==================== linecard_port_scheduler
### Pin placement, linecard_port_scheduler

Drawn at 1.5 px/µm. Pins as bars across the die edge, other pins in grey.
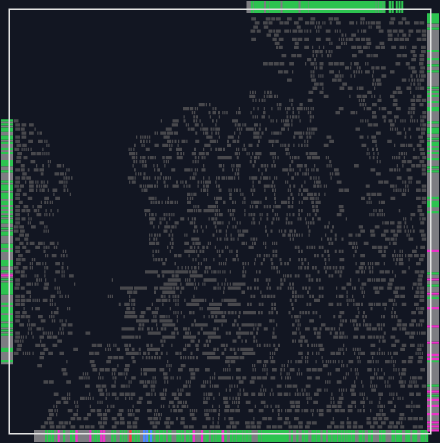
### Placed standard cells, linecard_port_scheduler

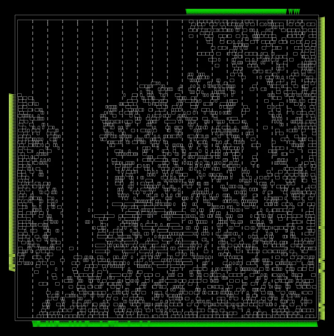
### M2 wires, linecard_port_scheduler

Drawn at 1.5 px/µm.
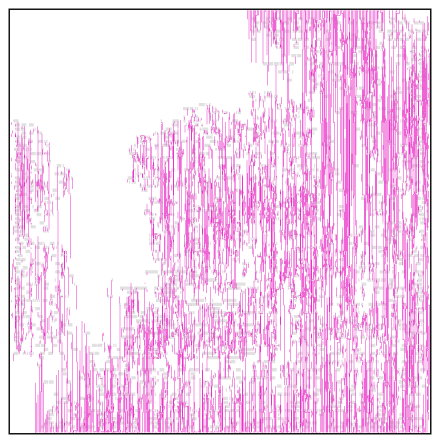
$ cat src/rtl/linecard_port_scheduler.sv
`timescale 1ns/1ps
`default_nettype none
// ============================================================================
// linecard_port_scheduler : round-robin grant of ingress URAM FIFOs to reader
// Rev 1.0
// ============================================================================
module linecard_port_scheduler #(
   parameter  int NUM_PORTS    = 24,
   parameter  int PTR_BITS     = 13,
   parameter  int MAX_INFLIGHT = 4,
   localparam int PORT_BITS    = $clog2(NUM_PORTS),
   localparam int CNT_BITS     = $clog2(MAX_INFLIGHT + 1)
) (
   input  logic                          clk,
   input  logic                          rst,
   input  logic [NUM_PORTS*PTR_BITS-1:0] wr_ptr_committed,
   input  logic [NUM_PORTS*PTR_BITS-1:0] rd_ptr,
   input  logic [NUM_PORTS-1:0]          rd_ptr_reset,
   input  logic [NUM_PORTS-1:0]          port_enable,
   output logic                          grant_valid,
   input  logic                          grant_ready,
   output logic [PORT_BITS-1:0]          grant_port,
   input  logic                          done_valid,
   input  logic [PORT_BITS-1:0]          done_port,
   output logic [NUM_PORTS-1:0]          busy,
   output logic [CNT_BITS-1:0]           inflight,
   output logic                          protocol_error
);

   localparam int                  EXT_PORTS      = 1 << PORT_BITS;
   localparam logic [CNT_BITS-1:0] C_MAX_INFLIGHT = CNT_BITS'(MAX_INFLIGHT);
   localparam logic [PORT_BITS-1:0] C_LAST_PORT   = PORT_BITS'(NUM_PORTS - 1);

   typedef enum logic [0:0] {
      ST_IDLE  = 1'b0,
      ST_OFFER = 1'b1
   } state_t;

   state_t                r_state;
   logic [PORT_BITS-1:0]  r_rr_ptr;

   logic [NUM_PORTS-1:0]  w_nonempty;
   logic [NUM_PORTS-1:0]  w_eligible;
   logic                  w_pick_found;
   logic [PORT_BITS-1:0]  w_pick_port;
   logic [PORT_BITS-1:0]  w_cand;
   logic                  w_accept;
   logic                  w_withdraw;
   logic [EXT_PORTS-1:0]  w_busy_ext;
   logic                  w_done_ok;
   logic                  w_done_err;
   logic [NUM_PORTS-1:0]  w_busy_next;

   // Full-width pointer compare: wrap-around is naturally handled.
   generate
      for (genvar gi = 0; gi < NUM_PORTS; gi++) begin : g_nonempty
         assign w_nonempty[gi] =
            (wr_ptr_committed[gi*PTR_BITS +: PTR_BITS] != rd_ptr[gi*PTR_BITS +: PTR_BITS])
            && !rd_ptr_reset[gi];
      end
   endgenerate

   assign w_eligible = w_nonempty & port_enable & ~busy;

   always_comb begin
      w_pick_found = 1'b0;
      w_pick_port  = '0;
      w_cand       = '0;
      for (int k = 0; k < NUM_PORTS; k++) begin
         w_cand = PORT_BITS'((int'(r_rr_ptr) + k) % NUM_PORTS);
         if (!w_pick_found && w_eligible[w_cand]) begin
            w_pick_found = 1'b1;
            w_pick_port  = w_cand;
         end
      end
   end

   assign w_accept   = (r_state == ST_OFFER) && grant_ready;
   assign w_withdraw = (r_state == ST_OFFER) && !grant_ready &&
                       (rd_ptr_reset[grant_port] || !port_enable[grant_port]);

   // Zero-padded copy so out-of-range done_port values read as not busy.
   assign w_busy_ext = EXT_PORTS'(busy);
   assign w_done_ok  = done_valid && w_busy_ext[done_port];
   assign w_done_err = done_valid && !w_done_ok;

   always_comb begin
      w_busy_next = busy;
      if (w_accept) begin
         w_busy_next[grant_port] = 1'b1;
      end
      if (w_done_ok) begin
         w_busy_next[done_port] = 1'b0;
      end
   end

   always_ff @(posedge clk or posedge rst) begin
      if (rst) begin
         r_state        <= ST_IDLE;
         r_rr_ptr       <= '0;
         grant_valid    <= 1'b0;
         grant_port     <= '0;
         busy           <= '0;
         inflight       <= '0;
         protocol_error <= 1'b0;
      end else begin
         busy <= w_busy_next;

         if (w_done_err) begin
            protocol_error <= 1'b1;
         end

         if (w_accept && !w_done_ok && (inflight != C_MAX_INFLIGHT)) begin
            inflight <= inflight + 1'b1;
         end else if (!w_accept && w_done_ok && (inflight != '0)) begin
            inflight <= inflight - 1'b1;
         end

         case (r_state)
            ST_IDLE: begin
               if (w_pick_found && (inflight < C_MAX_INFLIGHT)) begin
                  grant_port  <= w_pick_port;
                  grant_valid <= 1'b1;
                  r_state     <= ST_OFFER;
               end
            end
            ST_OFFER: begin
               // Accept takes priority over a simultaneous withdraw condition.
               if (w_accept) begin
                  grant_valid <= 1'b0;
                  r_rr_ptr    <= (grant_port == C_LAST_PORT) ? '0 : grant_port + 1'b1;
                  r_state     <= ST_IDLE;
               end else if (w_withdraw) begin
                  grant_valid <= 1'b0;
                  r_state     <= ST_IDLE;
               end
            end
            default: begin
               grant_valid <= 1'b0;
               r_state     <= ST_IDLE;
            end
         endcase
      end
   end

endmodule
`default_nettype wire
$ cat config.mk
export PLATFORM = sky130hd
export DESIGN_NAME = linecard_port_scheduler
export DESIGN_NICKNAME = d
export VERILOG_FILES = /design/src/rtl/linecard_port_scheduler.sv
export SDC_FILE = /design/constraint.sdc
export NUM_CORES = 1
export LEC_CHECK = 0
export ABC_AREA = 1
export CELL_PAD_IN_SITES_DETAIL_PLACEMENT = 0
export CELL_PAD_IN_SITES_GLOBAL_PLACEMENT = 1
export CORE_AREA = 2 2 278 280
export CTS_BUF_LIST = sky130_fd_sc_hd__clkbuf_16
export DETAILED_ROUTE_END_ITERATION = 10
export DIE_AREA = 0 0 280 282
export PLACE_DENSITY = 0.59
export SYNTH_ARGS = -nofsm -noshare
export SYNTH_HDL_FRONTEND = slang
export SYNTH_SLANG_ARGS = --single-unit
$ cat constraint.sdc
create_clock -name clk -period 7.6 [get_ports clk]
set_input_delay 1.9 -clock clk [delete_from_list [all_inputs] [get_ports clk]]
set_output_delay 1.9 -clock clk [all_outputs]
set_load 0.005 [all_outputs]
==> Slide: Implementation Results <==
Physical Implementation Snapshot

Route
  – Via-per-instance ratio: 4.30
  – Metal-1 WL: 36300 µm

Layout
  – Register area: 1000 µm²
  – #MultiIn Comb: 1888
  – Comb area share: 0.467
  – Synth-to-Final Area Change: 66.7%
  – Final instance area: 21200 µm²

Worst setup path
  – Cell family with most CP delay: simple AND/OR/NAND/NOR gates
  – CP arrival: 6.32 ns
  – Instance count on the critical path: 27
  – Max FO, Critical Path: 12
  – Slowest-stage cell, CP: clkdlybuf4s50_1

GRT
  – Grt total ovfl: 0
  – Met1 Use GR: 0.256
  – First-pass GRT wire length: 122000 µm

Logic synthesis
  – Dominant register cell: dfrtp_1
  – Yosys cell types: 65
  – Post-Synthesis Cells: 2405
  – Max-area cell share: 0.175
  – Post-synth ARST share: 1.00

Clock tree
  – CTS tree: yes

STA
  – Fmax: 163 MHz
  – Hold Fails Final Rpt: 0

Place
  – Post-Place Cells: 4076

Pwr
  – P_seq: 0.213 mW
  – Power density cells: 55.5 nW/µm²
  – Switching power: 0.405 mW
  – Clk power: 0.203 mW
  – Comb power frac: 0.646

Worst hold path
  – Hold path start: protocol_error$_DFFE_PP0P_
  – Hold Crit Endpoint: protocol_error$_DFFE_PP0P_

Run status
  – Status: completed
Notes on 'Pin placement' of linecard_port_scheduler above:
`wr_ptr_committed` -> green  # pins 312, direction input, edge 125 bottom, 90 top, 58 left, 39 right
`inflight` -> blue  # pins 3, direction output, edge bottom
`done_valid` -> red  # pins 1, direction input, edge bottom
`port_enable` -> magenta  # pins 24, direction input, edge 15 right, 8 bottom, 1 left
Die Wd: 280 µm
PortBufs: 714

Notes on 'Placed standard cells' of linecard_port_scheduler above:
final core utilization: 0.280
tapcell count: 978
CORE AREA: 75700 µm²
seq_cells: 40
Seq/total area: 0.0473

Notes on 'M2 wires' of linecard_port_scheduler above:
main direction = vertical
share of all routed wire = 50%
wire length on this layer = 43.7 mm
longest straight run = 160 µm
Post-Route WL: 87900 µm
routed via count: 17600
met2 usage: 0.393

-- sequential cells by signal (all words and copies together) (netlist names) --
register and flops:
grant_valid 1, protocol_error 1, r_rr_ptr 5, grant_port 5, r_state 1, inflight 3
busy 24
-- synthesized netlist by cell type, types with 16 or more instances --
cell type	count
nand3b_1	19
xor2_1	63
ha_1	48
a21oi_1	79
a31oi_1	29
nand2_1	592
o211ai_1	16
dfrtp_1	40
inv_1	417
xnor2_1	99
clkbuf_1	27
nor3b_1	16
o21ai_0	147
nand4_1	22
nand3_1	273
nor3_1	21
nor2_1	346
-- placed cells by master (no fill, tap or decap), drive strengths merged, types with 17 or more instances in the layout --
cell | Yosys | final
clkdlybuf4s50 | 0 | 714
nand2 | 596 | 596
inv | 432 | 432
nor2 | 358 | 358
nand3 | 277 | 277
o21ai | 167 | 167
xnor2 | 100 | 100
a21oi | 82 | 82
xor2 | 67 | 67
ha | 48 | 48
dfrtp | 40 | 40
a31oi | 30 | 30
nand4 | 30 | 30
nor3 | 23 | 23
nand3b | 19 | 19
o211ai | 17 | 17

==================== sa_sig_packer
### Pin placement, sa_sig_packer

Drawn at 4 px/µm. Pins as bars across the die edge, other pins in grey.
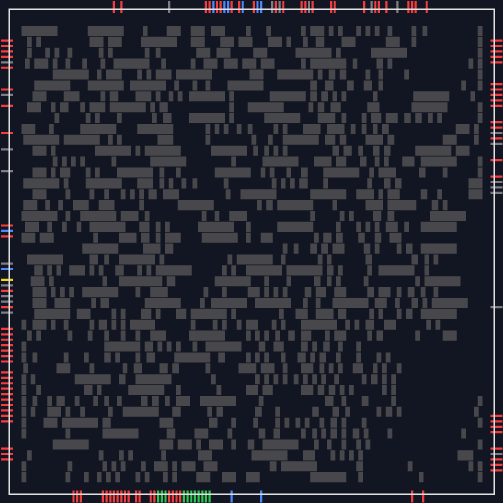
### Placed standard cells, sa_sig_packer

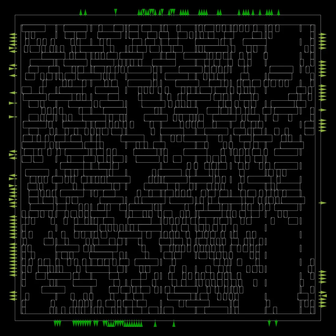
[config.mk]
export PLATFORM = sky130hd
export DESIGN_NAME = sa_sig_packer
export DESIGN_NICKNAME = d
export VERILOG_FILES = /design/src/rtl/sa_sig_packer.sv
export SDC_FILE = /design/constraint.sdc
export NUM_CORES = 1
export LEC_CHECK = 0
export ABC_AREA = 1
export CELL_PAD_IN_SITES_DETAIL_PLACEMENT = 1
export CELL_PAD_IN_SITES_GLOBAL_PLACEMENT = 1
export CORE_MARGIN = 2
export CORE_UTILIZATION = 37
export DETAILED_ROUTE_END_ITERATION = 6
export PLACE_DENSITY_LB_ADDON = 0.1
export SETUP_SLACK_MARGIN = 0.4
export SLEW_MARGIN = 30
export SYNTH_ARGS = -nofsm -noshare
export SYNTH_HDL_FRONTEND = slang
export SYNTH_SLANG_ARGS = --single-unit
[constraint.sdc]
create_clock -name clk_i -period 4.1 [get_ports clk_i]
set_clock_uncertainty 0.15 [all_clocks]
set_input_delay 0.82 -clock clk_i [delete_from_list [all_inputs] [get_ports clk_i]]
set_output_delay 0.82 -clock clk_i [all_outputs]
set_load 0.01 [all_outputs]
[src/rtl/sa_sig_packer.sv]
// Systolic-array control-word writer: collects per-row (f_sel, ncols) entries, packs one word per
// N_ROWS_ARRAY rows and writes the words to the signal memory at consecutive addresses.
module sa_sig_packer #(
    parameter int unsigned N_ROWS_ARRAY    = 4,
    parameter int unsigned N               = 3,
    parameter int unsigned SEL_WIDTH       = $clog2(N),
    parameter int unsigned NUM_COL_WIDTH   = $clog2(N + 1),
    parameter int unsigned ROM_SIG_WIDTH   = 100,
    parameter int unsigned SIG_ADDRS_WIDTH = 10
) (
    input  logic                       clk_i,
    input  logic                       general_rst_n_i,
    input  logic                       start_i,
    input  logic [SIG_ADDRS_WIDTH-1:0] base_addrs_i,
    input  logic [SIG_ADDRS_WIDTH:0]   num_words_i,
    input  logic                       entry_valid_i,
    output logic                       entry_ready_o,
    input  logic [SEL_WIDTH-1:0]       entry_f_sel_i,
    input  logic [NUM_COL_WIDTH-1:0]   entry_ncols_i,
    output logic                       wr_en_o,
    output logic [SIG_ADDRS_WIDTH-1:0] wr_addrs_o,
    output logic [ROM_SIG_WIDTH-1:0]   wr_data_o,
    output logic                       busy_o,
    output logic                       done_o,
    output logic                       err_o
);

    localparam int unsigned FieldW = N_ROWS_ARRAY * (SEL_WIDTH + NUM_COL_WIDTH);
    localparam int unsigned RowW   = (N_ROWS_ARRAY > 1) ? $clog2(N_ROWS_ARRAY) : 1;
    localparam int unsigned CntW   = SIG_ADDRS_WIDTH + 1;

    if (FieldW > ROM_SIG_WIDTH) begin : g_width_check
        $fatal(1, "sa_sig_packer: packed fields do not fit in ROM_SIG_WIDTH");
    end

    typedef enum logic [1:0] {StIdle, StCollect, StWrite, StDone} state_e;

    state_e                                        state_q, state_d;
    logic [RowW-1:0]                               row_cnt_q, row_cnt_d;
    logic [CntW-1:0]                               word_cnt_q, word_cnt_d;
    logic [CntW-1:0]                               num_words_q, num_words_d;
    logic [SIG_ADDRS_WIDTH-1:0]                    base_q, base_d;
    logic [N_ROWS_ARRAY-1:0][SEL_WIDTH-1:0]        fsel_q, fsel_d;
    logic [N_ROWS_ARRAY-1:0][NUM_COL_WIDTH-1:0]    ncols_q, ncols_d;
    logic                                          err_q, err_d;
    logic [SIG_ADDRS_WIDTH-1:0]                    addr_q, addr_d;
    logic [ROM_SIG_WIDTH-1:0]                      data_q, data_d;

    always_ff @(posedge clk_i or negedge general_rst_n_i) begin
        if (!general_rst_n_i) begin
            state_q     <= StIdle;
            row_cnt_q   <= '0;
            word_cnt_q  <= '0;
            num_words_q <= '0;
            base_q      <= '0;
            fsel_q      <= '0;
            ncols_q     <= '0;
            err_q       <= 1'b0;
            addr_q      <= '0;
            data_q      <= '0;
        end else begin
            state_q     <= state_d;
            row_cnt_q   <= row_cnt_d;
            word_cnt_q  <= word_cnt_d;
            num_words_q <= num_words_d;
            base_q      <= base_d;
            fsel_q      <= fsel_d;
            ncols_q     <= ncols_d;
            err_q       <= err_d;
            addr_q      <= addr_d;
            data_q      <= data_d;
        end
    end

    always_comb begin
        state_d       = state_q;
        row_cnt_d     = row_cnt_q;
        word_cnt_d    = word_cnt_q;
        num_words_d   = num_words_q;
        base_d        = base_q;
        fsel_d        = fsel_q;
        ncols_d       = ncols_q;
        err_d         = err_q;
        addr_d        = addr_q;
        data_d        = data_q;
        entry_ready_o = 1'b0;
        wr_en_o       = 1'b0;
        done_o        = 1'b0;

        unique case (state_q)
            StIdle: begin
                if (start_i) begin
                    base_d      = base_addrs_i;
                    num_words_d = num_words_i;
                    err_d       = 1'b0;
                    row_cnt_d   = '0;
                    word_cnt_d  = '0;
                    fsel_d      = '0;
                    ncols_d     = '0;
                    state_d     = (num_words_i == '0) ? StDone : StCollect;
                end
            end
            StCollect: begin
                entry_ready_o = 1'b1;
                if (entry_valid_i) begin
                    fsel_d[row_cnt_q]  = entry_f_sel_i;
                    ncols_d[row_cnt_q] = (32'(entry_ncols_i) > N) ? NUM_COL_WIDTH'(N)
                                                                  : entry_ncols_i;
                    if ((32'(entry_f_sel_i) >= N) || (32'(entry_ncols_i) > N)) begin
                        err_d = 1'b1;
                    end
                    row_cnt_d = row_cnt_q + RowW'(1);
                    if (row_cnt_q == RowW'(N_ROWS_ARRAY - 1)) begin
                        // Word registered here so the write cycle can present it while the
                        // shadow is free to clear for the next word.
                        addr_d                = base_q + word_cnt_q[SIG_ADDRS_WIDTH-1:0];
                        data_d                = '0;
                        data_d[FieldW-1:0]    = {ncols_d, fsel_d};
                        state_d               = StWrite;
                    end
                end
            end
            StWrite: begin
                wr_en_o = 1'b1;
                if (word_cnt_q == num_words_q - CntW'(1)) begin
                    state_d = StDone;
                end else begin
                    word_cnt_d = word_cnt_q + CntW'(1);
                    row_cnt_d  = '0;
                    fsel_d     = '0;
                    ncols_d    = '0;
                    state_d    = StCollect;
                end
            end
            StDone: begin
                done_o  = 1'b1;
                state_d = StIdle;
            end
            default: state_d = StIdle;
        endcase
    end

    assign busy_o     = (state_q != StIdle);
    assign err_o      = err_q;
    assign wr_addrs_o = addr_q;
    assign wr_data_o  = data_q;

endmodule
==> Slide: Implementation Results <==
Physical Implementation Snapshot

STA
  – Hold Fails Final Rpt: 0
  – Setup TNS Final: 0 ns

Layout
  – Comb area: 2500 µm²
  – Ant. Diodes: 0
  – Largest cell class: combinational gates
  – #MultiIn Comb: 516
  – Comb area share: 0.433

GRT
  – Met3 usage: 0.0287
  – Grt total ovfl: 0

Clock tree
  – Clock transition at path regs: 0.06 ns
  – Num CTS Buffers: 9
  – Postcts setup bufs: 0

Logic synthesis
  – Synth area leader: dfrtp_1
  – Dominant register cell: dfrtp_1
  – Max-area cell share: 0.391

Pwr
  – P_seq: 1.29 mW
  – Worst vdd ir: 0.312 mV

Run status
  – Status: completed

Place
  – Post-DP HPWL: 10100 µm
About 'Pin placement' of sa_sig_packer:
`wr_data_o` -> red  # pins 100, direction output, edge 32 left, 24 top, 23 right, 21 bottom
`base_addrs_i` -> blue  # pins 10, direction input, edge 6 top, 2 left, 2 bottom
`entry_valid_i` -> yellow  # pins 1, direction input, edge left
`num_words_i` -> green  # pins 11, direction input, edge bottom
Die Ht: 121 µm
PortBufs: 59
Die Wd: 121 µm

About 'Placed standard cells' of sa_sig_packer:
# fillers: 1674
Non-Filler Instances: 896
tapcell count: 176
seq_cells: 79

## cells by family after synthesis
family | count (synthesis) | synth area share
AND/OR/NAND/NOR | 340 | 0.284
buffers and inverters | 146 | 0.175
flip-flops | 79 | 0.391
adder cells (fa/ha/maj) | 16 | 0.0411
multiplexers | 12 | 0.0267
XOR/XNOR | 18 | 0.0312
AND-OR/OR-AND | 46 | 0.0500
other | 1 | 0.000742
## registers in the layout, summed over array words and instances (netlist names)
name         cells
err_o            1
wr_data_o       16
wr_addrs_o      10
num_words_q     11
row_cnt_q        2
fsel_q           8
ncols_q          8
state_q          2
base_q          10
word_cnt_q      11
## metrics by stage
step                hold slack [ns]  area [µm²]  power [mW]  cells  setup slack (ns)
finish                        0.320        5790        3.74    896              1.45
global route                  0.353        5790        4.05    896              1.13
CTS                           0.325        5790        3.80    896              1.43
detailed placement            0.309        5500        2.96    880              1.45
global placement              0.300        5490        2.91    880              1.55
floorplan                     0.288        5360        2.39    741              2.16

==================== hc194_seq_ctrl
### Metal layers overlaid, hc194_seq_ctrl

Drawn at 6 px/µm. Two of the layers only.
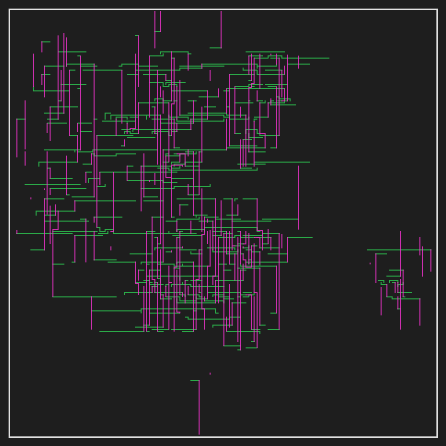
### Pin placement, hc194_seq_ctrl

Drawn at 6 px/µm. Pins as bars across the die edge, other pins in grey.
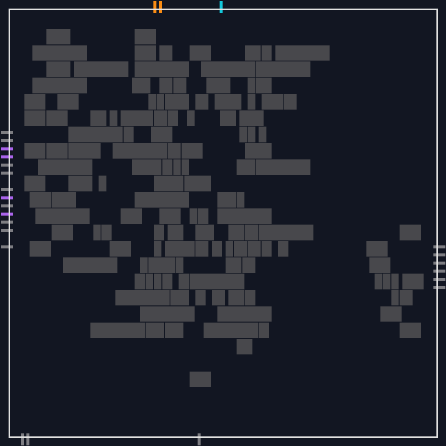
### Close-up of the layout, hc194_seq_ctrl

Region (16, 16) to (56, 56) µm. Cells in grey, sequential cells in the stronger grey; small squares are vias.
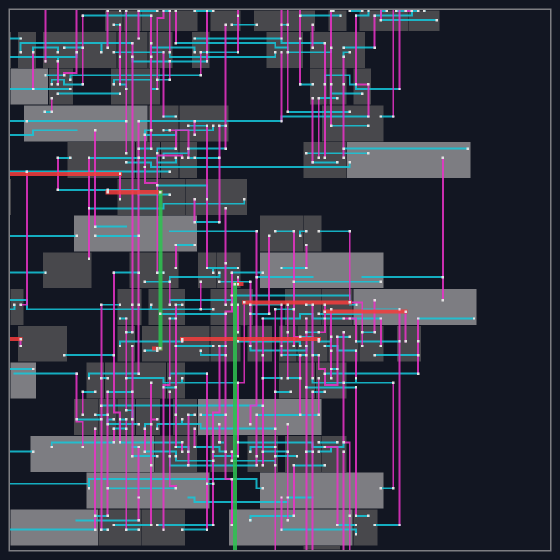
### config.mk
export PLATFORM = sky130hd
export DESIGN_NAME = hc194_seq_ctrl
export DESIGN_NICKNAME = d
export VERILOG_FILES = /design/src/rtl/hc194_seq_ctrl.sv
export SDC_FILE = /design/constraint.sdc
export NUM_CORES = 1
export LEC_CHECK = 0
export CAP_MARGIN = 30
export CORE_MARGIN = 2
export CORE_UTILIZATION = 25
export DETAILED_ROUTE_END_ITERATION = 16
export GPL_TIMING_DRIVEN = 0
export SKIP_LAST_GASP = 1
export SYNTH_ARGS = -nofsm -noshare
export SYNTH_HDL_FRONTEND = slang
export SYNTH_SLANG_ARGS = --single-unit
### constraint.sdc
create_clock -name Clk -period 4.7 [get_ports Clk]
set_clock_uncertainty 0.2 [all_clocks]
set_input_delay 0.47 -clock Clk [delete_from_list [all_inputs] [get_ports Clk]]
set_output_delay 0.47 -clock Clk [all_outputs]
set_load 0.05 [all_outputs]
### src/rtl/hc194_seq_ctrl.sv
// Sequencer for a 4-bit HC194 universal shift register: loads a seed, then
// alternates STEPS right-shifts and STEPS left-shifts, one step every DIV cycles.
module hc194_seq_ctrl #(
    parameter int DIV   = 4,
    parameter int STEPS = 3,
    parameter int CNT_W = 8
) (
    input  logic       Clk,
    input  logic       MR,
    input  logic       Start,
    input  logic       Stop,
    input  logic       Pause,
    input  logic       Ring,
    input  logic       Fill,
    input  logic [3:0] Seed,
    input  logic [3:0] Q_fb,
    output logic [1:0] S,
    output logic [3:0] D,
    output logic       DSR,
    output logic       DSL,
    output logic       Dir,
    output logic       Busy
);

    typedef enum logic [1:0] {IDLE, LOAD, SHR, SHL} state_t;

    localparam logic [1:0] S_HOLD = 2'b00;
    localparam logic [1:0] S_SHR  = 2'b01;
    localparam logic [1:0] S_SHL  = 2'b10;
    localparam logic [1:0] S_LOAD = 2'b11;

    localparam logic [CNT_W-1:0] DIV_LAST   = CNT_W'(DIV - 1);
    localparam logic [3:0]       STEPS_LAST = 4'(STEPS - 1);

    state_t           state;
    logic [CNT_W-1:0] div_cnt;
    logic [3:0]       step_cnt;

    logic step_now;
    logic last_step;
    logic dir_next;
    logic wrap;

    assign DSR = Ring ? Q_fb[3] : Fill;
    assign DSL = Ring ? Q_fb[0] : Fill;

    // The registered S tells us whether the cycle now ending was a step cycle.
    assign step_now  = (S == S_SHR) || (S == S_SHL);
    assign last_step = step_now && (step_cnt == STEPS_LAST);
    assign dir_next  = Dir ^ last_step;
    assign wrap      = !Pause && (div_cnt == DIV_LAST);

    // NOTE: sequential state uses non-blocking assignments so every register
    // samples the pre-edge values of its neighbours.
    always_ff @(posedge Clk or negedge MR) begin
        if (!MR) begin
            state    <= IDLE;
            S        <= S_HOLD;
            D        <= 4'b0000;
            Dir      <= 1'b0;
            Busy     <= 1'b0;
            div_cnt  <= '0;
            step_cnt <= '0;
        end else if (Stop) begin
            state    <= IDLE;
            S        <= S_HOLD;
            Dir      <= 1'b0;
            Busy     <= 1'b0;
            div_cnt  <= '0;
            step_cnt <= '0;
        end else begin
            case (state)
                IDLE: begin
                    S <= S_HOLD;
                    if (Start) begin
                        state    <= LOAD;
                        S        <= S_LOAD;
                        D        <= Seed;
                        Dir      <= 1'b0;
                        Busy     <= 1'b1;
                        div_cnt  <= '0;
                        step_cnt <= '0;
                    end
                end
                default: begin
                    // The LOAD cycle counts as the first divider cycle, so the
                    // first step lands DIV cycles after it.
                    if (step_now) step_cnt <= last_step ? 4'd0 : step_cnt + 4'd1;
                    if (!Pause)   div_cnt  <= wrap ? '0 : div_cnt + CNT_W'(1);
                    Dir   <= dir_next;
                    state <= dir_next ? SHL : SHR;
                    S     <= wrap ? (dir_next ? S_SHL : S_SHR) : S_HOLD;
                end
            endcase
        end
    end

endmodule

==> Slide: Implementation Results <==
Physical Implementation Snapshot

Run status
  – Status: completed

STA
  – Slew HR: 0.613
  – Final min period: 2.60 ns
  – Worst-Margin Slew: 0.581 ns

Worst setup path
  – R2r worst-path depth: 5
  – CP Capture Type: primary output
  – CP Class: input port to primary output

Logic synthesis
  – Synth logic family: simple AND/OR/NAND/NOR gates
  – Area fraction in xor and xnor cells: 0.0311
  – Ys Warns: 0

Layout
  – Synth-to-Final Area Change: 30.4%
  – Ant. Diodes: 0

GRT
  – Vias in the first global route: 928

Clock tree
  – Worst skew pair latency: 0.26 ns
  – Root buffer cell: clkbuf_8
## Picture notes: 'Metal layers overlaid' of hc194_seq_ctrl
met2 -> magenta  # wire length 1170 µm
met1 -> green  # wire length 1030 µm
Post-Route WL: 2390 µm
routed via count: 931

## Picture notes: 'Pin placement' of hc194_seq_ctrl
`S` -> orange  # pins 2, direction output, edge top
`Dir` -> cyan  # pins 1, direction output, edge top
`Seed` -> purple  # pins 4, direction input, edge left
all pins by edge = 13 left, 6 right, 3 top, 3 bottom
Die Ht: 71.1 µm
PortBufs: 22
Die Wd: 71.1 µm

## Picture notes: 'Close-up of the layout' of hc194_seq_ctrl
met2 -> magenta
met4 -> green
met1 -> cyan
met3 -> red
most frequent = dfrtp_1 (11), nand2_1 (9)
cells with their middle in the window = 81
netlist names of flops here include = `div_cnt` (8), `state` (2)
sequential cells in the window = 11

-- where the power goes --
group          switching [mW]  leakage [nW]  internal (mW)
clock                  0.0589        0.0216         0.0572
sequential             0.0154         0.293          0.209
combinational          0.0998         0.293         0.0618
-- cell type report --
| cell class | count | area (µm²) | share of cell area |
|---|---|---|---|
| Timing Repair Buffer | 23 | 235 | 0.160 |
| Tap cell | 52 | 65.1 | 0.0444 |
| Clock buffer | 3 | 41.3 | 0.0282 |
| Multi-Input combinational cell | 83 | 558 | 0.381 |
| Inverter | 2 | 7.51 | 0.00512 |
| Sequential cell | 22 | 551 | 0.375 |
| Buffer | 2 | 8.76 | 0.00597 |
-- stage by stage --
stage | hold WS, ns | total power, mW | std cells
finish | 0.311 | 0.502 | 187
CTS | 0.318 | 0.508 | 187
floorplan | -0.0256 | 0.332 | 109
global placement | 0.295 | 0.387 | 183
detailed placement | 0.299 | 0.391 | 184
global route | 0.328 | 0.529 | 187
-- metal layers --
layer  track usage  share of wire  wire length, µm  up-vias
li1              -              -                -      451
met2         0.161           0.49             1170       31
met5             0              0                0        -
met1         0.128           0.43             1030      445
met3        0.0313          0.063              151        4
met4        0.0252          0.015               36        0

==================== ds18b20_temp_fmt
### Metal layers overlaid, ds18b20_temp_fmt

Drawn at 2 px/µm. Two of the layers only.
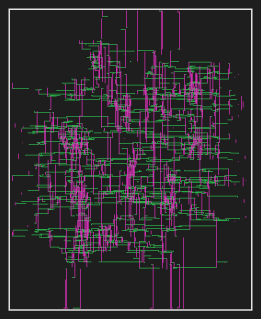
### Close-up of the layout, ds18b20_temp_fmt

Region (40, 55) to (80, 95) µm. Cells in grey, sequential cells in the stronger grey; small squares are vias.
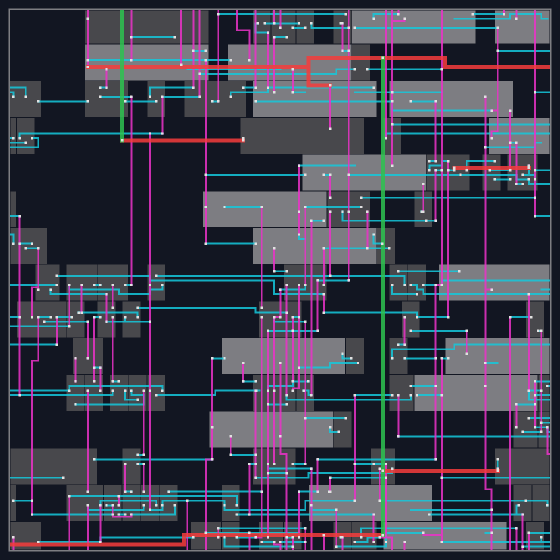
## src/rtl/ds18b20_pkg.sv

```systemverilog
// Shared definitions for the DS18B20 temperature formatter.
// FSM state encodings, range limit constants, conversion length and the
// double-dabble nibble adjust helper.
package ds18b20_pkg;

    typedef enum logic [1:0] {
        IDLE = 2'd0,
        ABS  = 2'd1,
        CONV = 2'd2,
        DONE = 2'd3
    } state_t;

    // Largest positive code (+125.0 C) and largest negative magnitude (55.0 C).
    localparam logic [15:0] TEMP_MAX_CODE = 16'h07D0;
    localparam logic [15:0] TEMP_MIN_MAG  = 16'h0370;

    // Integer part is 7 bits wide, so one shift per bit.
    localparam int CONV_BITS = 7;

    // Double-dabble correction: a nibble of 5 or more gets 3 added before the shift.
    function automatic logic [3:0] dd_adj(input logic [3:0] n);
        return (n >= 4'd5) ? (n + 4'd3) : n;
    endfunction

endpackage

```

## src/rtl/ds18b20_bcd_serial.sv

```systemverilog
// Serial double-dabble converter: 7-bit binary to three BCD digits,
// one bit per clock, MSB first. 'start' loads the operand; 'done' is high
// during the final shift cycle, and 'bcd' holds the result from the next
// cycle until the following start.
module ds18b20_bcd_serial
    import ds18b20_pkg::*;
(
    input  logic        clk,
    input  logic        rst_n,
    input  logic        start,
    input  logic [6:0]  bin,
    output logic        done,
    output logic [11:0] bcd
);

    logic [6:0]  sh;
    logic [2:0]  cnt;
    logic        active;
    logic [11:0] bcd_adj;

    // Correct every digit before it is shifted.
    always_comb begin
        bcd_adj = {dd_adj(bcd[11:8]), dd_adj(bcd[7:4]), dd_adj(bcd[3:0])};
    end

    // Load on start, then shift one binary bit into the BCD register per cycle.
    always_ff @(posedge clk or negedge rst_n) begin
        if (!rst_n) begin
            sh     <= '0;
            cnt    <= '0;
            active <= 1'b0;
            bcd    <= '0;
        end else if (start) begin
            sh     <= bin;
            cnt    <= 3'(CONV_BITS);
            active <= 1'b1;
            bcd    <= '0;
        end else if (active) begin
            bcd    <= 12'({bcd_adj, sh[6]});
            sh     <= {sh[5:0], 1'b0};
            cnt    <= cnt - 3'd1;
            if (cnt == 3'd1) begin
                active <= 1'b0;
            end
        end
    end

    // Final shift is happening this cycle.
    always_comb begin
        done = active && (cnt == 3'd1);
    end

endmodule

```

## src/rtl/ds18b20_temp_fmt.sv

```systemverilog
// DS18B20 temperature formatter: captures each 16-bit code from the
// one-wire driver and produces sign, BCD hundreds/tens/ones, a truncated
// tenths digit, a signed integer and a range-error flag.
// Optional over-temperature alarm with hysteresis: define TEMP_ALARM_EN.
module ds18b20_temp_fmt
    import ds18b20_pkg::*;
#(
    parameter logic signed [7:0] ALARM_HI = 8'sd50,
    parameter logic signed [7:0] ALARM_LO = 8'sd45
) (
    input  logic              clk_in,
    input  logic              rst_n_in,
    input  logic [15:0]       raw_data,
    input  logic              raw_valid,
    output logic              temp_sign,
    output logic [3:0]        temp_bcd_h,
    output logic [3:0]        temp_bcd_t,
    output logic [3:0]        temp_bcd_o,
    output logic [3:0]        temp_frac,
    output logic signed [7:0] temp_int,
    output logic              fmt_valid,
    output logic              busy,
    output logic              range_err
`ifdef TEMP_ALARM_EN
    ,
    output logic              alarm
`endif
);

    // raw_valid synchronizer, edge-detect stage and arming logic.
    // 'armed' only sets once a real low sample has been seen, so a level
    // already high when reset is released never looks like a new edge.
    logic sync1, sync2, sync3, sync1_real, armed, rise;

    state_t state, state_nxt;

    logic [15:0]       cap;
    logic [15:0]       mag;
    logic [6:0]        int7_c;
    logic [3:0]        frac_c;
    logic              rerr_c;

    logic              sign_r;
    logic [6:0]        int7_r;
    logic [3:0]        frac_r;
    logic              rerr_r;
    logic signed [7:0] int_new;

    logic              bcd_start;
    logic              bcd_done;
    logic [11:0]       bcd;

    // Synchronize raw_valid into clk_in and track whether an edge may be trusted.
    always_ff @(posedge clk_in or negedge rst_n_in) begin
        if (!rst_n_in) begin
            sync1      <= 1'b0;
            sync2      <= 1'b0;
            sync3      <= 1'b0;
            sync1_real <= 1'b0;
            armed      <= 1'b0;
        end else begin
            sync1      <= raw_valid;
            sync2      <= sync1;
            sync3      <= sync2;
            sync1_real <= 1'b1;
            armed      <= armed | (sync1_real & ~sync1);
        end
    end

    // Single-cycle rising-edge pulse.
    always_comb begin
        rise = sync2 & ~sync3 & armed;
    end

    // Magnitude, integer part, tenths digit and range check of the captured code.
    always_comb begin
        mag    = cap[15] ? (~cap + 16'd1) : cap;
        int7_c = mag[10:4];
        frac_c = 4'(({4'd0, mag[3:0]} * 8'd10) >> 4);
        rerr_c = (mag[15:11] != 5'd0) |
                 (!cap[15] && (mag > TEMP_MAX_CODE)) |
                 ( cap[15] && (mag > TEMP_MIN_MAG));
    end

    // Signed integer that a valid update will publish.
    always_comb begin
        int_new = sign_r ? $signed(8'd0 - {1'b0, int7_r}) : $signed({1'b0, int7_r});
    end

    // State register.
    always_ff @(posedge clk_in or negedge rst_n_in) begin
        if (!rst_n_in) begin
            state <= IDLE;
        end else begin
            state <= state_nxt;
        end
    end

    // Next-state logic and FSM-derived controls.
    always_comb begin
        state_nxt = state;
        bcd_start = 1'b0;
        busy      = 1'b0;
        case (state)
            IDLE: begin
                if (rise) begin
                    state_nxt = ABS;
                end
            end
            ABS: begin
                busy      = 1'b1;
                bcd_start = 1'b1;
                state_nxt = CONV;
            end
            CONV: begin
                busy = 1'b1;
                if (bcd_done) begin
                    state_nxt = DONE;
                end
            end
            DONE: begin
                busy      = 1'b1;
                state_nxt = IDLE;
            end
            default: begin
                state_nxt = IDLE;
            end
        endcase
    end

    ds18b20_bcd_serial u_bcd (
        .clk   (clk_in),
        .rst_n (rst_n_in),
        .start (bcd_start),
        .bin   (int7_c),
        .done  (bcd_done),
        .bcd   (bcd)
    );

    // Capture, intermediate results and published outputs.
    always_ff @(posedge clk_in or negedge rst_n_in) begin
        if (!rst_n_in) begin
            cap        <= '0;
            sign_r     <= 1'b0;
            int7_r     <= '0;
            frac_r     <= '0;
            rerr_r     <= 1'b0;
            temp_sign  <= 1'b0;
            temp_bcd_h <= '0;
            temp_bcd_t <= '0;
            temp_bcd_o <= '0;
            temp_frac  <= '0;
            temp_int   <= '0;
            fmt_valid  <= 1'b0;
            range_err  <= 1'b0;
`ifdef TEMP_ALARM_EN
            alarm      <= 1'b0;
`endif
        end else begin
            fmt_valid <= (state == DONE);
            if (state == IDLE && rise) begin
                cap <= raw_data;
            end
            if (state == ABS) begin
                sign_r <= cap[15];
                int7_r <= int7_c;
                frac_r <= frac_c;
                rerr_r <= rerr_c;
            end
            if (state == DONE) begin
                if (rerr_r) begin
                    // Out-of-range code: flag it, keep the last good reading.
                    range_err <= 1'b1;
                end else begin
                    range_err  <= 1'b0;
                    temp_sign  <= sign_r;
                    temp_bcd_h <= bcd[11:8];
                    temp_bcd_t <= bcd[7:4];
                    temp_bcd_o <= bcd[3:0];
                    temp_frac  <= frac_r;
                    temp_int   <= int_new;
`ifdef TEMP_ALARM_EN
                    if (int_new >= ALARM_HI) begin
                        alarm <= 1'b1;
                    end else if (int_new < ALARM_LO) begin
                        alarm <= 1'b0;
                    end
`endif
                end
            end
        end
    end

endmodule

```

## config.mk

```make
export PLATFORM = sky130hd
export DESIGN_NAME = ds18b20_temp_fmt
export DESIGN_NICKNAME = d
export VERILOG_FILES = /design/src/rtl/ds18b20_pkg.sv /design/src/rtl/ds18b20_bcd_serial.sv /design/src/rtl/ds18b20_temp_fmt.sv
export SDC_FILE = /design/constraint.sdc
export NUM_CORES = 1
export LEC_CHECK = 0
export ABC_AREA = 1
export CORE_ASPECT_RATIO = 1.25
export CORE_MARGIN = 2
export CORE_UTILIZATION = 25
export CTS_CLUSTER_DIAMETER = 50
export DETAILED_ROUTE_END_ITERATION = 8
export PLACE_DENSITY = 0.54
export SYNTH_ARGS = -nofsm -noshare
export SYNTH_HDL_FRONTEND = slang
export SYNTH_SLANG_ARGS = --single-unit
```

## constraint.sdc

```tcl
create_clock -name clk_in -period 3.38 [get_ports clk_in]
set_input_delay 0.676 -clock clk_in [delete_from_list [all_inputs] [get_ports clk_in]]
set_output_delay 0.676 -clock clk_in [all_outputs]
set_load 0.05 [all_outputs]
```

==> Slide: Implementation Results <==
Physical Implementation Snapshot

Logic synthesis
  – Dominant register cell: dfrtp_1
  – Syn nets: 529
  – Count leader, synth: nand2_1
  – Yosys stat chip area: 4240 µm²
  – Sequential area share after synthesis: 0.507
  – Max-area cell share: 0.507

Die
  – CORE AREA: 16700 µm²

Worst setup path
  – Critical path cell sequence: inv_1, ha_1, inv_1, clkdlybuf4s50_1
  – Flop2flop setup slack: 1.25 ns
  – CP Launch Type: register
  – R2r worst-path depth: 10
  – CP Class: register to primary output

Route
  – Metal-1 WL: 4170 µm
  – Antenna viol nets, final: 0
  – Pre-antenna DRT Iters: 4
  – # DRC: 0

STA
  – Unrepaired setup endpoints after global routing: false
  – Worst-Margin Slew: 1.08 ns
  – Hold Fails Final Rpt: 0

Pwr
  – Power density cells: 1000 nW/µm²
  – Tot Pwr: 5.22 mW
  – LEAKAGE: 2.41 nW

Worst hold path
  – Hold Crit Endpoint: sync3$_DFF_PN0_
  – HP Class: register to register

Job
  – Max Cap Viol: 0
  – Count of tool warnings: 34

GRT
  – Initial antenna violation count: 0

Run status
  – Status: completed

Layout
  – Non-Filler Instances: 760

Clock tree
  – Clock transition at path regs: 0.06 ns

Place
  – Dpl ws: 1.19 ns
Notes on 'Metal layers overlaid' of ds18b20_temp_fmt above:
met1 -> green  # wire length 4170 µm
met2 -> magenta  # wire length 4090 µm
WL per Instance: 11.5 µm
Post-Route WL: 8720 µm
Total GRT Usage: 0.106
routed via count: 3223

Notes on 'Close-up of the layout' of ds18b20_temp_fmt above:
met4 -> green
met3 -> red
met1 -> cyan
met2 -> magenta
most frequent = nand2_1 (19), dfrtp_1 (15), inv_1 (12)
netlist names of flops here include = `u_bcd.sh` (6), `int7_r` (5), `u_bcd.cnt` (2)
cells with their middle in the window = 82
sequential cells in the window = 15

-- registers in the layout, summed over array words and instances, names as in the netlist, 2 cells and up --
register,flops
temp_bcd_o,4
temp_bcd_t,4
temp_frac,4
temp_bcd_h,4
u_bcd.sh,7
u_bcd.bcd,12
u_bcd.cnt,3
temp_int,8
cap,16
frac_r,4
state,2
int7_r,7
-- cell type report --
cell class                 count  area share
timing repair buffer          48      0.0909
multi-input combinational    325       0.341
clock buffer                  11      0.0447
clock inverter                 4     0.00938
inverter                      66      0.0476
tap                          220      0.0529
sequential                    86       0.414
-- cells by family (layout without fill, tap and decap cells) --
kind of cell / Yosys count / in the layout / synth area share
xor gates and xnor gates: 14 / 14 / 0.0289
DFF: 86 / 86 / 0.507
other: 1 / 1 / 0.000884
muxes: 1 / 1 / 0.00265
AOI/OAI and AO/OA: 99 / 99 / 0.132
adders and majority gates: 19 / 19 / 0.0578
buffers and inverters: 80 / 129 / 0.0749
and+or+nand+nor: 191 / 191 / 0.196
-- power by group --
group / switching [mW] / total [mW] / internal, mW
clock network: 0.384 / 0.951 / 0.567
registers: 0.277 / 1.72 / 1.44
logic: 1.66 / 2.55 / 0.890

==================== button_event_arbiter
### Metal layers overlaid, button_event_arbiter

Drawn at 4 px/µm. Two of the layers only.
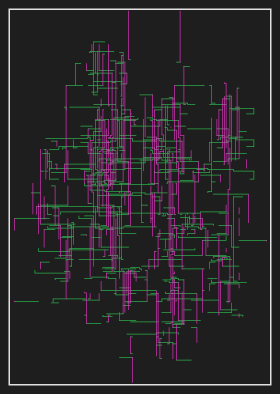
### Placed standard cells, button_event_arbiter

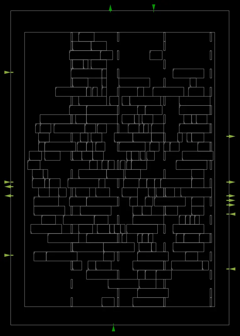
$ cat src/rtl/btn_evt_pkg.sv
// Shared parameters, id type and round-robin pick helper for the button event arbiter.
package btn_evt_pkg;

  localparam int unsigned N_BTN_DEF           = 4;
  localparam int unsigned DEBOUNCE_CYCLES_DEF = 4;
  localparam int unsigned FIFO_DEPTH_DEF      = 4;
  localparam int unsigned BTN_MAX             = 8;
  localparam int unsigned BTN_IDX_W           = 3;

  typedef logic [$clog2(N_BTN_DEF)-1:0] btn_id_t;

  // First set bit of pending at or above ptr, wrapping modulo n (n <= BTN_MAX).
  function automatic logic [BTN_IDX_W-1:0] rr_pick(input logic [BTN_MAX-1:0]   pending,
                                                   input logic [BTN_IDX_W-1:0] ptr,
                                                   input int unsigned          n);
    logic [BTN_IDX_W-1:0] pick;
    logic                 found;
    int unsigned          idx;
    pick  = '0;
    found = 1'b0;
    for (int unsigned k = 0; k < BTN_MAX; k++) begin
      idx = (32'(ptr) + k) % n;
      if (!found && (k < n) && pending[BTN_IDX_W'(idx)]) begin
        pick  = BTN_IDX_W'(idx);
        found = 1'b1;
      end
    end
    return pick;
  endfunction

endpackage

$ cat src/rtl/btn_debounce.sv
// Two-flop synchronizer plus debounce counter for one button; pulses press_c on
// the edge where the stable level rises.
module btn_debounce
  import btn_evt_pkg::*;
#(
  parameter int unsigned DEBOUNCE_CYCLES = DEBOUNCE_CYCLES_DEF
) (
  input  logic clk,
  input  logic rst_n,
  input  logic btn,
  output logic press_c
);

  localparam int unsigned CNT_W = (DEBOUNCE_CYCLES > 1) ? $clog2(DEBOUNCE_CYCLES) : 1;
  localparam logic [CNT_W-1:0] CNT_LAST = CNT_W'(DEBOUNCE_CYCLES - 1);

  logic             s1;
  logic             s2;
  logic             stable;
  logic [CNT_W-1:0] cnt;
  logic             settle_c;

  // Level has differed from stable for DEBOUNCE_CYCLES consecutive samples.
  assign settle_c = (s2 != stable) && (cnt == CNT_LAST);
  assign press_c  = settle_c && s2;

  always_ff @(posedge clk or negedge rst_n) begin
    if (!rst_n) begin
      s1     <= 1'b0;
      s2     <= 1'b0;
      stable <= 1'b0;
      cnt    <= '0;
    end else begin
      s1 <= btn;
      s2 <= s1;
      if (s2 == stable) begin
        cnt <= '0;
      end else if (settle_c) begin
        stable <= s2;
        cnt    <= '0;
      end else begin
        cnt <= cnt + CNT_W'(1);
      end
    end
  end

endmodule

$ cat src/rtl/button_event_arbiter.sv
// Debounces N_BTN buttons, grants pending presses round-robin into a show-ahead
// event FIFO drained over a valid/ready handshake.
module button_event_arbiter
  import btn_evt_pkg::*;
#(
  parameter int unsigned N_BTN           = N_BTN_DEF,
  parameter int unsigned DEBOUNCE_CYCLES = DEBOUNCE_CYCLES_DEF,
  parameter int unsigned FIFO_DEPTH      = FIFO_DEPTH_DEF
) (
  input  logic                     Clk,
  input  logic                     ResetN,
  input  logic [N_BTN-1:0]         Bi,
  output logic                     EvtValid,
  output logic [$clog2(N_BTN)-1:0] EvtId,
  input  logic                     EvtReady,
  output logic [N_BTN-1:0]         Pending,
  output logic                     Overflow
);

  localparam int unsigned ID_W  = $clog2(N_BTN);
  localparam int unsigned PTR_W = $clog2(FIFO_DEPTH);
  localparam int unsigned CNT_W = PTR_W + 1;
  localparam logic [CNT_W-1:0] FULL_CNT = CNT_W'(FIFO_DEPTH);
  localparam logic [ID_W-1:0]  LAST_ID  = ID_W'(N_BTN - 1);

  logic [N_BTN-1:0] press_c;
  logic [N_BTN-1:0] pending_q;
  logic [N_BTN-1:0] grant_mask_c;
  logic [ID_W-1:0]  grant_id_c;
  logic             grant_c;
  logic             pop_c;
  logic [ID_W-1:0]  rr_ptr;
  logic             overflow_q;
  logic [ID_W-1:0]  fifo_mem [FIFO_DEPTH];
  logic [PTR_W-1:0] wr_ptr;
  logic [PTR_W-1:0] rd_ptr;
  logic [CNT_W-1:0] count;

  for (genvar i = 0; i < N_BTN; i++) begin : g_btn
    btn_debounce #(
      .DEBOUNCE_CYCLES(DEBOUNCE_CYCLES)
    ) u_debounce (
      .clk    (Clk),
      .rst_n  (ResetN),
      .btn    (Bi[i]),
      .press_c(press_c[i])
    );
  end

  // Grant decision uses the registered count only; a same-cycle pop does not free a slot.
  always_comb begin
    grant_mask_c = '0;
    grant_c      = (count < FULL_CNT) && (|pending_q);
    grant_id_c   = ID_W'(rr_pick(BTN_MAX'(pending_q), BTN_IDX_W'(rr_ptr), N_BTN));
    if (grant_c) grant_mask_c[grant_id_c] = 1'b1;
  end

  assign pop_c    = EvtValid && EvtReady;
  assign EvtValid = (count != '0);
  assign EvtId    = fifo_mem[rd_ptr];
  assign Pending  = pending_q;
  assign Overflow = overflow_q;

  always_ff @(posedge Clk or negedge ResetN) begin
    if (!ResetN) begin
      pending_q  <= '0;
      overflow_q <= 1'b0;
      rr_ptr     <= '0;
      wr_ptr     <= '0;
      rd_ptr     <= '0;
      count      <= '0;
      for (int i = 0; i < FIFO_DEPTH; i++) fifo_mem[i] <= '0;
    end else begin
      // A press on the button being granted this cycle re-arms it instead of merging.
      pending_q <= (pending_q & ~grant_mask_c) | press_c;
      if (|(press_c & pending_q & ~grant_mask_c)) overflow_q <= 1'b1;
      if (grant_c) begin
        fifo_mem[wr_ptr] <= grant_id_c;
        wr_ptr           <= wr_ptr + PTR_W'(1);
        rr_ptr           <= (grant_id_c == LAST_ID) ? '0 : grant_id_c + ID_W'(1);
      end
      if (pop_c) rd_ptr <= rd_ptr + PTR_W'(1);
      if (grant_c && !pop_c) begin
        count <= count + CNT_W'(1);
      end else if (!grant_c && pop_c) begin
        count <= count - CNT_W'(1);
      end
    end
  end

endmodule

$ cat config.mk
export PLATFORM = sky130hd
export DESIGN_NAME = button_event_arbiter
export DESIGN_NICKNAME = d
export VERILOG_FILES = /design/src/rtl/btn_evt_pkg.sv /design/src/rtl/btn_debounce.sv /design/src/rtl/button_event_arbiter.sv
export SDC_FILE = /design/constraint.sdc
export NUM_CORES = 1
export LEC_CHECK = 0
export CAP_MARGIN = 20
export CORE_ASPECT_RATIO = 1.5
export CORE_MARGIN = 4
export CORE_UTILIZATION = 40
export DETAILED_ROUTE_END_ITERATION = 8
export GPL_TIMING_DRIVEN = 0
export PLACE_DENSITY = 0.68
export SYNTH_ARGS = -nofsm -noshare
export SYNTH_HDL_FRONTEND = slang
export SYNTH_HIERARCHICAL = 1
export SYNTH_SLANG_ARGS = --single-unit
$ cat constraint.sdc
create_clock -name Clk -period 5 [get_ports Clk]
set_input_delay 1 -clock Clk [delete_from_list [all_inputs] [get_ports Clk]]
set_output_delay 1 -clock Clk [all_outputs]
set_load 0.02 [all_outputs]
==> Slide: Implementation Results <==
Physical Implementation Snapshot

Clock tree
  – Max clock buf depth: 2

Pwr
  – LEAKAGE: 1.02 nW
  – Comb pwr: 0.636 mW
  – Comb power frac: 0.440

Layout
  – Largest cell class: registers
  – Clock buffers: 5
  – Synth-to-Final Area Change: 15.9%

Logic synthesis
  – Yosys stat chip area: 1950 µm²
  – Top area cell types: dfrtp_1 54%, ha_1 8.3%, xnor2_1 3.6%
  – Synth logic family: simple AND/OR/NAND/NOR gates
  – Mapped Area: 1950 µm²

STA
  – Max-slew violation count: 0

Die
  – Starting Density: 0.422

Worst setup path
  – Slowest-stage cell, CP: clkdlybuf4s50_1
  – Crit path buffers/inverters: 1

Run status
  – Status: completed

Job
  – Max Cap Viol: 0

Worst hold path
  – Hold depth: 0
About 'Metal layers overlaid' of button_event_arbiter:
met1 -> green  # wire length 1310 µm
met2 -> magenta  # wire length 1810 µm
WL per Instance: 13.8 µm
Post-Route WL: 3340 µm
Total GRT Usage: 0.130

About 'Placed standard cells' of button_event_arbiter:
Rows: 30
final core utilization: 0.489
Seq/total area: 0.466
# fillers: 441
CORE AREA: 4620 µm²

## through the flow
stage / utilization / worst slack (ns) / instance area (µm²) / power, mW
after floorplan: - / 2.65 / 1950 / 1.04
after global placement: 0.470 / 1.97 / 2170 / 1.20
after detailed placement: 0.469 / 2.31 / 2160 / 1.24
after CTS: 0.489 / 2.12 / 2260 / 1.47
after global routing: 0.489 / 2.07 / 2260 / 1.57
final: 0.489 / 2.14 / 2260 / 1.45
## cell usage after synthesis
cell type  count
a21bo_2        1
a21o_1         4
a21oi_1        1
a221oi_1       1
a221oi_2       1
a31oi_1        1
buf_4          1
clkbuf_1       1
dfrtp_1       42
fa_1           1
ha_1          13
inv_1         15
inv_4          1
mux2_2         5
mux2_4         2
mux2i_1        2
mux4_2         2
nand2_1        6
nand2b_1       5
nand3_1        4
nand4_1        1
nor2_1         6
nor2b_1        5
nor3_1         4
nor3_2         4
nor3b_1        1
nor4_4         1
o21ai_0        4
o31ai_1        4
o41ai_1        4
or2_1          2
or3_1          1
xnor2_1        8
xor2_1         2
## per-layer routing
layer  track usage  wire length [µm]  up-vias
met4        0.0670                79        0
met1         0.140              1310      592
met3        0.0433               137        6
met2         0.223              1810       17
li1              -                 -      580
met5             0                 0        -

==================== mem_access_unit
### Pin placement, mem_access_unit

Drawn at 4 px/µm. Pins as bars across the die edge, other pins in grey.
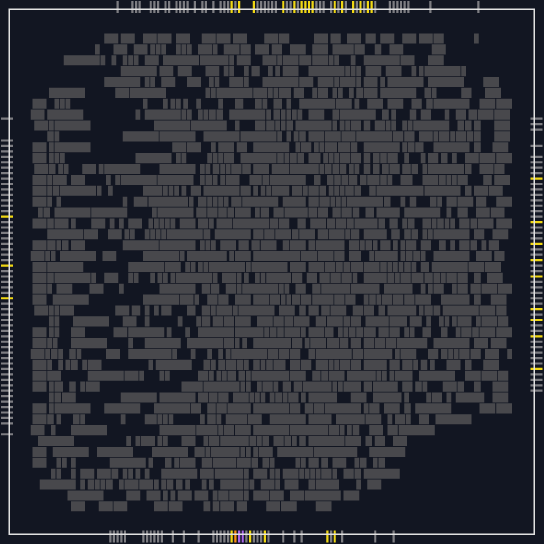
[src/rtl/mem_pkg.sv]
// Shared encodings, FSM states and defaults for the data-memory
// load/store unit.
package mem_pkg;

    localparam int MEM_DEPTH = 64;

    localparam logic [1:0] SZ_BYTE = 2'b00;
    localparam logic [1:0] SZ_HALF = 2'b01;
    localparam logic [1:0] SZ_WORD = 2'b10;

    typedef enum logic [1:0] {
        IDLE,
        RD,
        WR,
        RESP
    } state_t;

    function automatic logic misaligned(
        input logic [1:0] size,
        input logic [1:0] off
    );
        return (size == SZ_HALF && off[0])
            || (size == SZ_WORD && off != 2'b00);
    endfunction

endpackage

[src/rtl/mem_lane_unit.sv]
// Byte-lane steering: merges store data into a word and extracts
// extended load data from a word.
module mem_lane_unit
    import mem_pkg::*;
(
    input  logic [1:0]  off,
    input  logic [1:0]  size,
    input  logic        is_unsigned,
    input  logic [31:0] old_word,
    input  logic [31:0] wdata,
    output logic [31:0] store_word,
    output logic [31:0] load_word
);

    logic [7:0]  byte_sel;
    logic [15:0] half_sel;

    always_comb begin
        byte_sel = old_word[7:0];
        case (off)
            2'd1:    byte_sel = old_word[15:8];
            2'd2:    byte_sel = old_word[23:16];
            2'd3:    byte_sel = old_word[31:24];
            default: byte_sel = old_word[7:0];
        endcase
        half_sel = off[1] ? old_word[31:16] : old_word[15:0];
    end

    always_comb begin
        store_word = old_word;
        load_word  = old_word;
        case (size)
            SZ_BYTE: begin
                case (off)
                    2'd1:    store_word[15:8]  = wdata[7:0];
                    2'd2:    store_word[23:16] = wdata[7:0];
                    2'd3:    store_word[31:24] = wdata[7:0];
                    default: store_word[7:0]   = wdata[7:0];
                endcase
                load_word = {{24{~is_unsigned & byte_sel[7]}}, byte_sel};
            end
            SZ_HALF: begin
                if (off[1])
                    store_word[31:16] = wdata[15:0];
                else
                    store_word[15:0] = wdata[15:0];
                load_word = {{16{~is_unsigned & half_sel[15]}}, half_sel};
            end
            SZ_WORD: begin
                store_word = wdata;
                load_word  = old_word;
            end
            default: begin
                store_word = old_word;
                load_word  = old_word;
            end
        endcase
    end

endmodule

[src/rtl/mem_access_unit.sv]
// Load/store initiator: request latch, RMW sequencing FSM and
// response generation towards a word-addressed memory.
module mem_access_unit
    import mem_pkg::*;
#(
    parameter int DEPTH = MEM_DEPTH
) (
    input  logic        clk,
    input  logic        reset,
    input  logic        req_valid,
    output logic        req_ready,
    input  logic        req_write,
    input  logic [1:0]  req_size,
    input  logic        req_unsigned,
    input  logic [31:0] req_addr,
    input  logic [31:0] req_wdata,
    output logic        resp_valid,
    output logic [31:0] resp_rdata,
    output logic        resp_err,
    output logic [31:0] mem_address,
    output logic [31:0] mem_write_data,
    output logic        mem_read,
    output logic        mem_write,
    input  logic [31:0] mem_data
);

    localparam logic [29:0] LIMIT = 30'(DEPTH);

    state_t      state_q;
    state_t      state_d;
    logic        wr_q;
    logic        err_q;
    logic        uns_q;
    logic [1:0]  size_q;
    logic [31:0] addr_q;
    logic [31:0] wdata_q;
    logic [31:0] word_q;
    logic        accept;
    logic        req_err;
    logic [31:0] store_word;
    logic [31:0] load_word;

    assign accept  = req_valid && (state_q == IDLE);
    assign req_err = misaligned(req_size, req_addr[1:0])
                  || req_size == 2'b11
                  || req_addr[31:2] >= LIMIT;

    always_ff @(posedge clk or negedge reset) begin
        if (!reset) begin
            state_q <= IDLE;
            wr_q    <= 1'b0;
            err_q   <= 1'b0;
            uns_q   <= 1'b0;
            size_q  <= SZ_BYTE;
            addr_q  <= '0;
            wdata_q <= '0;
            word_q  <= '0;
        end else begin
            state_q <= state_d;
            if (accept) begin
                wr_q    <= req_write;
                err_q   <= req_err;
                uns_q   <= req_unsigned;
                size_q  <= req_size;
                addr_q  <= req_addr;
                wdata_q <= req_wdata;
            end
            if (state_q == RD)
                word_q <= mem_data;
        end
    end

    always_comb begin
        state_d = state_q;
        case (state_q)
            IDLE: begin
                if (accept) begin
                    if (req_err)
                        state_d = RESP;
                    else if (!req_write)
                        state_d = RD;
                    else if (req_size == SZ_WORD)
                        state_d = WR;
                    else
                        state_d = RD;
                end
            end
            RD:      state_d = wr_q ? WR : RESP;
            WR:      state_d = RESP;
            RESP:    state_d = IDLE;
            default: state_d = IDLE;
        endcase
    end

    mem_lane_unit u_lane (
        .off         (addr_q[1:0]),
        .size        (size_q),
        .is_unsigned (uns_q),
        .old_word    (word_q),
        .wdata       (wdata_q),
        .store_word  (store_word),
        .load_word   (load_word)
    );

    // Strobes decode straight from state so reset drops them at once.
    assign req_ready      = (state_q == IDLE);
    assign mem_read       = (state_q == RD);
    assign mem_write      = (state_q == WR);
    assign mem_write_data = mem_write ? store_word : '0;
    assign mem_address    = {2'b00, addr_q[31:2]};
    assign resp_valid     = (state_q == RESP);
    assign resp_err       = resp_valid && err_q;
    assign resp_rdata     = (resp_valid && !err_q && !wr_q) ? load_word : '0;

endmodule

[config.mk]
export PLATFORM = sky130hd
export DESIGN_NAME = mem_access_unit
export DESIGN_NICKNAME = d
export VERILOG_FILES = /design/src/rtl/mem_pkg.sv /design/src/rtl/mem_lane_unit.sv /design/src/rtl/mem_access_unit.sv
export SDC_FILE = /design/constraint.sdc
export NUM_CORES = 1
export LEC_CHECK = 0
export ABC_AREA = 1
export CAP_MARGIN = 20
export CORE_MARGIN = 5
export CORE_UTILIZATION = 42
export CTS_CLUSTER_DIAMETER = 150
export CTS_CLUSTER_SIZE = 20
export DETAILED_ROUTE_END_ITERATION = 16
export HOLD_SLACK_MARGIN = 0.02
export PLACE_DENSITY = 0.77
export REMOVE_ABC_BUFFERS = 1
export SYNTH_ARGS = -nofsm -noshare
export SYNTH_HDL_FRONTEND = slang
export SYNTH_SLANG_ARGS = --single-unit
[constraint.sdc]
create_clock -name clk -period 1.88 [get_ports clk]
set_clock_uncertainty 0.2 [all_clocks]
set_input_delay 0.282 -clock clk [delete_from_list [all_inputs] [get_ports clk]]
set_output_delay 0.282 -clock clk [all_outputs]
set_load 0.02 [all_outputs]
==> Slide: Implementation Results <==
Physical Implementation Snapshot

Clock tree
  – Worst skew pair latency: 0.35 ns
  – CTS tree: yes
  – Max clock buf depth: 2
  – Root buffer cell: clkbuf_16

Logic synthesis
  – Post-synth ARST share: 1.00
  – Synthesized registers: 103
  – Post-synth EDFFs: 0
  – Synth area leader: dfrtp_1
  – Mean post-synth cell area: 7.11 µm²

Place
  – GP Congestion: 0.965
  – Post-DP HPWL: 16600 µm

STA
  – Setup Viol. Count Final: 67
  – Worst-Margin Slew: 0.513 ns
  – Fmax: 402 MHz
  – PnR worst setup slack: -0.610 ns

Job
  – Count of tool warnings: 30

Worst setup path
  – Crit path DRT: 1.40 ns
  – CP Capture Type: primary output
  – CP arrival: 2.01 ns
  – RR Startpoint: state_q[0]$_DFFE_PN0P_
  – RR Endpoint: wdata_q[2]$_DFFE_PN0P_

Layout
  – Non-Filler Instances: 1345
  – Fraction of layout cells with a size suffix above 1: 0.322
  – Most numerous logic cells after layout: 288 x nand2_1, 133 x buf_4, 131 x clkdlybuf4s50_1
  – # fillers: 1077
  – Inverters: 79
  – Seq_cells: 103

Route
  – Antenna viol nets, final: 0
  – Post-Route WL: 25500 µm
  – Initial DRC count: 799

GRT
  – Vias in the first global route: 7042
  – Total GRT Usage: 0.275

Run status
  – Failing checks: setup timing
  – Status: finished, violations left

Die
  – Rows: 44
Notes on 'Pin placement' of mem_access_unit above:
`req_size` -> purple  # pins 2, direction input, edge bottom
`mem_write_data` -> yellow  # pins 32, direction output, edge 15 top, 9 right, 5 bottom, 3 left
`resp_err` -> orange  # pins 1, direction output, edge bottom
all pins by edge = 62 top, 55 left, 48 right, 39 bottom
Die Ht: 131 µm
PortBufs: 201

-- where the power goes --
group / switching (mW) / internal (mW) / total (mW)
combinational: 7.29 / 5.81 / 13.1
sequential: 0.886 / 3.29 / 4.18
clock: 0.848 / 1.21 / 2.06
total: 9.03 / 10.3 / 19.3
-- logic make-up (layout without fill, tap and decap cells) --
family / count (synthesis) / after routing
AND/OR/NAND/NOR: 417 / 420
AND-OR/OR-AND: 169 / 169
buffers and inverters: 155 / 448
flip-flops: 103 / 103
multiplexers: 14 / 14
adder cells (fa/ha/maj): 4 / 4
other: 1 / 3
-- routing by layer --
metal  vias to the layer above  track usage  wire length, µm
met2                       490        0.455            12100
li1                       3320            -                -
met3                       134       0.0614             2860
met4                         0        0.131             1300
met5                         -            0                0
met1                      3409        0.340             9250
-- metrics by stage --
stage | power (mW) | setup TNS [ns] | utilization
finish | 19.3 | -30.83 | 0.724
global route | 20.3 | -35.50 | 0.724
CTS | 17.9 | -27.42 | 0.692
detailed placement | 14.4 | -40.54 | 0.623
global placement | 14.2 | -38.02 | 0.623
floorplan | 8.88 | -122.22 | -

==================== regfile8_sb
### Placed standard cells, regfile8_sb

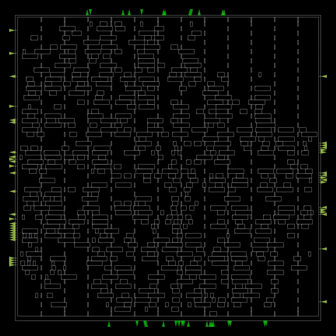
### Metal layers overlaid, regfile8_sb

Drawn at 2 px/µm. Two of the layers only.
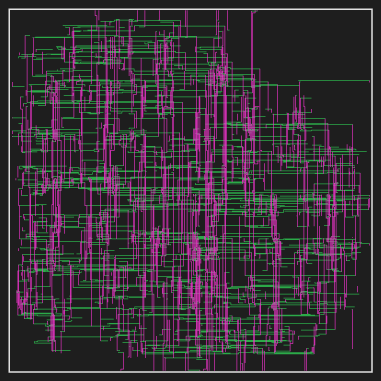
==> config.mk <==
export PLATFORM = sky130hd
export DESIGN_NAME = regfile8_sb
export DESIGN_NICKNAME = d
export VERILOG_FILES = /design/src/rtl/cpu32_pkg.sv /design/src/rtl/sb_scoreboard8.sv /design/src/rtl/regfile8_sb.sv
export SDC_FILE = /design/constraint.sdc
export NUM_CORES = 1
export LEC_CHECK = 0
export CELL_PAD_IN_SITES_DETAIL_PLACEMENT = 2
export CELL_PAD_IN_SITES_GLOBAL_PLACEMENT = 2
export CORE_UTILIZATION = 25
export DETAILED_ROUTE_END_ITERATION = 12
export DONT_BUFFER_PORTS = 1
export GPL_TIMING_DRIVEN = 0
export MAX_ROUTING_LAYER = met4
export PLACE_DENSITY_LB_ADDON = 0.1
export SLEW_MARGIN = 20
export SYNTH_ARGS = -nofsm -noshare
export SYNTH_HDL_FRONTEND = slang
export SYNTH_SLANG_ARGS = --single-unit
==> constraint.sdc <==
create_clock -name clk -period 2.7 [get_ports clk]
set_input_delay 0.405 -clock clk [delete_from_list [all_inputs] [get_ports clk]]
set_output_delay 0.405 -clock clk [all_outputs]
set_load 0.005 [all_outputs]
==> src/rtl/cpu32_pkg.sv <==
// Shared register-file constants and the one-hot write/issue decoder.
// Latency: n/a (package only).
// Backpressure: n/a (package only).
package cpu32_pkg;

    localparam int REG_COUNT  = 8;
    localparam int REG_ADDR_W = 3;
    localparam int DEF_WIDTH  = 16;

    // One-hot decode of a register address, all-zero when not enabled.
    function automatic logic [REG_COUNT-1:0] decoder8en(
        input logic                  en,
        input logic [REG_ADDR_W-1:0] addr
    );
        logic [REG_COUNT-1:0] onehot;
        onehot = '0;
        if (en) begin
            onehot[addr] = 1'b1;
        end
        return onehot;
    endfunction

endpackage

==> src/rtl/sb_scoreboard8.sv <==
// Pending-write scoreboard: one busy flop per register, issue sets, writeback clears.
// Latency: busy updates at the next clk edge; busy_a/busy_b are combinational lookups.
// Backpressure: none; busy_a/busy_b are the stall hints consumed by decode.
//
// Ports: clk, reset_n (async active-low), issue/issue_addr (set), we/waddr (clear),
//        raddr_a/raddr_b (lookup), busy_a/busy_b (operand not ready), busy (raw vector).
module sb_scoreboard8
    import cpu32_pkg::*;
#(
    parameter int BYPASS  = 1,
    parameter int ZERO_R0 = 0
) (
    input  logic                  clk,
    input  logic                  reset_n,
    input  logic                  issue,
    input  logic [REG_ADDR_W-1:0] issue_addr,
    input  logic                  we,
    input  logic [REG_ADDR_W-1:0] waddr,
    input  logic [REG_ADDR_W-1:0] raddr_a,
    input  logic [REG_ADDR_W-1:0] raddr_b,
    output logic                  busy_a,
    output logic                  busy_b,
    output logic [REG_COUNT-1:0]  busy
);

    logic [REG_COUNT-1:0] busy_q;
    logic [REG_COUNT-1:0] set_vec;
    logic [REG_COUNT-1:0] clr_vec;
    logic [REG_COUNT-1:0] busy_nxt;
    logic                 fwd_a;
    logic                 fwd_b;

    // Set is applied after clear so a same-cycle issue (the younger write) wins.
    always_comb begin
        set_vec  = decoder8en(issue, issue_addr);
        clr_vec  = decoder8en(we, waddr);
        busy_nxt = set_vec | (busy_q & ~clr_vec);
        if (ZERO_R0 != 0) begin
            busy_nxt[0] = 1'b0;
        end
    end

    always_ff @(posedge clk or negedge reset_n) begin
        if (!reset_n) begin
            busy_q <= '0;
        end else begin
            busy_q <= busy_nxt;
        end
    end

    // A writeback being forwarded this cycle already satisfies the operand.
    assign fwd_a  = (BYPASS != 0) && we && (waddr == raddr_a);
    assign fwd_b  = (BYPASS != 0) && we && (waddr == raddr_b);
    assign busy_a = busy_q[raddr_a] & ~fwd_a;
    assign busy_b = busy_q[raddr_b] & ~fwd_b;
    assign busy   = busy_q;

endmodule

==> src/rtl/regfile8_sb.sv <==
// 8-entry register file, two combinational read ports, one write port, pending-write scoreboard.
// Latency: reads 0 cycles (same-cycle forwarding when BYPASS=1); writes visible next cycle.
// Backpressure: none; busy_a/busy_b tell decode to stall on unavailable operands.
//
// Ports: clk, reset_n (async active-low), we/waddr/wdata (writeback), raddr_a/raddr_b ->
//        rdata_a/rdata_b (operand reads), issue/issue_addr (decode marks destination busy),
//        busy_a/busy_b (operand pending), busy (raw scoreboard).
module regfile8_sb
    import cpu32_pkg::*;
#(
    parameter int WIDTH   = DEF_WIDTH,
    parameter int BYPASS  = 1,
    parameter int ZERO_R0 = 0
) (
    input  logic                  clk,
    input  logic                  reset_n,
    input  logic                  we,
    input  logic [REG_ADDR_W-1:0] waddr,
    input  logic [WIDTH-1:0]      wdata,
    input  logic [REG_ADDR_W-1:0] raddr_a,
    input  logic [REG_ADDR_W-1:0] raddr_b,
    output logic [WIDTH-1:0]      rdata_a,
    output logic [WIDTH-1:0]      rdata_b,
    input  logic                  issue,
    input  logic [REG_ADDR_W-1:0] issue_addr,
    output logic                  busy_a,
    output logic                  busy_b,
    output logic [REG_COUNT-1:0]  busy
);

    logic [WIDTH-1:0]     regs [REG_COUNT];
    logic [REG_COUNT-1:0] wen;
    logic                 fwd_a;
    logic                 fwd_b;
    logic                 issue_ok;

    always_comb begin
        wen = decoder8en(we, waddr);
        if (ZERO_R0 != 0) begin
            wen[0] = 1'b0;
        end
    end

    always_ff @(posedge clk or negedge reset_n) begin
        if (!reset_n) begin
            for (int i = 0; i < REG_COUNT; i++) begin
                regs[i] <= '0;
            end
        end else begin
            for (int i = 0; i < REG_COUNT; i++) begin
                if (wen[i]) begin
                    regs[i] <= wdata;
                end
            end
        end
    end

    // Forwarding is suppressed while reset is held so the read ports read zero then.
    assign fwd_a = (BYPASS != 0) && reset_n && we && (waddr == raddr_a);
    assign fwd_b = (BYPASS != 0) && reset_n && we && (waddr == raddr_b);

    // r0 override comes last so a forwarded write to r0 still reads as zero.
    always_comb begin
        rdata_a = fwd_a ? wdata : regs[raddr_a];
        if ((ZERO_R0 != 0) && (raddr_a == '0)) begin
            rdata_a = '0;
        end
    end

    always_comb begin
        rdata_b = fwd_b ? wdata : regs[raddr_b];
        if ((ZERO_R0 != 0) && (raddr_b == '0)) begin
            rdata_b = '0;
        end
    end

    assign issue_ok = issue && !((ZERO_R0 != 0) && (issue_addr == '0));

    sb_scoreboard8 #(
        .BYPASS  (BYPASS),
        .ZERO_R0 (ZERO_R0)
    ) u_sb (
        .clk        (clk),
        .reset_n    (reset_n),
        .issue      (issue_ok),
        .issue_addr (issue_addr),
        .we         (we),
        .waddr      (waddr),
        .raddr_a    (raddr_a),
        .raddr_b    (raddr_b),
        .busy_a     (busy_a),
        .busy_b     (busy_b),
        .busy       (busy)
    );

endmodule

==> Slide: Implementation Results <==
Physical Implementation Snapshot

Logic synthesis
  – Mapped Area: 7980 µm²
  – Synth area leader: dfrtp_1
  – Max-area cell share: 0.427
  – Mean post-synth cell area: 16.3 µm²
  – Ys Warns: 0
  – Yosys cell count: 490
  – Yosys stat chip area: 7980 µm²
  – Post-Synthesis Cells: 490
  – Sequential area share after synthesis: 0.427

Layout
  – Fraction of layout cells with a size suffix above 1: 0.509
  – Clock buf/inv share: 0.0676
  – Commonest Layout Cell: mux2_2
  – Largest cell class: combinational gates
  – Most numerous logic cells after layout: 182 x mux2_2, 136 x dfrtp_1, 64 x mux4_1

GRT
  – GR peak layer: met2
  – Initial antenna violation count: 0
  – First-pass GRT wire length: 38000 µm
  – Vias in the first global route: 5433

Run status
  – Failing checks: hold timing
  – Status: finished, violations left

STA
  – Hold Slack: -0.332 ns
  – PnR worst setup slack: 0.0756 ns
  – Max-slew violation count: 0
  – Hold Fails Final Rpt: 136
  – Fmax: 381 MHz
  – Slew HR: 0.304

Worst setup path
  – Cell family with most CP delay: buffers and inverters
  – Slowest stage delay, CP: 0.46 ns
  – Instance count on the critical path: 6
  – CP Launch Type: input port
  – CP Class: input port to primary output
  – Slowest-stage cell, CP: nand4_2

Route
  – Antenna viol nets, final: 0
  – Pre-antenna DRT Iters: 5

Clock tree
  – CTS tree: yes
  – Clock transition at path regs: 0.06 ns

Place
  – PortBufs: 0

Die
  – CORE AREA: 31500 µm²
  – Rows: 65

Job
  – Max Cap Viol: 0

Pwr
  – Power density cells: 751 nW/µm²

Worst hold path
  – HP Class: input port to async pin
About 'Placed standard cells' of regfile8_sb:
Seq/total area: 0.373
Non-Filler Instances: 925

About 'Metal layers overlaid' of regfile8_sb:
met2 -> magenta  # wire length 12700 µm
met1 -> green  # wire length 11300 µm
Post-Route WL: 25200 µm
WL per Instance: 27.3 µm
routed via count: 4638

flip-flops by register name (all words and copies together), names as in the netlist:
signal and cells:
regs 128, u_sb.busy 8
synthesized netlist by cell type (all sizes together):
cell type  instances
mux2             192
dfrtp            136
mux4              68
buf               42
clkbuf             8
nand2              7
xnor2              6
inv                4
nand2b             4
o21ai              4
nand4              3
nand4b             3
a41oi              2
mux2i              2
nor3               2
nor3b              2
o22ai              2
o32ai              2
and2               1
power by group:
group          switching, mW  total (mW)  internal, mW
clock                  0.955        2.49          1.53
sequential             0.319        2.81          2.49
combinational          0.562        1.55         0.992
total                   1.84        6.85          5.01
worst paths after layout:
check,endpoint
setup reg to reg,regs[85]$_DFFE_PN0P_
min in group clk,u_sb.busy[0]$_DFF_PN0_
max in group asynchronous,regs[122]$_DFFE_PN0P_
hold reg to reg,regs[94]$_DFFE_PN0P_
hold / removal,regs[16]$_DFFE_PN0P_
setup / recovery,rdata_a[11]
cell families after synthesis:
| group | synth area share |
|---|---|
| mux | 0.500 |
| xor+xnor | 0.00659 |
| simple gates | 0.0193 |
| compound gates | 0.00847 |
| flops | 0.427 |
| buf+inv | 0.0386 |

==================== riscv_mc_ctrl
### Pin placement, riscv_mc_ctrl

Drawn at 12 px/µm. Pins as bars across the die edge, other pins in grey.
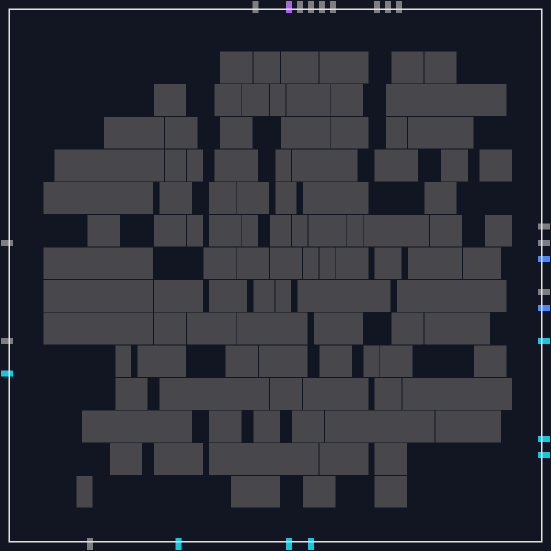
[config.mk]
export PLATFORM = sky130hd
export DESIGN_NAME = riscv_mc_ctrl
export DESIGN_NICKNAME = d
export VERILOG_FILES = /design/src/rtl/riscv_mc_ctrl_pkg.sv /design/src/rtl/riscv_op_dec.sv /design/src/rtl/riscv_mc_ctrl.sv
export SDC_FILE = /design/constraint.sdc
export NUM_CORES = 1
export LEC_CHECK = 0
export CAP_MARGIN = 30
export CORE_MARGIN = 2
export CORE_UTILIZATION = 46
export DETAILED_ROUTE_END_ITERATION = 8
export DONT_BUFFER_PORTS = 1
export PLACE_DENSITY_LB_ADDON = 0.2
export SYNTH_ARGS = -nofsm -noshare
export SYNTH_HDL_FRONTEND = slang
export SYNTH_HIERARCHICAL = 1
export SYNTH_SLANG_ARGS = --single-unit
[constraint.sdc]
create_clock -name clk -period 2.54 [get_ports clk]
set_input_delay 0.381 -clock clk [delete_from_list [all_inputs] [get_ports clk]]
set_output_delay 0.381 -clock clk [all_outputs]
set_load 0.03 [all_outputs]
[src/rtl/riscv_mc_ctrl_pkg.sv]
// Shared types and constants for the multi-cycle RV32I control FSM.
// Opcode, state, writeback-select and PC-source encodings live here.
package riscv_mc_ctrl_pkg;

  typedef enum logic [2:0] {
    StFetch  = 3'd0,
    StDecode = 3'd1,
    StExec   = 3'd2,
    StMem    = 3'd3,
    StWb     = 3'd4,
    StHalt   = 3'd5
  } state_e;

  localparam logic [6:0] OpcLoad   = 7'b0000011;
  localparam logic [6:0] OpcStore  = 7'b0100011;
  localparam logic [6:0] OpcBranch = 7'b1100011;
  localparam logic [6:0] OpcJal    = 7'b1101111;
  localparam logic [6:0] OpcJalr   = 7'b1100111;
  localparam logic [6:0] OpcOp     = 7'b0110011;
  localparam logic [6:0] OpcOpImm  = 7'b0010011;
  localparam logic [6:0] OpcAuipc  = 7'b0010111;
  localparam logic [6:0] OpcLui    = 7'b0110111;

  // {wb_sel1, wb_sel2}
  localparam logic [2:0] WbSelPc   = 3'b100;
  localparam logic [2:0] WbSelAlu  = 3'b000;
  localparam logic [2:0] WbSelDmem = 3'b010;
  localparam logic [2:0] WbSelImm  = 3'b001;

  localparam logic [1:0] PcSrcPlus4  = 2'b00;
  localparam logic [1:0] PcSrcBranch = 2'b01;
  localparam logic [1:0] PcSrcJump   = 2'b10;

  function automatic logic is_mem_state(state_e s);
    return (s == StFetch) || (s == StMem);
  endfunction

endpackage

[src/rtl/riscv_op_dec.sv]
// Combinational opcode classifier: instruction class, writeback select and illegal flag.
module riscv_op_dec
  import riscv_mc_ctrl_pkg::*;
(
  input  logic [6:0] op,
  output logic       is_load,
  output logic       is_store,
  output logic       is_branch,
  output logic       is_jump,
  output logic [2:0] wb_sel,
  output logic       illegal
);

  always_comb begin
    is_load   = 1'b0;
    is_store  = 1'b0;
    is_branch = 1'b0;
    is_jump   = 1'b0;
    wb_sel    = WbSelAlu;
    illegal   = 1'b0;
    case (op)
      OpcLoad: begin
        is_load = 1'b1;
        wb_sel  = WbSelDmem;
      end
      OpcStore:  is_store  = 1'b1;
      OpcBranch: is_branch = 1'b1;
      OpcJal, OpcJalr: begin
        is_jump = 1'b1;
        wb_sel  = WbSelPc;
      end
      OpcLui:                     wb_sel = WbSelImm;
      OpcOp, OpcOpImm, OpcAuipc:  wb_sel = WbSelAlu;
      default:                    illegal = 1'b1;
    endcase
  end

endmodule

[src/rtl/riscv_mc_ctrl.sv]
// Multi-cycle control FSM for the RV32I core sharing one memory port for fetch and data.
// Optional memory-wait watchdog enabled by defining MEM_TIMEOUT_EN.
module riscv_mc_ctrl
  import riscv_mc_ctrl_pkg::*;
#(
  parameter int unsigned TIMEOUT_CYCLES = 16
) (
  input  logic       clk,
  input  logic       rst,
  input  logic [6:0] opcode,
  input  logic       branch_taken,
  input  logic       mem_ready,
  output logic       mem_req,
  output logic       mem_we,
  output logic       addr_sel,
  output logic       ir_we,
  output logic       pc_we,
  output logic [1:0] pc_src,
  output logic       reg_we,
  output logic       wb_sel1,
  output logic [1:0] wb_sel2,
  output logic       illegal,
  output logic       err_timeout
);

  if (TIMEOUT_CYCLES == 0) begin : gen_cfg_check
    $error("TIMEOUT_CYCLES must be at least 1");
  end

  state_e     state_q, state_d;
  logic [6:0] op_q;
  logic       illegal_q, illegal_d;
  logic       timeout_hit;

  logic [6:0] dec_op;
  logic       d_is_load, d_is_store, d_is_branch, d_is_jump, d_illegal;
  logic [2:0] d_wb_sel;

  // In DECODE op_q is not yet loaded, so classify the live opcode there.
  assign dec_op = (state_q == StDecode) ? opcode : op_q;

  riscv_op_dec u_op_dec (
    .op        (dec_op),
    .is_load   (d_is_load),
    .is_store  (d_is_store),
    .is_branch (d_is_branch),
    .is_jump   (d_is_jump),
    .wb_sel    (d_wb_sel),
    .illegal   (d_illegal)
  );

`ifdef MEM_TIMEOUT_EN
  localparam int unsigned CntW = $clog2(TIMEOUT_CYCLES + 1);

  logic [CntW-1:0] cnt_q, cnt_d;
  logic            err_q;
  logic            waiting;

  // Counter is zero in every non-memory state, which covers clearing on FETCH/MEM entry.
  always_comb begin
    waiting     = is_mem_state(state_q) && !mem_ready;
    cnt_d       = waiting ? (cnt_q + CntW'(1)) : '0;
    timeout_hit = waiting && (cnt_d == CntW'(TIMEOUT_CYCLES));
  end

  always_ff @(posedge clk or posedge rst) begin
    if (rst) begin
      cnt_q <= '0;
      err_q <= 1'b0;
    end else begin
      cnt_q <= cnt_d;
      if (timeout_hit) err_q <= 1'b1;
    end
  end

  assign err_timeout = err_q;
`else
  assign timeout_hit = 1'b0;
  assign err_timeout = 1'b0;
`endif

  always_comb begin
    state_d   = state_q;
    illegal_d = illegal_q;
    case (state_q)
      StFetch: if (mem_ready) state_d = StDecode;
      StDecode: begin
        if (d_illegal) begin
          state_d   = StHalt;
          illegal_d = 1'b1;
        end else begin
          state_d = StExec;
        end
      end
      StExec: begin
        if (d_is_branch)                  state_d = StFetch;
        else if (d_is_load || d_is_store) state_d = StMem;
        else                              state_d = StWb;
      end
      StMem:   if (mem_ready) state_d = d_is_store ? StFetch : StWb;
      StWb:    state_d = StFetch;
      StHalt:  state_d = StHalt;
      default: state_d = StFetch;
    endcase
    if (timeout_hit) state_d = StHalt;
  end

  always_ff @(posedge clk or posedge rst) begin
    if (rst) begin
      state_q   <= StFetch;
      op_q      <= '0;
      illegal_q <= 1'b0;
    end else begin
      state_q   <= state_d;
      illegal_q <= illegal_d;
      if (state_q == StDecode) op_q <= opcode;
    end
  end

  assign illegal = illegal_q;

  always_comb begin
    mem_req  = 1'b0;
    mem_we   = 1'b0;
    addr_sel = 1'b0;
    ir_we    = 1'b0;
    pc_we    = 1'b0;
    pc_src   = PcSrcPlus4;
    reg_we   = 1'b0;
    wb_sel1  = 1'b0;
    wb_sel2  = 2'b00;
    case (state_q)
      StFetch: begin
        mem_req = 1'b1;
        if (mem_ready) begin
          ir_we = 1'b1;
          pc_we = 1'b1;
        end
      end
      StExec: begin
        if (d_is_branch) begin
          pc_we  = branch_taken;
          pc_src = PcSrcBranch;
        end
      end
      StMem: begin
        mem_req  = 1'b1;
        addr_sel = 1'b1;
        mem_we   = d_is_store;
      end
      StWb: begin
        reg_we             = 1'b1;
        {wb_sel1, wb_sel2} = d_wb_sel;
        if (d_is_jump) begin
          pc_we  = 1'b1;
          pc_src = PcSrcJump;
        end
      end
      default: ;
    endcase
    // Reset parks the FSM in FETCH; keep the port quiet until release.
    if (rst) begin
      mem_req  = 1'b0;
      mem_we   = 1'b0;
      addr_sel = 1'b0;
      ir_we    = 1'b0;
      pc_we    = 1'b0;
      pc_src   = PcSrcPlus4;
      reg_we   = 1'b0;
      wb_sel1  = 1'b0;
      wb_sel2  = 2'b00;
    end
  end

endmodule
==> Slide: Implementation Results <==
Physical Implementation Snapshot

Worst setup path
  – RR Endpoint: state_q[2]$_DFFE_PP0P_
  – CP arrival: 2.42 ns

Logic synthesis
  – Dominant register cell: dfrtp_1
  – Yosys stat chip area: 744 µm²
  – Synthesized registers: 11
  – Count leader, synth: dfrtp_1
  – Syn nets: 86

Clock tree
  – Num CTS Buffers: 3

STA
  – Setup Viol. Count Final: 3
  – Fmax: 357 MHz
  – Final Cycle Share: 1.10
  – Hold Fails Final Rpt: 0
  – PnR worst setup slack: -0.259 ns

GRT
  – Met3 usage: 0.0653
  – Grt total ovfl: 0

Layout
  – # fillers: 115
  – NonClk Buf Share: 0.212
  – Seq_cells: 11
  – Comb area share: 0.473
  – Clock buffers: 4
  – Buffers excl. clock: 28
  – Inverters: 3

Place
  – PortBufs: 0

Pwr
  – Clk power: 0.119 mW

Run status
  – Status: finished, violations left
  – Failing checks: setup timing

Route
  – Initial DRC count: 14
  – Routed via count: 668
About 'Pin placement' of riscv_mc_ctrl:
`ir_we` -> purple  # pins 1, direction output, edge top
`opcode` -> cyan  # pins 7, direction input, edge 3 bottom, 3 right, 1 left
`wb_sel2` -> blue  # pins 2, direction output, edge right
all pins by edge = 9 top, 8 right, 4 bottom, 3 left
Die Ht: 44.2 µm
Die Wd: 44.2 µm

==> through the flow <==
stage                     worst slack (ns)  power [mW]  instances   util
after floorplan                    -0.0261       0.764         75      -
after global placement             -0.0833       0.969        104  0.612
after detailed placement            -0.117       0.992        104  0.612
after CTS                           -0.305        1.22        116  0.686
after global routing                -0.390        1.34        117  0.701
final                               -0.259        1.26        117  0.701
==> placed cells by master (no fill, tap or decap), types with 2 or more instances in the layout <==
master,synthesis,layout
and2_2,0,2
and2_4,0,2
buf_4,5,24
buf_6,0,3
clkbuf_4,0,3
dfrtp_1,11,11
inv_1,3,2
mux2_2,7,3
mux2_4,0,4
nand2b_1,2,2
nor2_1,7,7
nor2b_1,2,2
nor4b_2,2,2
o21ai_0,2,2
==> state kept, by name, indices dropped and copies added, names as in the netlist <==
| name | cells |
|---|---|
| op_q | 7 |
| state_q | 3 |
| illegal | 1 |
==> routing by layer <==
| layer | vias up | routed length (µm) | part of all wire |
|---|---|---|---|
| li1 | 320 | - | - |
| met1 | 323 | 803 | 0.44 |
| met2 | 21 | 904 | 0.50 |
| met3 | 4 | 82 | 0.045 |
| met4 | 0 | 27 | 0.015 |
| met5 | - | 0 | 0 |

==================== easyaxi_ost_sched_flat
### Placed standard cells, easyaxi_ost_sched_flat

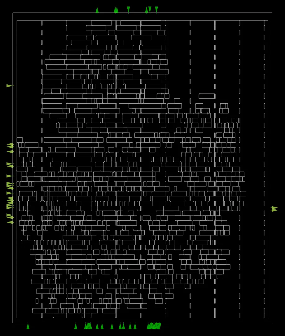
### M2 wires, easyaxi_ost_sched_flat

Drawn at 2 px/µm.
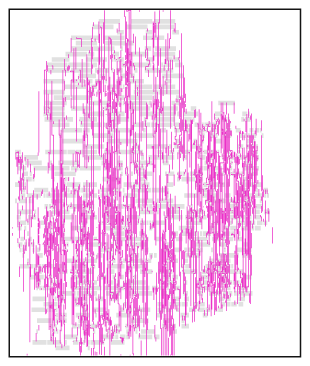
**config.mk**
```make
export PLATFORM = sky130hd
export DESIGN_NAME = easyaxi_ost_sched_flat
export DESIGN_NICKNAME = d
export VERILOG_FILES = /design/src/rtl/easyaxi_ost_sched_if.sv /design/src/rtl/easyaxi_ost_sched.sv /design/src/flat_wrapper.sv
export SDC_FILE = /design/constraint.sdc
export NUM_CORES = 1
export LEC_CHECK = 0
export CAP_MARGIN = 25
export CORE_ASPECT_RATIO = 1.2
export CORE_MARGIN = 2
export CORE_UTILIZATION = 35
export DETAILED_ROUTE_END_ITERATION = 6
export DONT_BUFFER_PORTS = 1
export GPL_TIMING_DRIVEN = 0
export PLACE_DENSITY = 0.55
export RECOVER_POWER = 50
export SLEW_MARGIN = 20
export SYNTH_ARGS = -nofsm -noshare
export SYNTH_HDL_FRONTEND = slang
export SYNTH_SLANG_ARGS = --single-unit
```
**constraint.sdc**
```tcl
create_clock -name clk -period 5.95 [get_ports clk]
set_clock_uncertainty 0.2 [all_clocks]
set_input_delay 1.4875 -clock clk [delete_from_list [all_inputs] [get_ports clk]]
set_output_delay 1.4875 -clock clk [all_outputs]
set_load 0.02 [all_outputs]
```
**src/rtl/easyaxi_ost_sched_if.sv**
```systemverilog
// easyaxi_ost_sched_if: request, completion and response signals of the outstanding-slot scheduler.
interface easyaxi_ost_sched_if #(
    parameter int OST_DEPTH = 16,
    parameter int ID_WIDTH  = 4
);
    localparam int PW = $clog2(OST_DEPTH);
    logic                 alloc_valid;
    logic                 alloc_ready;
    logic [ID_WIDTH-1:0]  alloc_id;
    logic [PW-1:0]        alloc_ptr;
    logic                 done_valid;
    logic [PW-1:0]        done_ptr;
    logic [OST_DEPTH-1:0] order_bits;
    logic                 resp_valid;
    logic                 resp_ready;
    logic [PW-1:0]        resp_ptr;
    logic [ID_WIDTH-1:0]  resp_id;
    logic [PW:0]          ost_cnt;
    logic                 err_done;
    modport slave (
        input  alloc_valid, alloc_id, done_valid, done_ptr, order_bits, resp_ready,
        output alloc_ready, alloc_ptr, resp_valid, resp_ptr, resp_id, ost_cnt, err_done
    );
    modport master (
        output alloc_valid, alloc_id, done_valid, done_ptr, order_bits, resp_ready,
        input  alloc_ready, alloc_ptr, resp_valid, resp_ptr, resp_id, ost_cnt, err_done
    );
endinterface

```
**src/rtl/easyaxi_ost_sched.sv**
```systemverilog
// easyaxi_ost_sched: allocates outstanding slots, tracks completion and returns
// in-order-eligible responses one at a time with round-robin selection.
module easyaxi_ost_sched #(
    parameter int OST_DEPTH = 16,
    parameter int ID_WIDTH  = 4
) (
    input logic                clk,
    input logic                rst,
    easyaxi_ost_sched_if.slave ost_if
);
    localparam int PW = $clog2(OST_DEPTH);
    typedef enum logic {IDLE, BUSY} state_e;
    state_e               state_q, state_d;
    logic [OST_DEPTH-1:0] vld_q, vld_d, done_q, done_d, pend_q, pend_d, elig, cand;
    logic [ID_WIDTH-1:0]  id_q [OST_DEPTH];
    logic [ID_WIDTH-1:0]  resp_id_q, resp_id_d;
    logic [PW-1:0]        resp_ptr_q, resp_ptr_d, rr_base_q, rr_base_d, free_ptr, gnt_ptr, idx;
    logic [PW:0]          cnt_q, cnt_d;
    logic                 err_q, err_d, alloc_fire, free, gnt_found, gnt;

    assign ost_if.alloc_ready = ~&vld_q;
    assign ost_if.alloc_ptr   = free_ptr;
    assign ost_if.resp_valid  = state_q == BUSY;
    assign ost_if.resp_ptr    = resp_ptr_q;
    assign ost_if.resp_id     = resp_id_q;
    assign ost_if.ost_cnt     = cnt_q;
    assign ost_if.err_done    = err_q;
    assign alloc_fire = ost_if.alloc_valid & ~&vld_q;
    assign free       = (state_q == BUSY) & ost_if.resp_ready;
    assign elig       = vld_q & done_q & ~pend_q & ost_if.order_bits;
    assign gnt        = gnt_found & ((state_q == IDLE) | ost_if.resp_ready);

    always_comb begin
        free_ptr = '0;
        for (int i = OST_DEPTH - 1; i >= 0; i--)
            if (!vld_q[i]) free_ptr = PW'(i);
    end

    // Round-robin search over eligible slots starting at rr_base; the presented slot never competes.
    always_comb begin
        cand = elig;
        if (state_q == BUSY) cand[resp_ptr_q] = 1'b0;
        gnt_found = 1'b0;
        gnt_ptr   = '0;
        idx       = '0;
        for (int i = 0; i < OST_DEPTH; i++) begin
            idx = rr_base_q + PW'(i);
            if (!gnt_found && cand[idx]) begin
                gnt_found = 1'b1;
                gnt_ptr   = idx;
            end
        end
    end

    always_comb begin
        state_d    = state_q;
        vld_d      = vld_q;
        done_d     = done_q;
        pend_d     = pend_q;
        resp_ptr_d = resp_ptr_q;
        resp_id_d  = resp_id_q;
        rr_base_d  = rr_base_q;
        cnt_d      = cnt_q + (PW+1)'(alloc_fire) - (PW+1)'(free);
        err_d      = err_q | (ost_if.done_valid & ~vld_q[ost_if.done_ptr]);
        if (ost_if.done_valid && vld_q[ost_if.done_ptr]) done_d[ost_if.done_ptr] = 1'b1;
        if (free) begin
            vld_d[resp_ptr_q]  = 1'b0;
            done_d[resp_ptr_q] = 1'b0;
            pend_d[resp_ptr_q] = 1'b0;
            state_d            = IDLE;
        end
        if (alloc_fire) begin
            vld_d[free_ptr]  = 1'b1;
            done_d[free_ptr] = 1'b0;
            pend_d[free_ptr] = 1'b0;
        end
        if (gnt) begin
            pend_d[gnt_ptr] = 1'b1;
            resp_ptr_d      = gnt_ptr;
            resp_id_d       = id_q[gnt_ptr];
            rr_base_d       = gnt_ptr + PW'(1);
            state_d         = BUSY;
        end
    end

    always_ff @(posedge clk) begin
        if (rst) begin
            state_q    <= IDLE;
            vld_q      <= '0;
            done_q     <= '0;
            pend_q     <= '0;
            resp_ptr_q <= '0;
            resp_id_q  <= '0;
            rr_base_q  <= '0;
            cnt_q      <= '0;
            err_q      <= 1'b0;
        end else begin
            state_q    <= state_d;
            vld_q      <= vld_d;
            done_q     <= done_d;
            pend_q     <= pend_d;
            resp_ptr_q <= resp_ptr_d;
            resp_id_q  <= resp_id_d;
            rr_base_q  <= rr_base_d;
            cnt_q      <= cnt_d;
            err_q      <= err_d;
        end
    end

    always_ff @(posedge clk)
        if (alloc_fire) id_q[free_ptr] <= ost_if.alloc_id;
endmodule

```
**src/flat_wrapper.sv**
```systemverilog
// flat-port wrapper written by rule: the top's interface ports become plain ports
module easyaxi_ost_sched_flat 
#(
    parameter int OST_DEPTH = 16,
    parameter int ID_WIDTH  = 4
)
  (clk, rst, ost_if_alloc_valid, ost_if_alloc_id, ost_if_done_valid, ost_if_done_ptr, ost_if_order_bits, ost_if_resp_ready, ost_if_alloc_ready, ost_if_alloc_ptr, ost_if_resp_valid, ost_if_resp_ptr, ost_if_resp_id, ost_if_ost_cnt, ost_if_err_done);
  easyaxi_ost_sched_if #(.OST_DEPTH(OST_DEPTH), .ID_WIDTH(ID_WIDTH)) ost_if_i ();
  input logic clk;
  input logic rst;
  input wire logic [$bits(ost_if_i.alloc_valid)-1:0] ost_if_alloc_valid;
  input wire logic [$bits(ost_if_i.alloc_id)-1:0] ost_if_alloc_id;
  input wire logic [$bits(ost_if_i.done_valid)-1:0] ost_if_done_valid;
  input wire logic [$bits(ost_if_i.done_ptr)-1:0] ost_if_done_ptr;
  input wire logic [$bits(ost_if_i.order_bits)-1:0] ost_if_order_bits;
  input wire logic [$bits(ost_if_i.resp_ready)-1:0] ost_if_resp_ready;
  output wire logic [$bits(ost_if_i.alloc_ready)-1:0] ost_if_alloc_ready;
  output wire logic [$bits(ost_if_i.alloc_ptr)-1:0] ost_if_alloc_ptr;
  output wire logic [$bits(ost_if_i.resp_valid)-1:0] ost_if_resp_valid;
  output wire logic [$bits(ost_if_i.resp_ptr)-1:0] ost_if_resp_ptr;
  output wire logic [$bits(ost_if_i.resp_id)-1:0] ost_if_resp_id;
  output wire logic [$bits(ost_if_i.ost_cnt)-1:0] ost_if_ost_cnt;
  output wire logic [$bits(ost_if_i.err_done)-1:0] ost_if_err_done;
  assign ost_if_i.alloc_valid = ost_if_alloc_valid;
  assign ost_if_i.alloc_id = ost_if_alloc_id;
  assign ost_if_i.done_valid = ost_if_done_valid;
  assign ost_if_i.done_ptr = ost_if_done_ptr;
  assign ost_if_i.order_bits = ost_if_order_bits;
  assign ost_if_i.resp_ready = ost_if_resp_ready;
  assign ost_if_alloc_ready = ost_if_i.alloc_ready;
  assign ost_if_alloc_ptr = ost_if_i.alloc_ptr;
  assign ost_if_resp_valid = ost_if_i.resp_valid;
  assign ost_if_resp_ptr = ost_if_i.resp_ptr;
  assign ost_if_resp_id = ost_if_i.resp_id;
  assign ost_if_ost_cnt = ost_if_i.ost_cnt;
  assign ost_if_err_done = ost_if_i.err_done;
  easyaxi_ost_sched #(.OST_DEPTH(OST_DEPTH), .ID_WIDTH(ID_WIDTH)) u_core (.clk(clk), .rst(rst), .ost_if(ost_if_i));
endmodule
```
==> Slide: Implementation Results <==
Physical Implementation Snapshot

Route
  – Top Layer Used: met4
  – # DRC: 0

Die
  – Die Wd: 145 µm
  – Starting Density: 0.358

Pwr
  – Comb power frac: 0.040

Place
  – GP Congestion: 0.875

Logic synthesis
  – Post-Synthesis Cells: 833
  – Synth area leader: edfxtp_1
  – Adder Share, Synth: 0.0264

Clock tree
  – H-tree Lvls: 4
  – Num CTS Buffers: 17
  – TritonCTS Sinks: 131
  – Postcts setup bufs: 0

Worst hold path
  – Hold Crit Endpoint: u_core.pend_q[7]$_SDFF_PP0_

Run status
  – Status: completed

Worst setup path
  – CP arrival: 5.80 ns
## Picture notes: 'Placed standard cells' of easyaxi_ost_sched_flat
final core utilization: 0.401
# fillers: 2310
Non-Filler Instances: 1181
CORE AREA: 23300 µm²
seq_cells: 131

## Picture notes: 'M2 wires' of easyaxi_ost_sched_flat
share of all routed wire = 49%
wire length on this layer = 12900 µm
main direction = vertical
nets with wire on the layer = 740
longest straight run = 93.1 µm
met2 usage: 0.353
routed via count: 6936
Post-Route WL: 26600 µm

## worst max-delay path, cell delays in order
cell and delay (ns):
nand4b_1 0.12, a211oi_1 0.69, a2111oi_0 0.20, nor4_2 0.51, mux2i_2 0.28, and4b_4 0.32
and3_4 0.16, buf_6 0.14, a221o_1 0.35, o22ai_2 0.36, inv_2 0.16, buf_2 0.25
ha_1 0.37, xnor2_1 0.18, mux2i_1 0.15, nor2_1 0.05
## final cells by class
type                       count  area, µm²  area share
timing repair buffer           1       3.75    0.000402
multi-input combinational    623       4700       0.503
tap                          315        394      0.0423
sequential                   131       3260       0.350
inverter                      31        116      0.0125
clock buffer                  19        443      0.0475
buffer                        48        274      0.0294
clock inverter                13        136      0.0146
## stage by stage
stage | TNS, ns | instance area (µm²) | std cells | util
detailed placement | -2.51 | 8720 | 1148 | 0.375
global route | 0 | 9330 | 1181 | 0.401
global placement | -3.06 | 8720 | 1148 | 0.375
CTS | 0 | 9300 | 1180 | 0.400
finish | 0 | 9330 | 1181 | 0.401
floorplan | 0 | 8330 | 833 | -
## timing repair
item / 4_1_cts / 5_1_grt
endpoints found under the setup margin: 0 / 13
resized: 0 / 6
hold endpoints to repair: 0 / 0

==================== lem_dig_arbiter
### Placed standard cells, lem_dig_arbiter

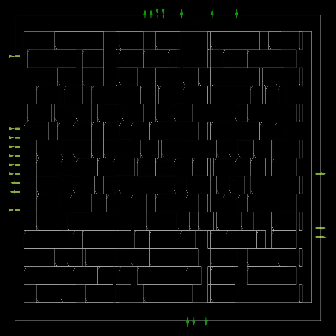
### PDN straps and rails, lem_dig_arbiter

Drawn at 10 px/µm. Pins as bars on the die edge. Tap cells in grey.
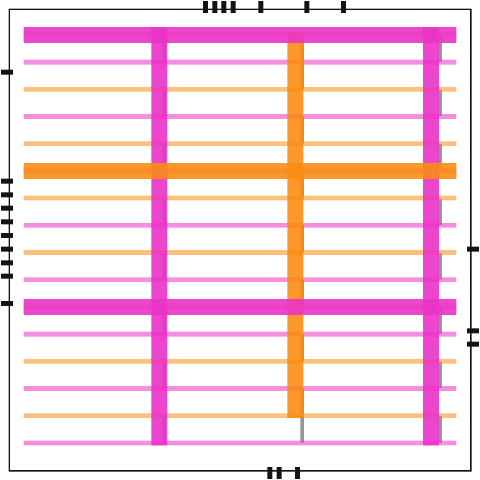
`src/rtl/lem_dig_arbiter.sv`:
```
// lem_dig_arbiter
// Round-robin arbiter that shares the single dig tool among N lemming walker FSMs.
// One lemming holds the tool at a time, for at most MAX_DIG cycles. Each release
// is followed by COOLDOWN cycles with no grant, then arbitration resumes. The
// lemming just released is placed last in priority.
//
// Ports:
//   clk          rising-edge clock
//   areset       synchronous active-high reset
//   req[N]       bit i: lemming i requests the dig tool
//   ground[N]    bit i: lemming i is on ground (request eligible only when both set)
//   grant[N]     registered one-hot (or zero) grant
//   grant_valid  registered OR of grant
//   grant_id     index of the granted lemming, holds its last value while idle
//   dig_cycles   cycles the current grant has been held (1 in first cycle, 0 idle)
//   timeout      one-cycle pulse in the cycle after a grant is cut by MAX_DIG

module lem_dig_arbiter #(
    parameter int unsigned N        = 4,
    parameter int unsigned MAX_DIG  = 16,
    parameter int unsigned COOLDOWN = 2,
    localparam int unsigned IdW     = (N > 1) ? $clog2(N) : 1,
    localparam int unsigned CntW    = $clog2(MAX_DIG + 1)
) (
    input  logic            clk,
    input  logic            areset,
    input  logic [N-1:0]    req,
    input  logic [N-1:0]    ground,
    output logic [N-1:0]    grant,
    output logic            grant_valid,
    output logic [IdW-1:0]  grant_id,
    output logic [CntW-1:0] dig_cycles,
    output logic            timeout
);

    localparam int unsigned CoolW = (COOLDOWN > 0) ? $clog2(COOLDOWN + 1) : 1;

    typedef enum logic [1:0] {
        StIdle  = 2'd0,
        StGrant = 2'd1,
        StCool  = 2'd2
    } state_e;

    state_e          state_q, state_d;
    logic [N-1:0]    grant_q, grant_d;
    logic            grant_valid_q, grant_valid_d;
    logic [IdW-1:0]  grant_id_q, grant_id_d;
    logic [CntW-1:0] dig_cycles_q, dig_cycles_d;
    logic            timeout_q, timeout_d;
    logic [IdW-1:0]  ptr_q, ptr_d;
    logic [CoolW-1:0] cool_q, cool_d;

    logic [N-1:0]    elig;
    logic            pick_found;
    logic [IdW-1:0]  pick_id;
    logic [IdW-1:0]  scan_id;
    int unsigned     scan_idx;
    logic            arb_en;
    logic            do_release;
    logic            release_timeout;
    logic [IdW-1:0]  ptr_next;

    assign elig = req & ground;

    // First eligible index scanning ptr, ptr+1, ... modulo N.
    always_comb begin
        pick_found = 1'b0;
        pick_id    = '0;
        scan_idx   = 0;
        scan_id    = '0;
        for (int unsigned i = 0; i < N; i++) begin
            scan_idx = (32'(ptr_q) + i) % N;
            scan_id  = IdW'(scan_idx);
            if (!pick_found && elig[scan_id]) begin
                pick_found = 1'b1;
                pick_id    = scan_id;
            end
        end
    end

    // Wrap explicitly at N so a non-power-of-two N never yields an index >= N.
    always_comb begin
        if (32'(grant_id_q) == N - 1) begin
            ptr_next = '0;
        end else begin
            ptr_next = grant_id_q + IdW'(1);
        end
    end

    always_comb begin
        state_d         = state_q;
        grant_d         = grant_q;
        grant_id_d      = grant_id_q;
        dig_cycles_d    = dig_cycles_q;
        timeout_d       = 1'b0;
        ptr_d           = ptr_q;
        cool_d          = cool_q;
        arb_en          = 1'b0;
        do_release      = 1'b0;
        release_timeout = 1'b0;

        unique case (state_q)
            StIdle: begin
                arb_en = 1'b1;
            end
            StGrant: begin
                if (!elig[grant_id_q]) begin
                    do_release = 1'b1;
                end else if (32'(dig_cycles_q) == MAX_DIG) begin
                    do_release      = 1'b1;
                    release_timeout = 1'b1;
                end else begin
                    dig_cycles_d = dig_cycles_q + CntW'(1);
                end
            end
            StCool: begin
                // The edge on which the counter reaches zero closes the cooldown
                // and arbitrates, so grant stays low for exactly COOLDOWN cycles.
                cool_d = cool_q - CoolW'(1);
                if (cool_q <= CoolW'(1)) begin
                    cool_d  = '0;
                    state_d = StIdle;
                    arb_en  = 1'b1;
                end
            end
            default: begin
                state_d = StIdle;
            end
        endcase

        if (do_release) begin
            grant_d      = '0;
            dig_cycles_d = '0;
            ptr_d        = ptr_next;
            timeout_d    = release_timeout;
            if (COOLDOWN > 0) begin
                state_d = StCool;
                cool_d  = CoolW'(COOLDOWN);
            end else begin
                state_d = StIdle;
            end
        end

        if (arb_en && pick_found) begin
            grant_d          = '0;
            grant_d[pick_id] = 1'b1;
            grant_id_d       = pick_id;
            dig_cycles_d     = CntW'(1);
            state_d          = StGrant;
        end

        grant_valid_d = |grant_d;
    end

    always_ff @(posedge clk) begin
        if (areset) begin
            state_q       <= StIdle;
            grant_q       <= '0;
            grant_valid_q <= 1'b0;
            grant_id_q    <= '0;
            dig_cycles_q  <= '0;
            timeout_q     <= 1'b0;
            ptr_q         <= '0;
            cool_q        <= '0;
        end else begin
            state_q       <= state_d;
            grant_q       <= grant_d;
            grant_valid_q <= grant_valid_d;
            grant_id_q    <= grant_id_d;
            dig_cycles_q  <= dig_cycles_d;
            timeout_q     <= timeout_d;
            ptr_q         <= ptr_d;
            cool_q        <= cool_d;
        end
    end

    assign grant       = grant_q;
    assign grant_valid = grant_valid_q;
    assign grant_id    = grant_id_q;
    assign dig_cycles  = dig_cycles_q;
    assign timeout     = timeout_q;

endmodule

```
`config.mk`:
```
export PLATFORM = sky130hd
export DESIGN_NAME = lem_dig_arbiter
export DESIGN_NICKNAME = d
export VERILOG_FILES = /design/src/rtl/lem_dig_arbiter.sv
export SDC_FILE = /design/constraint.sdc
export NUM_CORES = 1
export LEC_CHECK = 0
export CORE_UTILIZATION = 52
export DETAILED_ROUTE_END_ITERATION = 8
export HOLD_SLACK_MARGIN = 0.1
export PLACE_DENSITY = 0.82
export SETUP_SLACK_MARGIN = 0.1
export SLEW_MARGIN = 5
export SYNTH_ARGS = -nofsm -noshare
export SYNTH_HDL_FRONTEND = slang
export SYNTH_SLANG_ARGS = --single-unit
```
`constraint.sdc`:
```
create_clock -name clk -period 3.19 [get_ports clk]
set_input_delay 0.638 -clock clk [delete_from_list [all_inputs] [get_ports clk]]
set_output_delay 0.638 -clock clk [all_outputs]
set_load 0.02 [all_outputs]
```
==> Slide: Implementation Results <==
Physical Implementation Snapshot

Run status
  – Status: completed

STA
  – Hold Slack: 0.499 ns
  – PnR worst setup slack: 0.829 ns

Logic synthesis
  – Top area cell types: dfxtp_1 38%, o21ai_0 4.5%, a211oi_2 3.7%
  – Post-Synthesis Cells: 111
  – Synth logic family: simple AND/OR/NAND/NOR gates
  – AND-OR/OR-AND Cells, Area Fraction: 0.232
  – Yosys cell count: 111
  – Synthesized registers: 19

Route
  – Met3 WL: 114 µm
  – Initial DRC count: 24
  – # DRC: 0
  – WL per Instance: 13.3 µm

GRT
  – Met2 usage: 0.363
  – Initial antenna violation count: 0

Place
  – Post-Place Cells: 153
  – DP Area: 1230 µm²

Worst setup path
  – CP Class: input port to register
  – Crit path launch: ground[3]

Pwr
  – LEAKAGE: 0.431 nW
  – P_seq: 0.273 mW

Clock tree
  – Max clock buf depth: 2
  – H-tree Lvls: 1
  – Root buffer cell: clkbuf_4
  – Num CTS Buffers: 3

Layout
  – Most numerous logic cells after layout: 22 x clkdlybuf4s50_1, 19 x dfxtp_1, 9 x nand2_1, 9 x o21ai_0, 6 x a21oi_1
  – Commonest Layout Cell: clkdlybuf4s50_1
  – Synth-to-Final Area Change: 24.8%

Die
  – Starting Density: 0.571

Job
  – Max Cap Viol: 0
## Picture notes: 'Placed standard cells' of lem_dig_arbiter
Non-Filler Instances: 157
Rows: 15
CORE AREA: 1760 µm²
Seq/total area: 0.302

## Picture notes: 'PDN straps and rails' of lem_dig_arbiter
VDD -> orange
VSS -> magenta
met5 straps = 3
met4 straps = 3
met1 rails = 16
rows = 15
signal pins = 23
Die Wd: 46.0 µm
Die Ht: 46.0 µm

## Yosys cell counts, types with 3 or more instances
master,number
ha_1,3
nand3b_1,4
dfxtp_1,19
a21oi_1,6
a211oi_2,3
nand2_1,9
nand2b_1,5
nand4b_1,3
nand4_1,3
or3_1,3
inv_1,5
o21ai_0,9
o32ai_1,4
nor2b_1,4
## worst max-delay path, cell delays in order
cell and delay [ns]:
clkdlybuf4s50_1 0.50, nand2_1 0.09, mux4_2 0.57, or4_1 0.55, a211oi_2 0.23
## layout make-up
type                            instances  area [µm²]
Inverter                                5        18.8
Sequential cell                        19         380
Clock buffer                            4        26.3
Timing Repair Buffer                   22         220
Multi-Input combinational cell         82         581
Fill cell                             149         507
Tap cell                               25        31.3
## worst paths after layout
kind | endpoint | slack [ns] | depth (start not counted)
worst max-delay path | dig_cycles[2]$_SDFFE_PP0P_ | 0.83 | 5
worst min-delay path | state_q[1]$_SDFFE_PP0P_ | 0.50 | 2
worst max register to register | dig_cycles[2]$_SDFFE_PP0P_ | 1.26 | 3
worst min register to register | state_q[1]$_SDFFE_PP0P_ | 0.50 | 2

==================== fpu_op_arbiter
### Pin placement, fpu_op_arbiter

Drawn at 2 px/µm. Pins as bars across the die edge, other pins in grey.
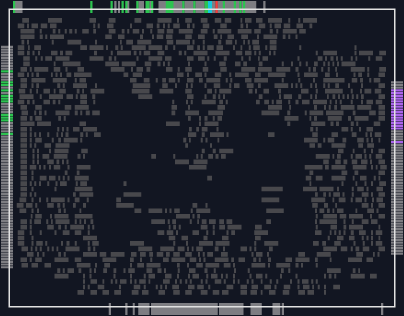
### Close-up of the layout, fpu_op_arbiter

Region (76, 54) to (116, 94) µm. Cells in grey, sequential cells in the stronger grey; small squares are vias.
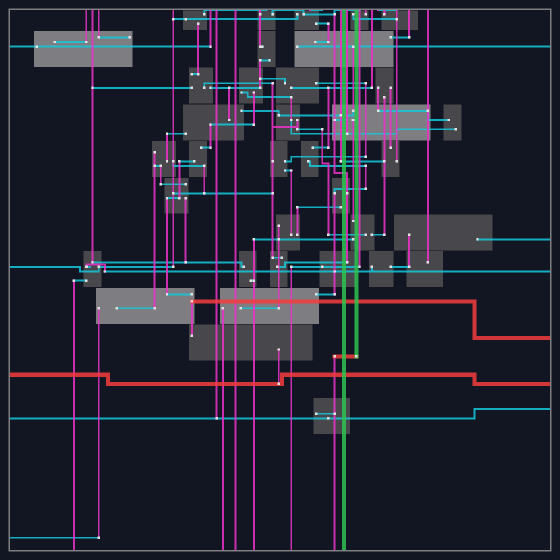
File: config.mk
export PLATFORM = sky130hd
export DESIGN_NAME = fpu_op_arbiter
export DESIGN_NICKNAME = d
export VERILOG_FILES = /design/src/rtl/fpu_ctrl_pkg.sv /design/src/rtl/fpu_op_arbiter_rr_arb2.sv /design/src/rtl/fpu_op_arbiter.sv
export SDC_FILE = /design/constraint.sdc
export NUM_CORES = 1
export LEC_CHECK = 0
export ABC_AREA = 1
export CELL_PAD_IN_SITES_DETAIL_PLACEMENT = 1
export CELL_PAD_IN_SITES_GLOBAL_PLACEMENT = 2
export CORE_AREA = 3 3 189 145
export CTS_BUF_LIST = sky130_fd_sc_hd__clkbuf_4 sky130_fd_sc_hd__clkbuf_8 sky130_fd_sc_hd__clkbuf_16
export CTS_CLUSTER_DIAMETER = 60
export CTS_CLUSTER_SIZE = 12
export DETAILED_ROUTE_END_ITERATION = 8
export DIE_AREA = 0 0 192 148
export HOLD_SLACK_MARGIN = 0.06
export PLACE_DENSITY = 0.91
export SLEW_MARGIN = 10
export SYNTH_ARGS = -nofsm -noshare
export SYNTH_HDL_FRONTEND = slang
export SYNTH_SLANG_ARGS = --single-unit
export TNS_END_PERCENT = 5
File: constraint.sdc
create_clock -name clk -period 3.15 [get_ports clk]
set_clock_uncertainty 0.1 [all_clocks]
set_input_delay 0.4725 -clock clk [delete_from_list [all_inputs] [get_ports clk]]
set_output_delay 0.4725 -clock clk [all_outputs]
set_load 0.01 [all_outputs]
File: src/rtl/fpu_ctrl_pkg.sv
// Shared definitions for the FPU operation arbiter: opcodes, FSM states, default width.
package fpu_ctrl_pkg;

  localparam int WIDTH_DEF = 32;

  localparam logic [1:0] OP_ADD = 2'b00;
  localparam logic [1:0] OP_SUB = 2'b01;
  localparam logic [1:0] OP_MUL = 2'b10;
  localparam logic [1:0] OP_DIV = 2'b11;

  typedef enum logic [1:0] {
    IDLE = 2'd0,
    EXEC = 2'd1,
    RESP = 2'd2
  } state_t;

endpackage

File: src/rtl/fpu_op_arbiter_rr_arb2.sv
// Two-input round-robin grant; the pointer moves past the granted requester on accept.
module rr_arb2 (
  input  logic       clk,
  input  logic       rst,
  input  logic [1:0] valid,
  input  logic       accept,
  output logic       grant
);

  logic ptr;

  always_comb begin
    grant = 1'b0;
    if (valid == 2'b11) grant = ptr;
    else if (valid[1]) grant = 1'b1;
  end

  always_ff @(posedge clk) begin
    if (rst) ptr <= 1'b0;
    else if (accept) ptr <= ~grant;
  end

endmodule

File: src/rtl/fpu_op_arbiter.sv
// Shares one FPU datapath between two requesters: grant, hold operands, capture, respond.
// state | meaning
// IDLE  | waiting for a request; ready offered to the granted requester
// EXEC  | operands held on fpu_*, hold counter running down
// RESP  | result presented on rsp_*, waiting for rsp_ready
module fpu_op_arbiter
  import fpu_ctrl_pkg::*;
#(
  parameter int WIDTH   = WIDTH_DEF,
  parameter int LATENCY = 2,
  parameter int CNT_W   = 16
) (
  input  logic             clk,
  input  logic             rst,
  input  logic [1:0]       req_valid,
  output logic [1:0]       req_ready,
  input  logic [1:0]       req_op0,
  input  logic [WIDTH-1:0] req_a0,
  input  logic [WIDTH-1:0] req_b0,
  input  logic [1:0]       req_op1,
  input  logic [WIDTH-1:0] req_a1,
  input  logic [WIDTH-1:0] req_b1,
  output logic [1:0]       fpu_op,
  output logic [WIDTH-1:0] fpu_a,
  output logic [WIDTH-1:0] fpu_b,
  input  logic [WIDTH-1:0] fpu_result,
  input  logic             fpu_dz,
  output logic             rsp_valid,
  input  logic             rsp_ready,
  output logic             rsp_id,
  output logic [WIDTH-1:0] rsp_data,
  output logic             rsp_dz,
  output logic             busy,
  output logic [CNT_W-1:0] ops_done
);

  state_t     state, state_nx;
  logic [3:0] hold_cnt;
  logic       grant;
  logic       accept;
  logic       capture;

  rr_arb2 u_arb (
    .clk    (clk),
    .rst    (rst),
    .valid  (req_valid),
    .accept (accept),
    .grant  (grant)
  );

  always_comb begin
    state_nx  = state;
    req_ready = 2'b00;
    case (state)
      IDLE: begin
        // ready is withheld during reset so nothing is accepted while clearing
        if (|req_valid && !rst) begin
          req_ready[grant] = 1'b1;
          state_nx         = EXEC;
        end
      end
      EXEC:    if (hold_cnt == 4'd0) state_nx = RESP;
      RESP:    if (rsp_ready) state_nx = IDLE;
      default: state_nx = IDLE;
    endcase
  end

  assign accept    = |(req_valid & req_ready);
  assign capture   = (state == EXEC) && (hold_cnt == 4'd0);
  assign rsp_valid = (state == RESP);
  assign busy      = (state != IDLE);

  always_ff @(posedge clk) begin
    if (rst) state <= IDLE;
    else     state <= state_nx;
  end

  always_ff @(posedge clk) begin
    if (rst) begin
      hold_cnt <= 4'd0;
      fpu_op   <= 2'b00;
      fpu_a    <= '0;
      fpu_b    <= '0;
      rsp_id   <= 1'b0;
      rsp_data <= '0;
      rsp_dz   <= 1'b0;
      ops_done <= '0;
    end else begin
      if (accept) begin
        fpu_op   <= grant ? req_op1 : req_op0;
        fpu_a    <= grant ? req_a1 : req_a0;
        fpu_b    <= grant ? req_b1 : req_b0;
        rsp_id   <= grant;
        hold_cnt <= 4'(LATENCY - 1);
      end else if (state == EXEC && hold_cnt != 4'd0) begin
        hold_cnt <= hold_cnt - 4'd1;
      end
      if (capture) begin
        // the dz flag only has meaning for divide; other ops pass the result through
        if (fpu_op == OP_DIV && fpu_dz) begin
          rsp_data <= '0;
          rsp_dz   <= 1'b1;
        end else begin
          rsp_data <= fpu_result;
          rsp_dz   <= 1'b0;
        end
      end
      if (state == RESP && rsp_ready) ops_done <= ops_done + 1'b1;
    end
  end

endmodule

==> Slide: Implementation Results <==
Physical Implementation Snapshot

Clock tree
  – CTS resizes: 0
  – Postcts setup bufs: 0
  – CTS tree: yes
  – Clock transition at path regs: 0.06 ns

GRT
  – Largest net degree at the start of global routing: 66
  – First-pass GRT wire length: 33400 µm
  – Met3 usage: 0.0635
  – Initial antenna violation count: 0
  – Grt total ovfl: 0
  – Vias in the first global route: 6188

Logic synthesis
  – Post-Synthesis Cells: 811
  – Yosys stat chip area: 5640 µm²
  – Adder Share, Synth: 0.00443
  – Mux frac, synth: 0
  – Max-area cell share: 0.436
  – Mapped Area: 5640 µm²
  – Post-synth EDFFs: 0

Run status
  – Status: completed

Route
  – Metal-1 WL: 9780 µm
  – Routed via count: 6092

Pwr
  – Comb pwr: 1.40 mW
  – Clk power: 1.94 mW
  – Clock share of power: 0.376
  – Switching power: 1.54 mW

Die
  – Rows: 51

Layout
  – Final instance area: 9340 µm²
  – Synth-to-Final Area Change: 65.5%
  – Most numerous logic cells after layout: 404 x nand2_1, 288 x clkdlybuf4s50_1, 123 x dfxtp_1

Worst setup path
  – Crit path DRT: 2.58 ns

Place
  – Post-DP HPWL: 15900 µm
About 'Pin placement' of fpu_op_arbiter:
`rsp_data` -> green  # pins 32, direction output, edge 21 top, 11 left
`ops_done` -> purple  # pins 16, direction output, edge right
`req_valid` -> cyan  # pins 2, direction input, edge top
`rsp_ready` -> red  # pins 1, direction input, edge top
PortBufs: 289
Die Ht: 148 µm
Die Wd: 192 µm

About 'Close-up of the layout' of fpu_op_arbiter:
met1 -> cyan
met4 -> green
met2 -> magenta
met3 -> red
sequential cells in the window = 5
most frequent = inv_1 (6), nand2_1 (6)
netlist names of flops here include = `hold_cnt` (3)
cells with their middle in the window = 36

[tightest hold or removal path, delay by kind of cell]
kind,cells,cell delay [ns]
buf+inv,2,0.18
simple gates,2,0.11
[cell type report]
type | count | area share
repair buffers | 299 | 0.319
well taps | 344 | 0.0461
clock inverters | 8 | 0.0102
multi-input cells | 609 | 0.297
inverters | 33 | 0.0134
clock buffers | 23 | 0.0510
flip-flops and latches | 123 | 0.264
[state kept, by name (all words and copies together), names as in the netlist]
signal     cells
rsp_data      32
rsp_id         1
u_arb.ptr      1
fpu_b         32
fpu_a         32
hold_cnt       4
fpu_op         2
ops_done      16
rsp_dz         1
state          2
[worst paths after layout]
| check | from | end | slack [ns] | cells after the start |
|---|---|---|---|---|
| max | req_valid[1] | req_ready[1] | 0.47 | 6 |
| max reg2reg | hold_cnt[0]$_SDFFE_PP0P_ | rsp_data[31]$_SDFFE_PP0P_ | 0.92 | 7 |
| min | rst | ops_done[14]$_SDFFE_PP0P_ | 0.30 | 4 |
| min reg2reg | fpu_b[29]$_SDFFE_PP0P_ | fpu_b[29]$_SDFFE_PP0P_ | 0.36 | 2 |


==> gallery <==
Pin placement.
Plate I
Drawn at 4 px/µm. Pins as bars across the die edge, other pins in grey.
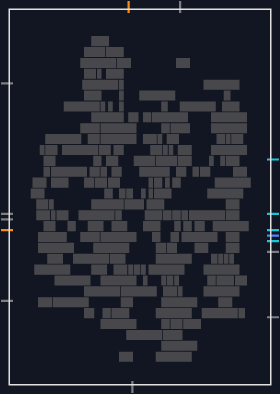
Plate II
Drawn at 3 px/µm. Pins as bars across the die edge, other pins in grey.
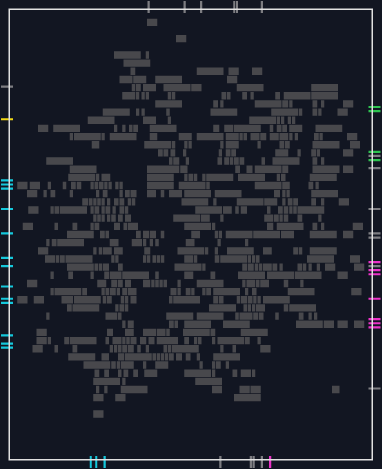
Plate III
Drawn at 2 px/µm. Pins as bars across the die edge, other pins in grey.
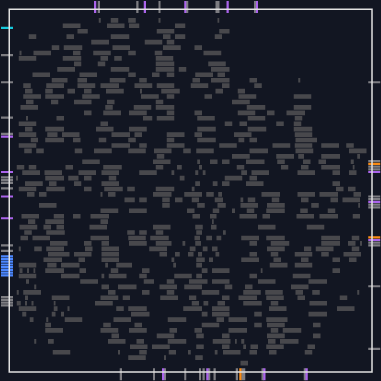
Plate IV
Drawn at 3 px/µm. Pins as bars across the die edge, other pins in grey.
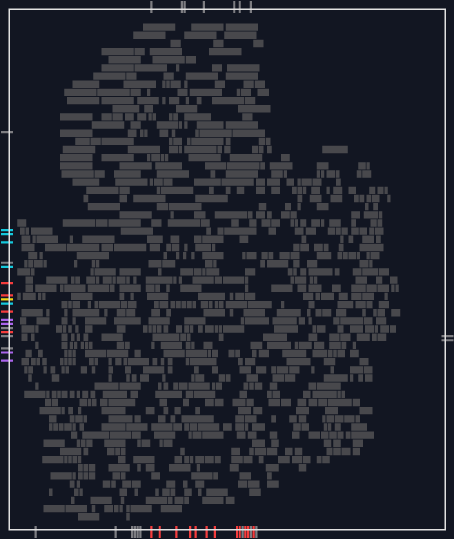
Plate V
Drawn at 10 px/µm. Pins as bars across the die edge, other pins in grey.
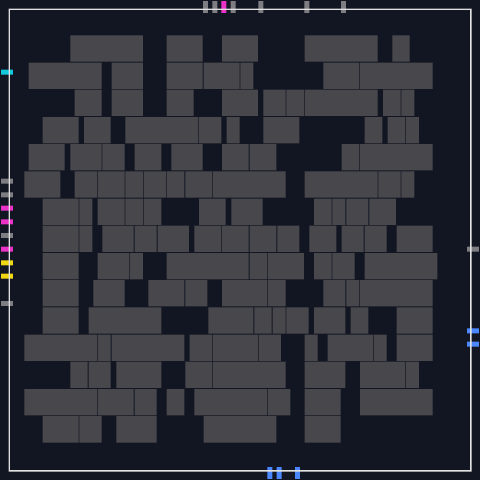
Plate V: lem_dig_arbiter
Plate II: ds18b20_temp_fmt
Plate IV: easyaxi_ost_sched_flat
Plate I: button_event_arbiter
Plate III: regfile8_sb
- smallest die: Plate V
- fewest pins: Plate I

Key to Plate I:
`EvtId` -> orange  # pins 2, direction output, edge 1 left, 1 top
`Overflow` -> blue  # pins 1, direction output, edge right
`Pending` -> cyan  # pins 4, direction output, edge right


==> layout pictures side by side <==
Placed standard cells.
image #1
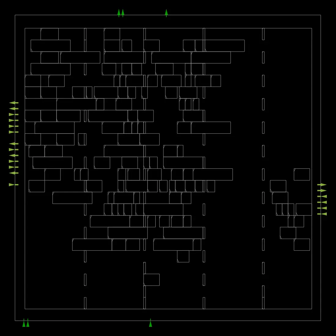
image #2
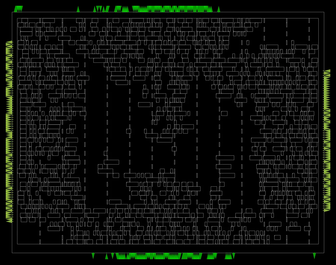
image #3
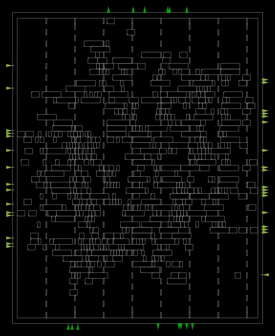
image #4
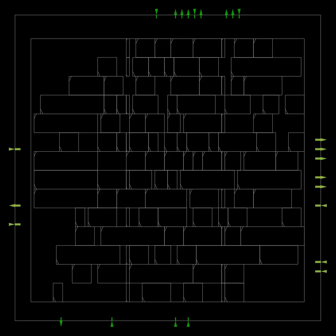
image #5
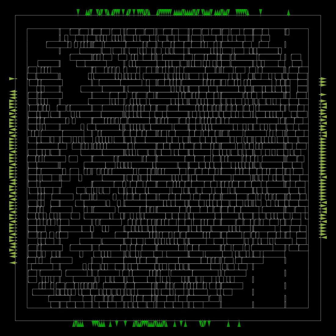
hc194_seq_ctrl -> image #1
riscv_mc_ctrl -> image #4
mem_access_unit -> image #5
ds18b20_temp_fmt -> image #3
fpu_op_arbiter -> image #2
Of these, fewest cells: image #4

Power and IR drop assume default switching activity.
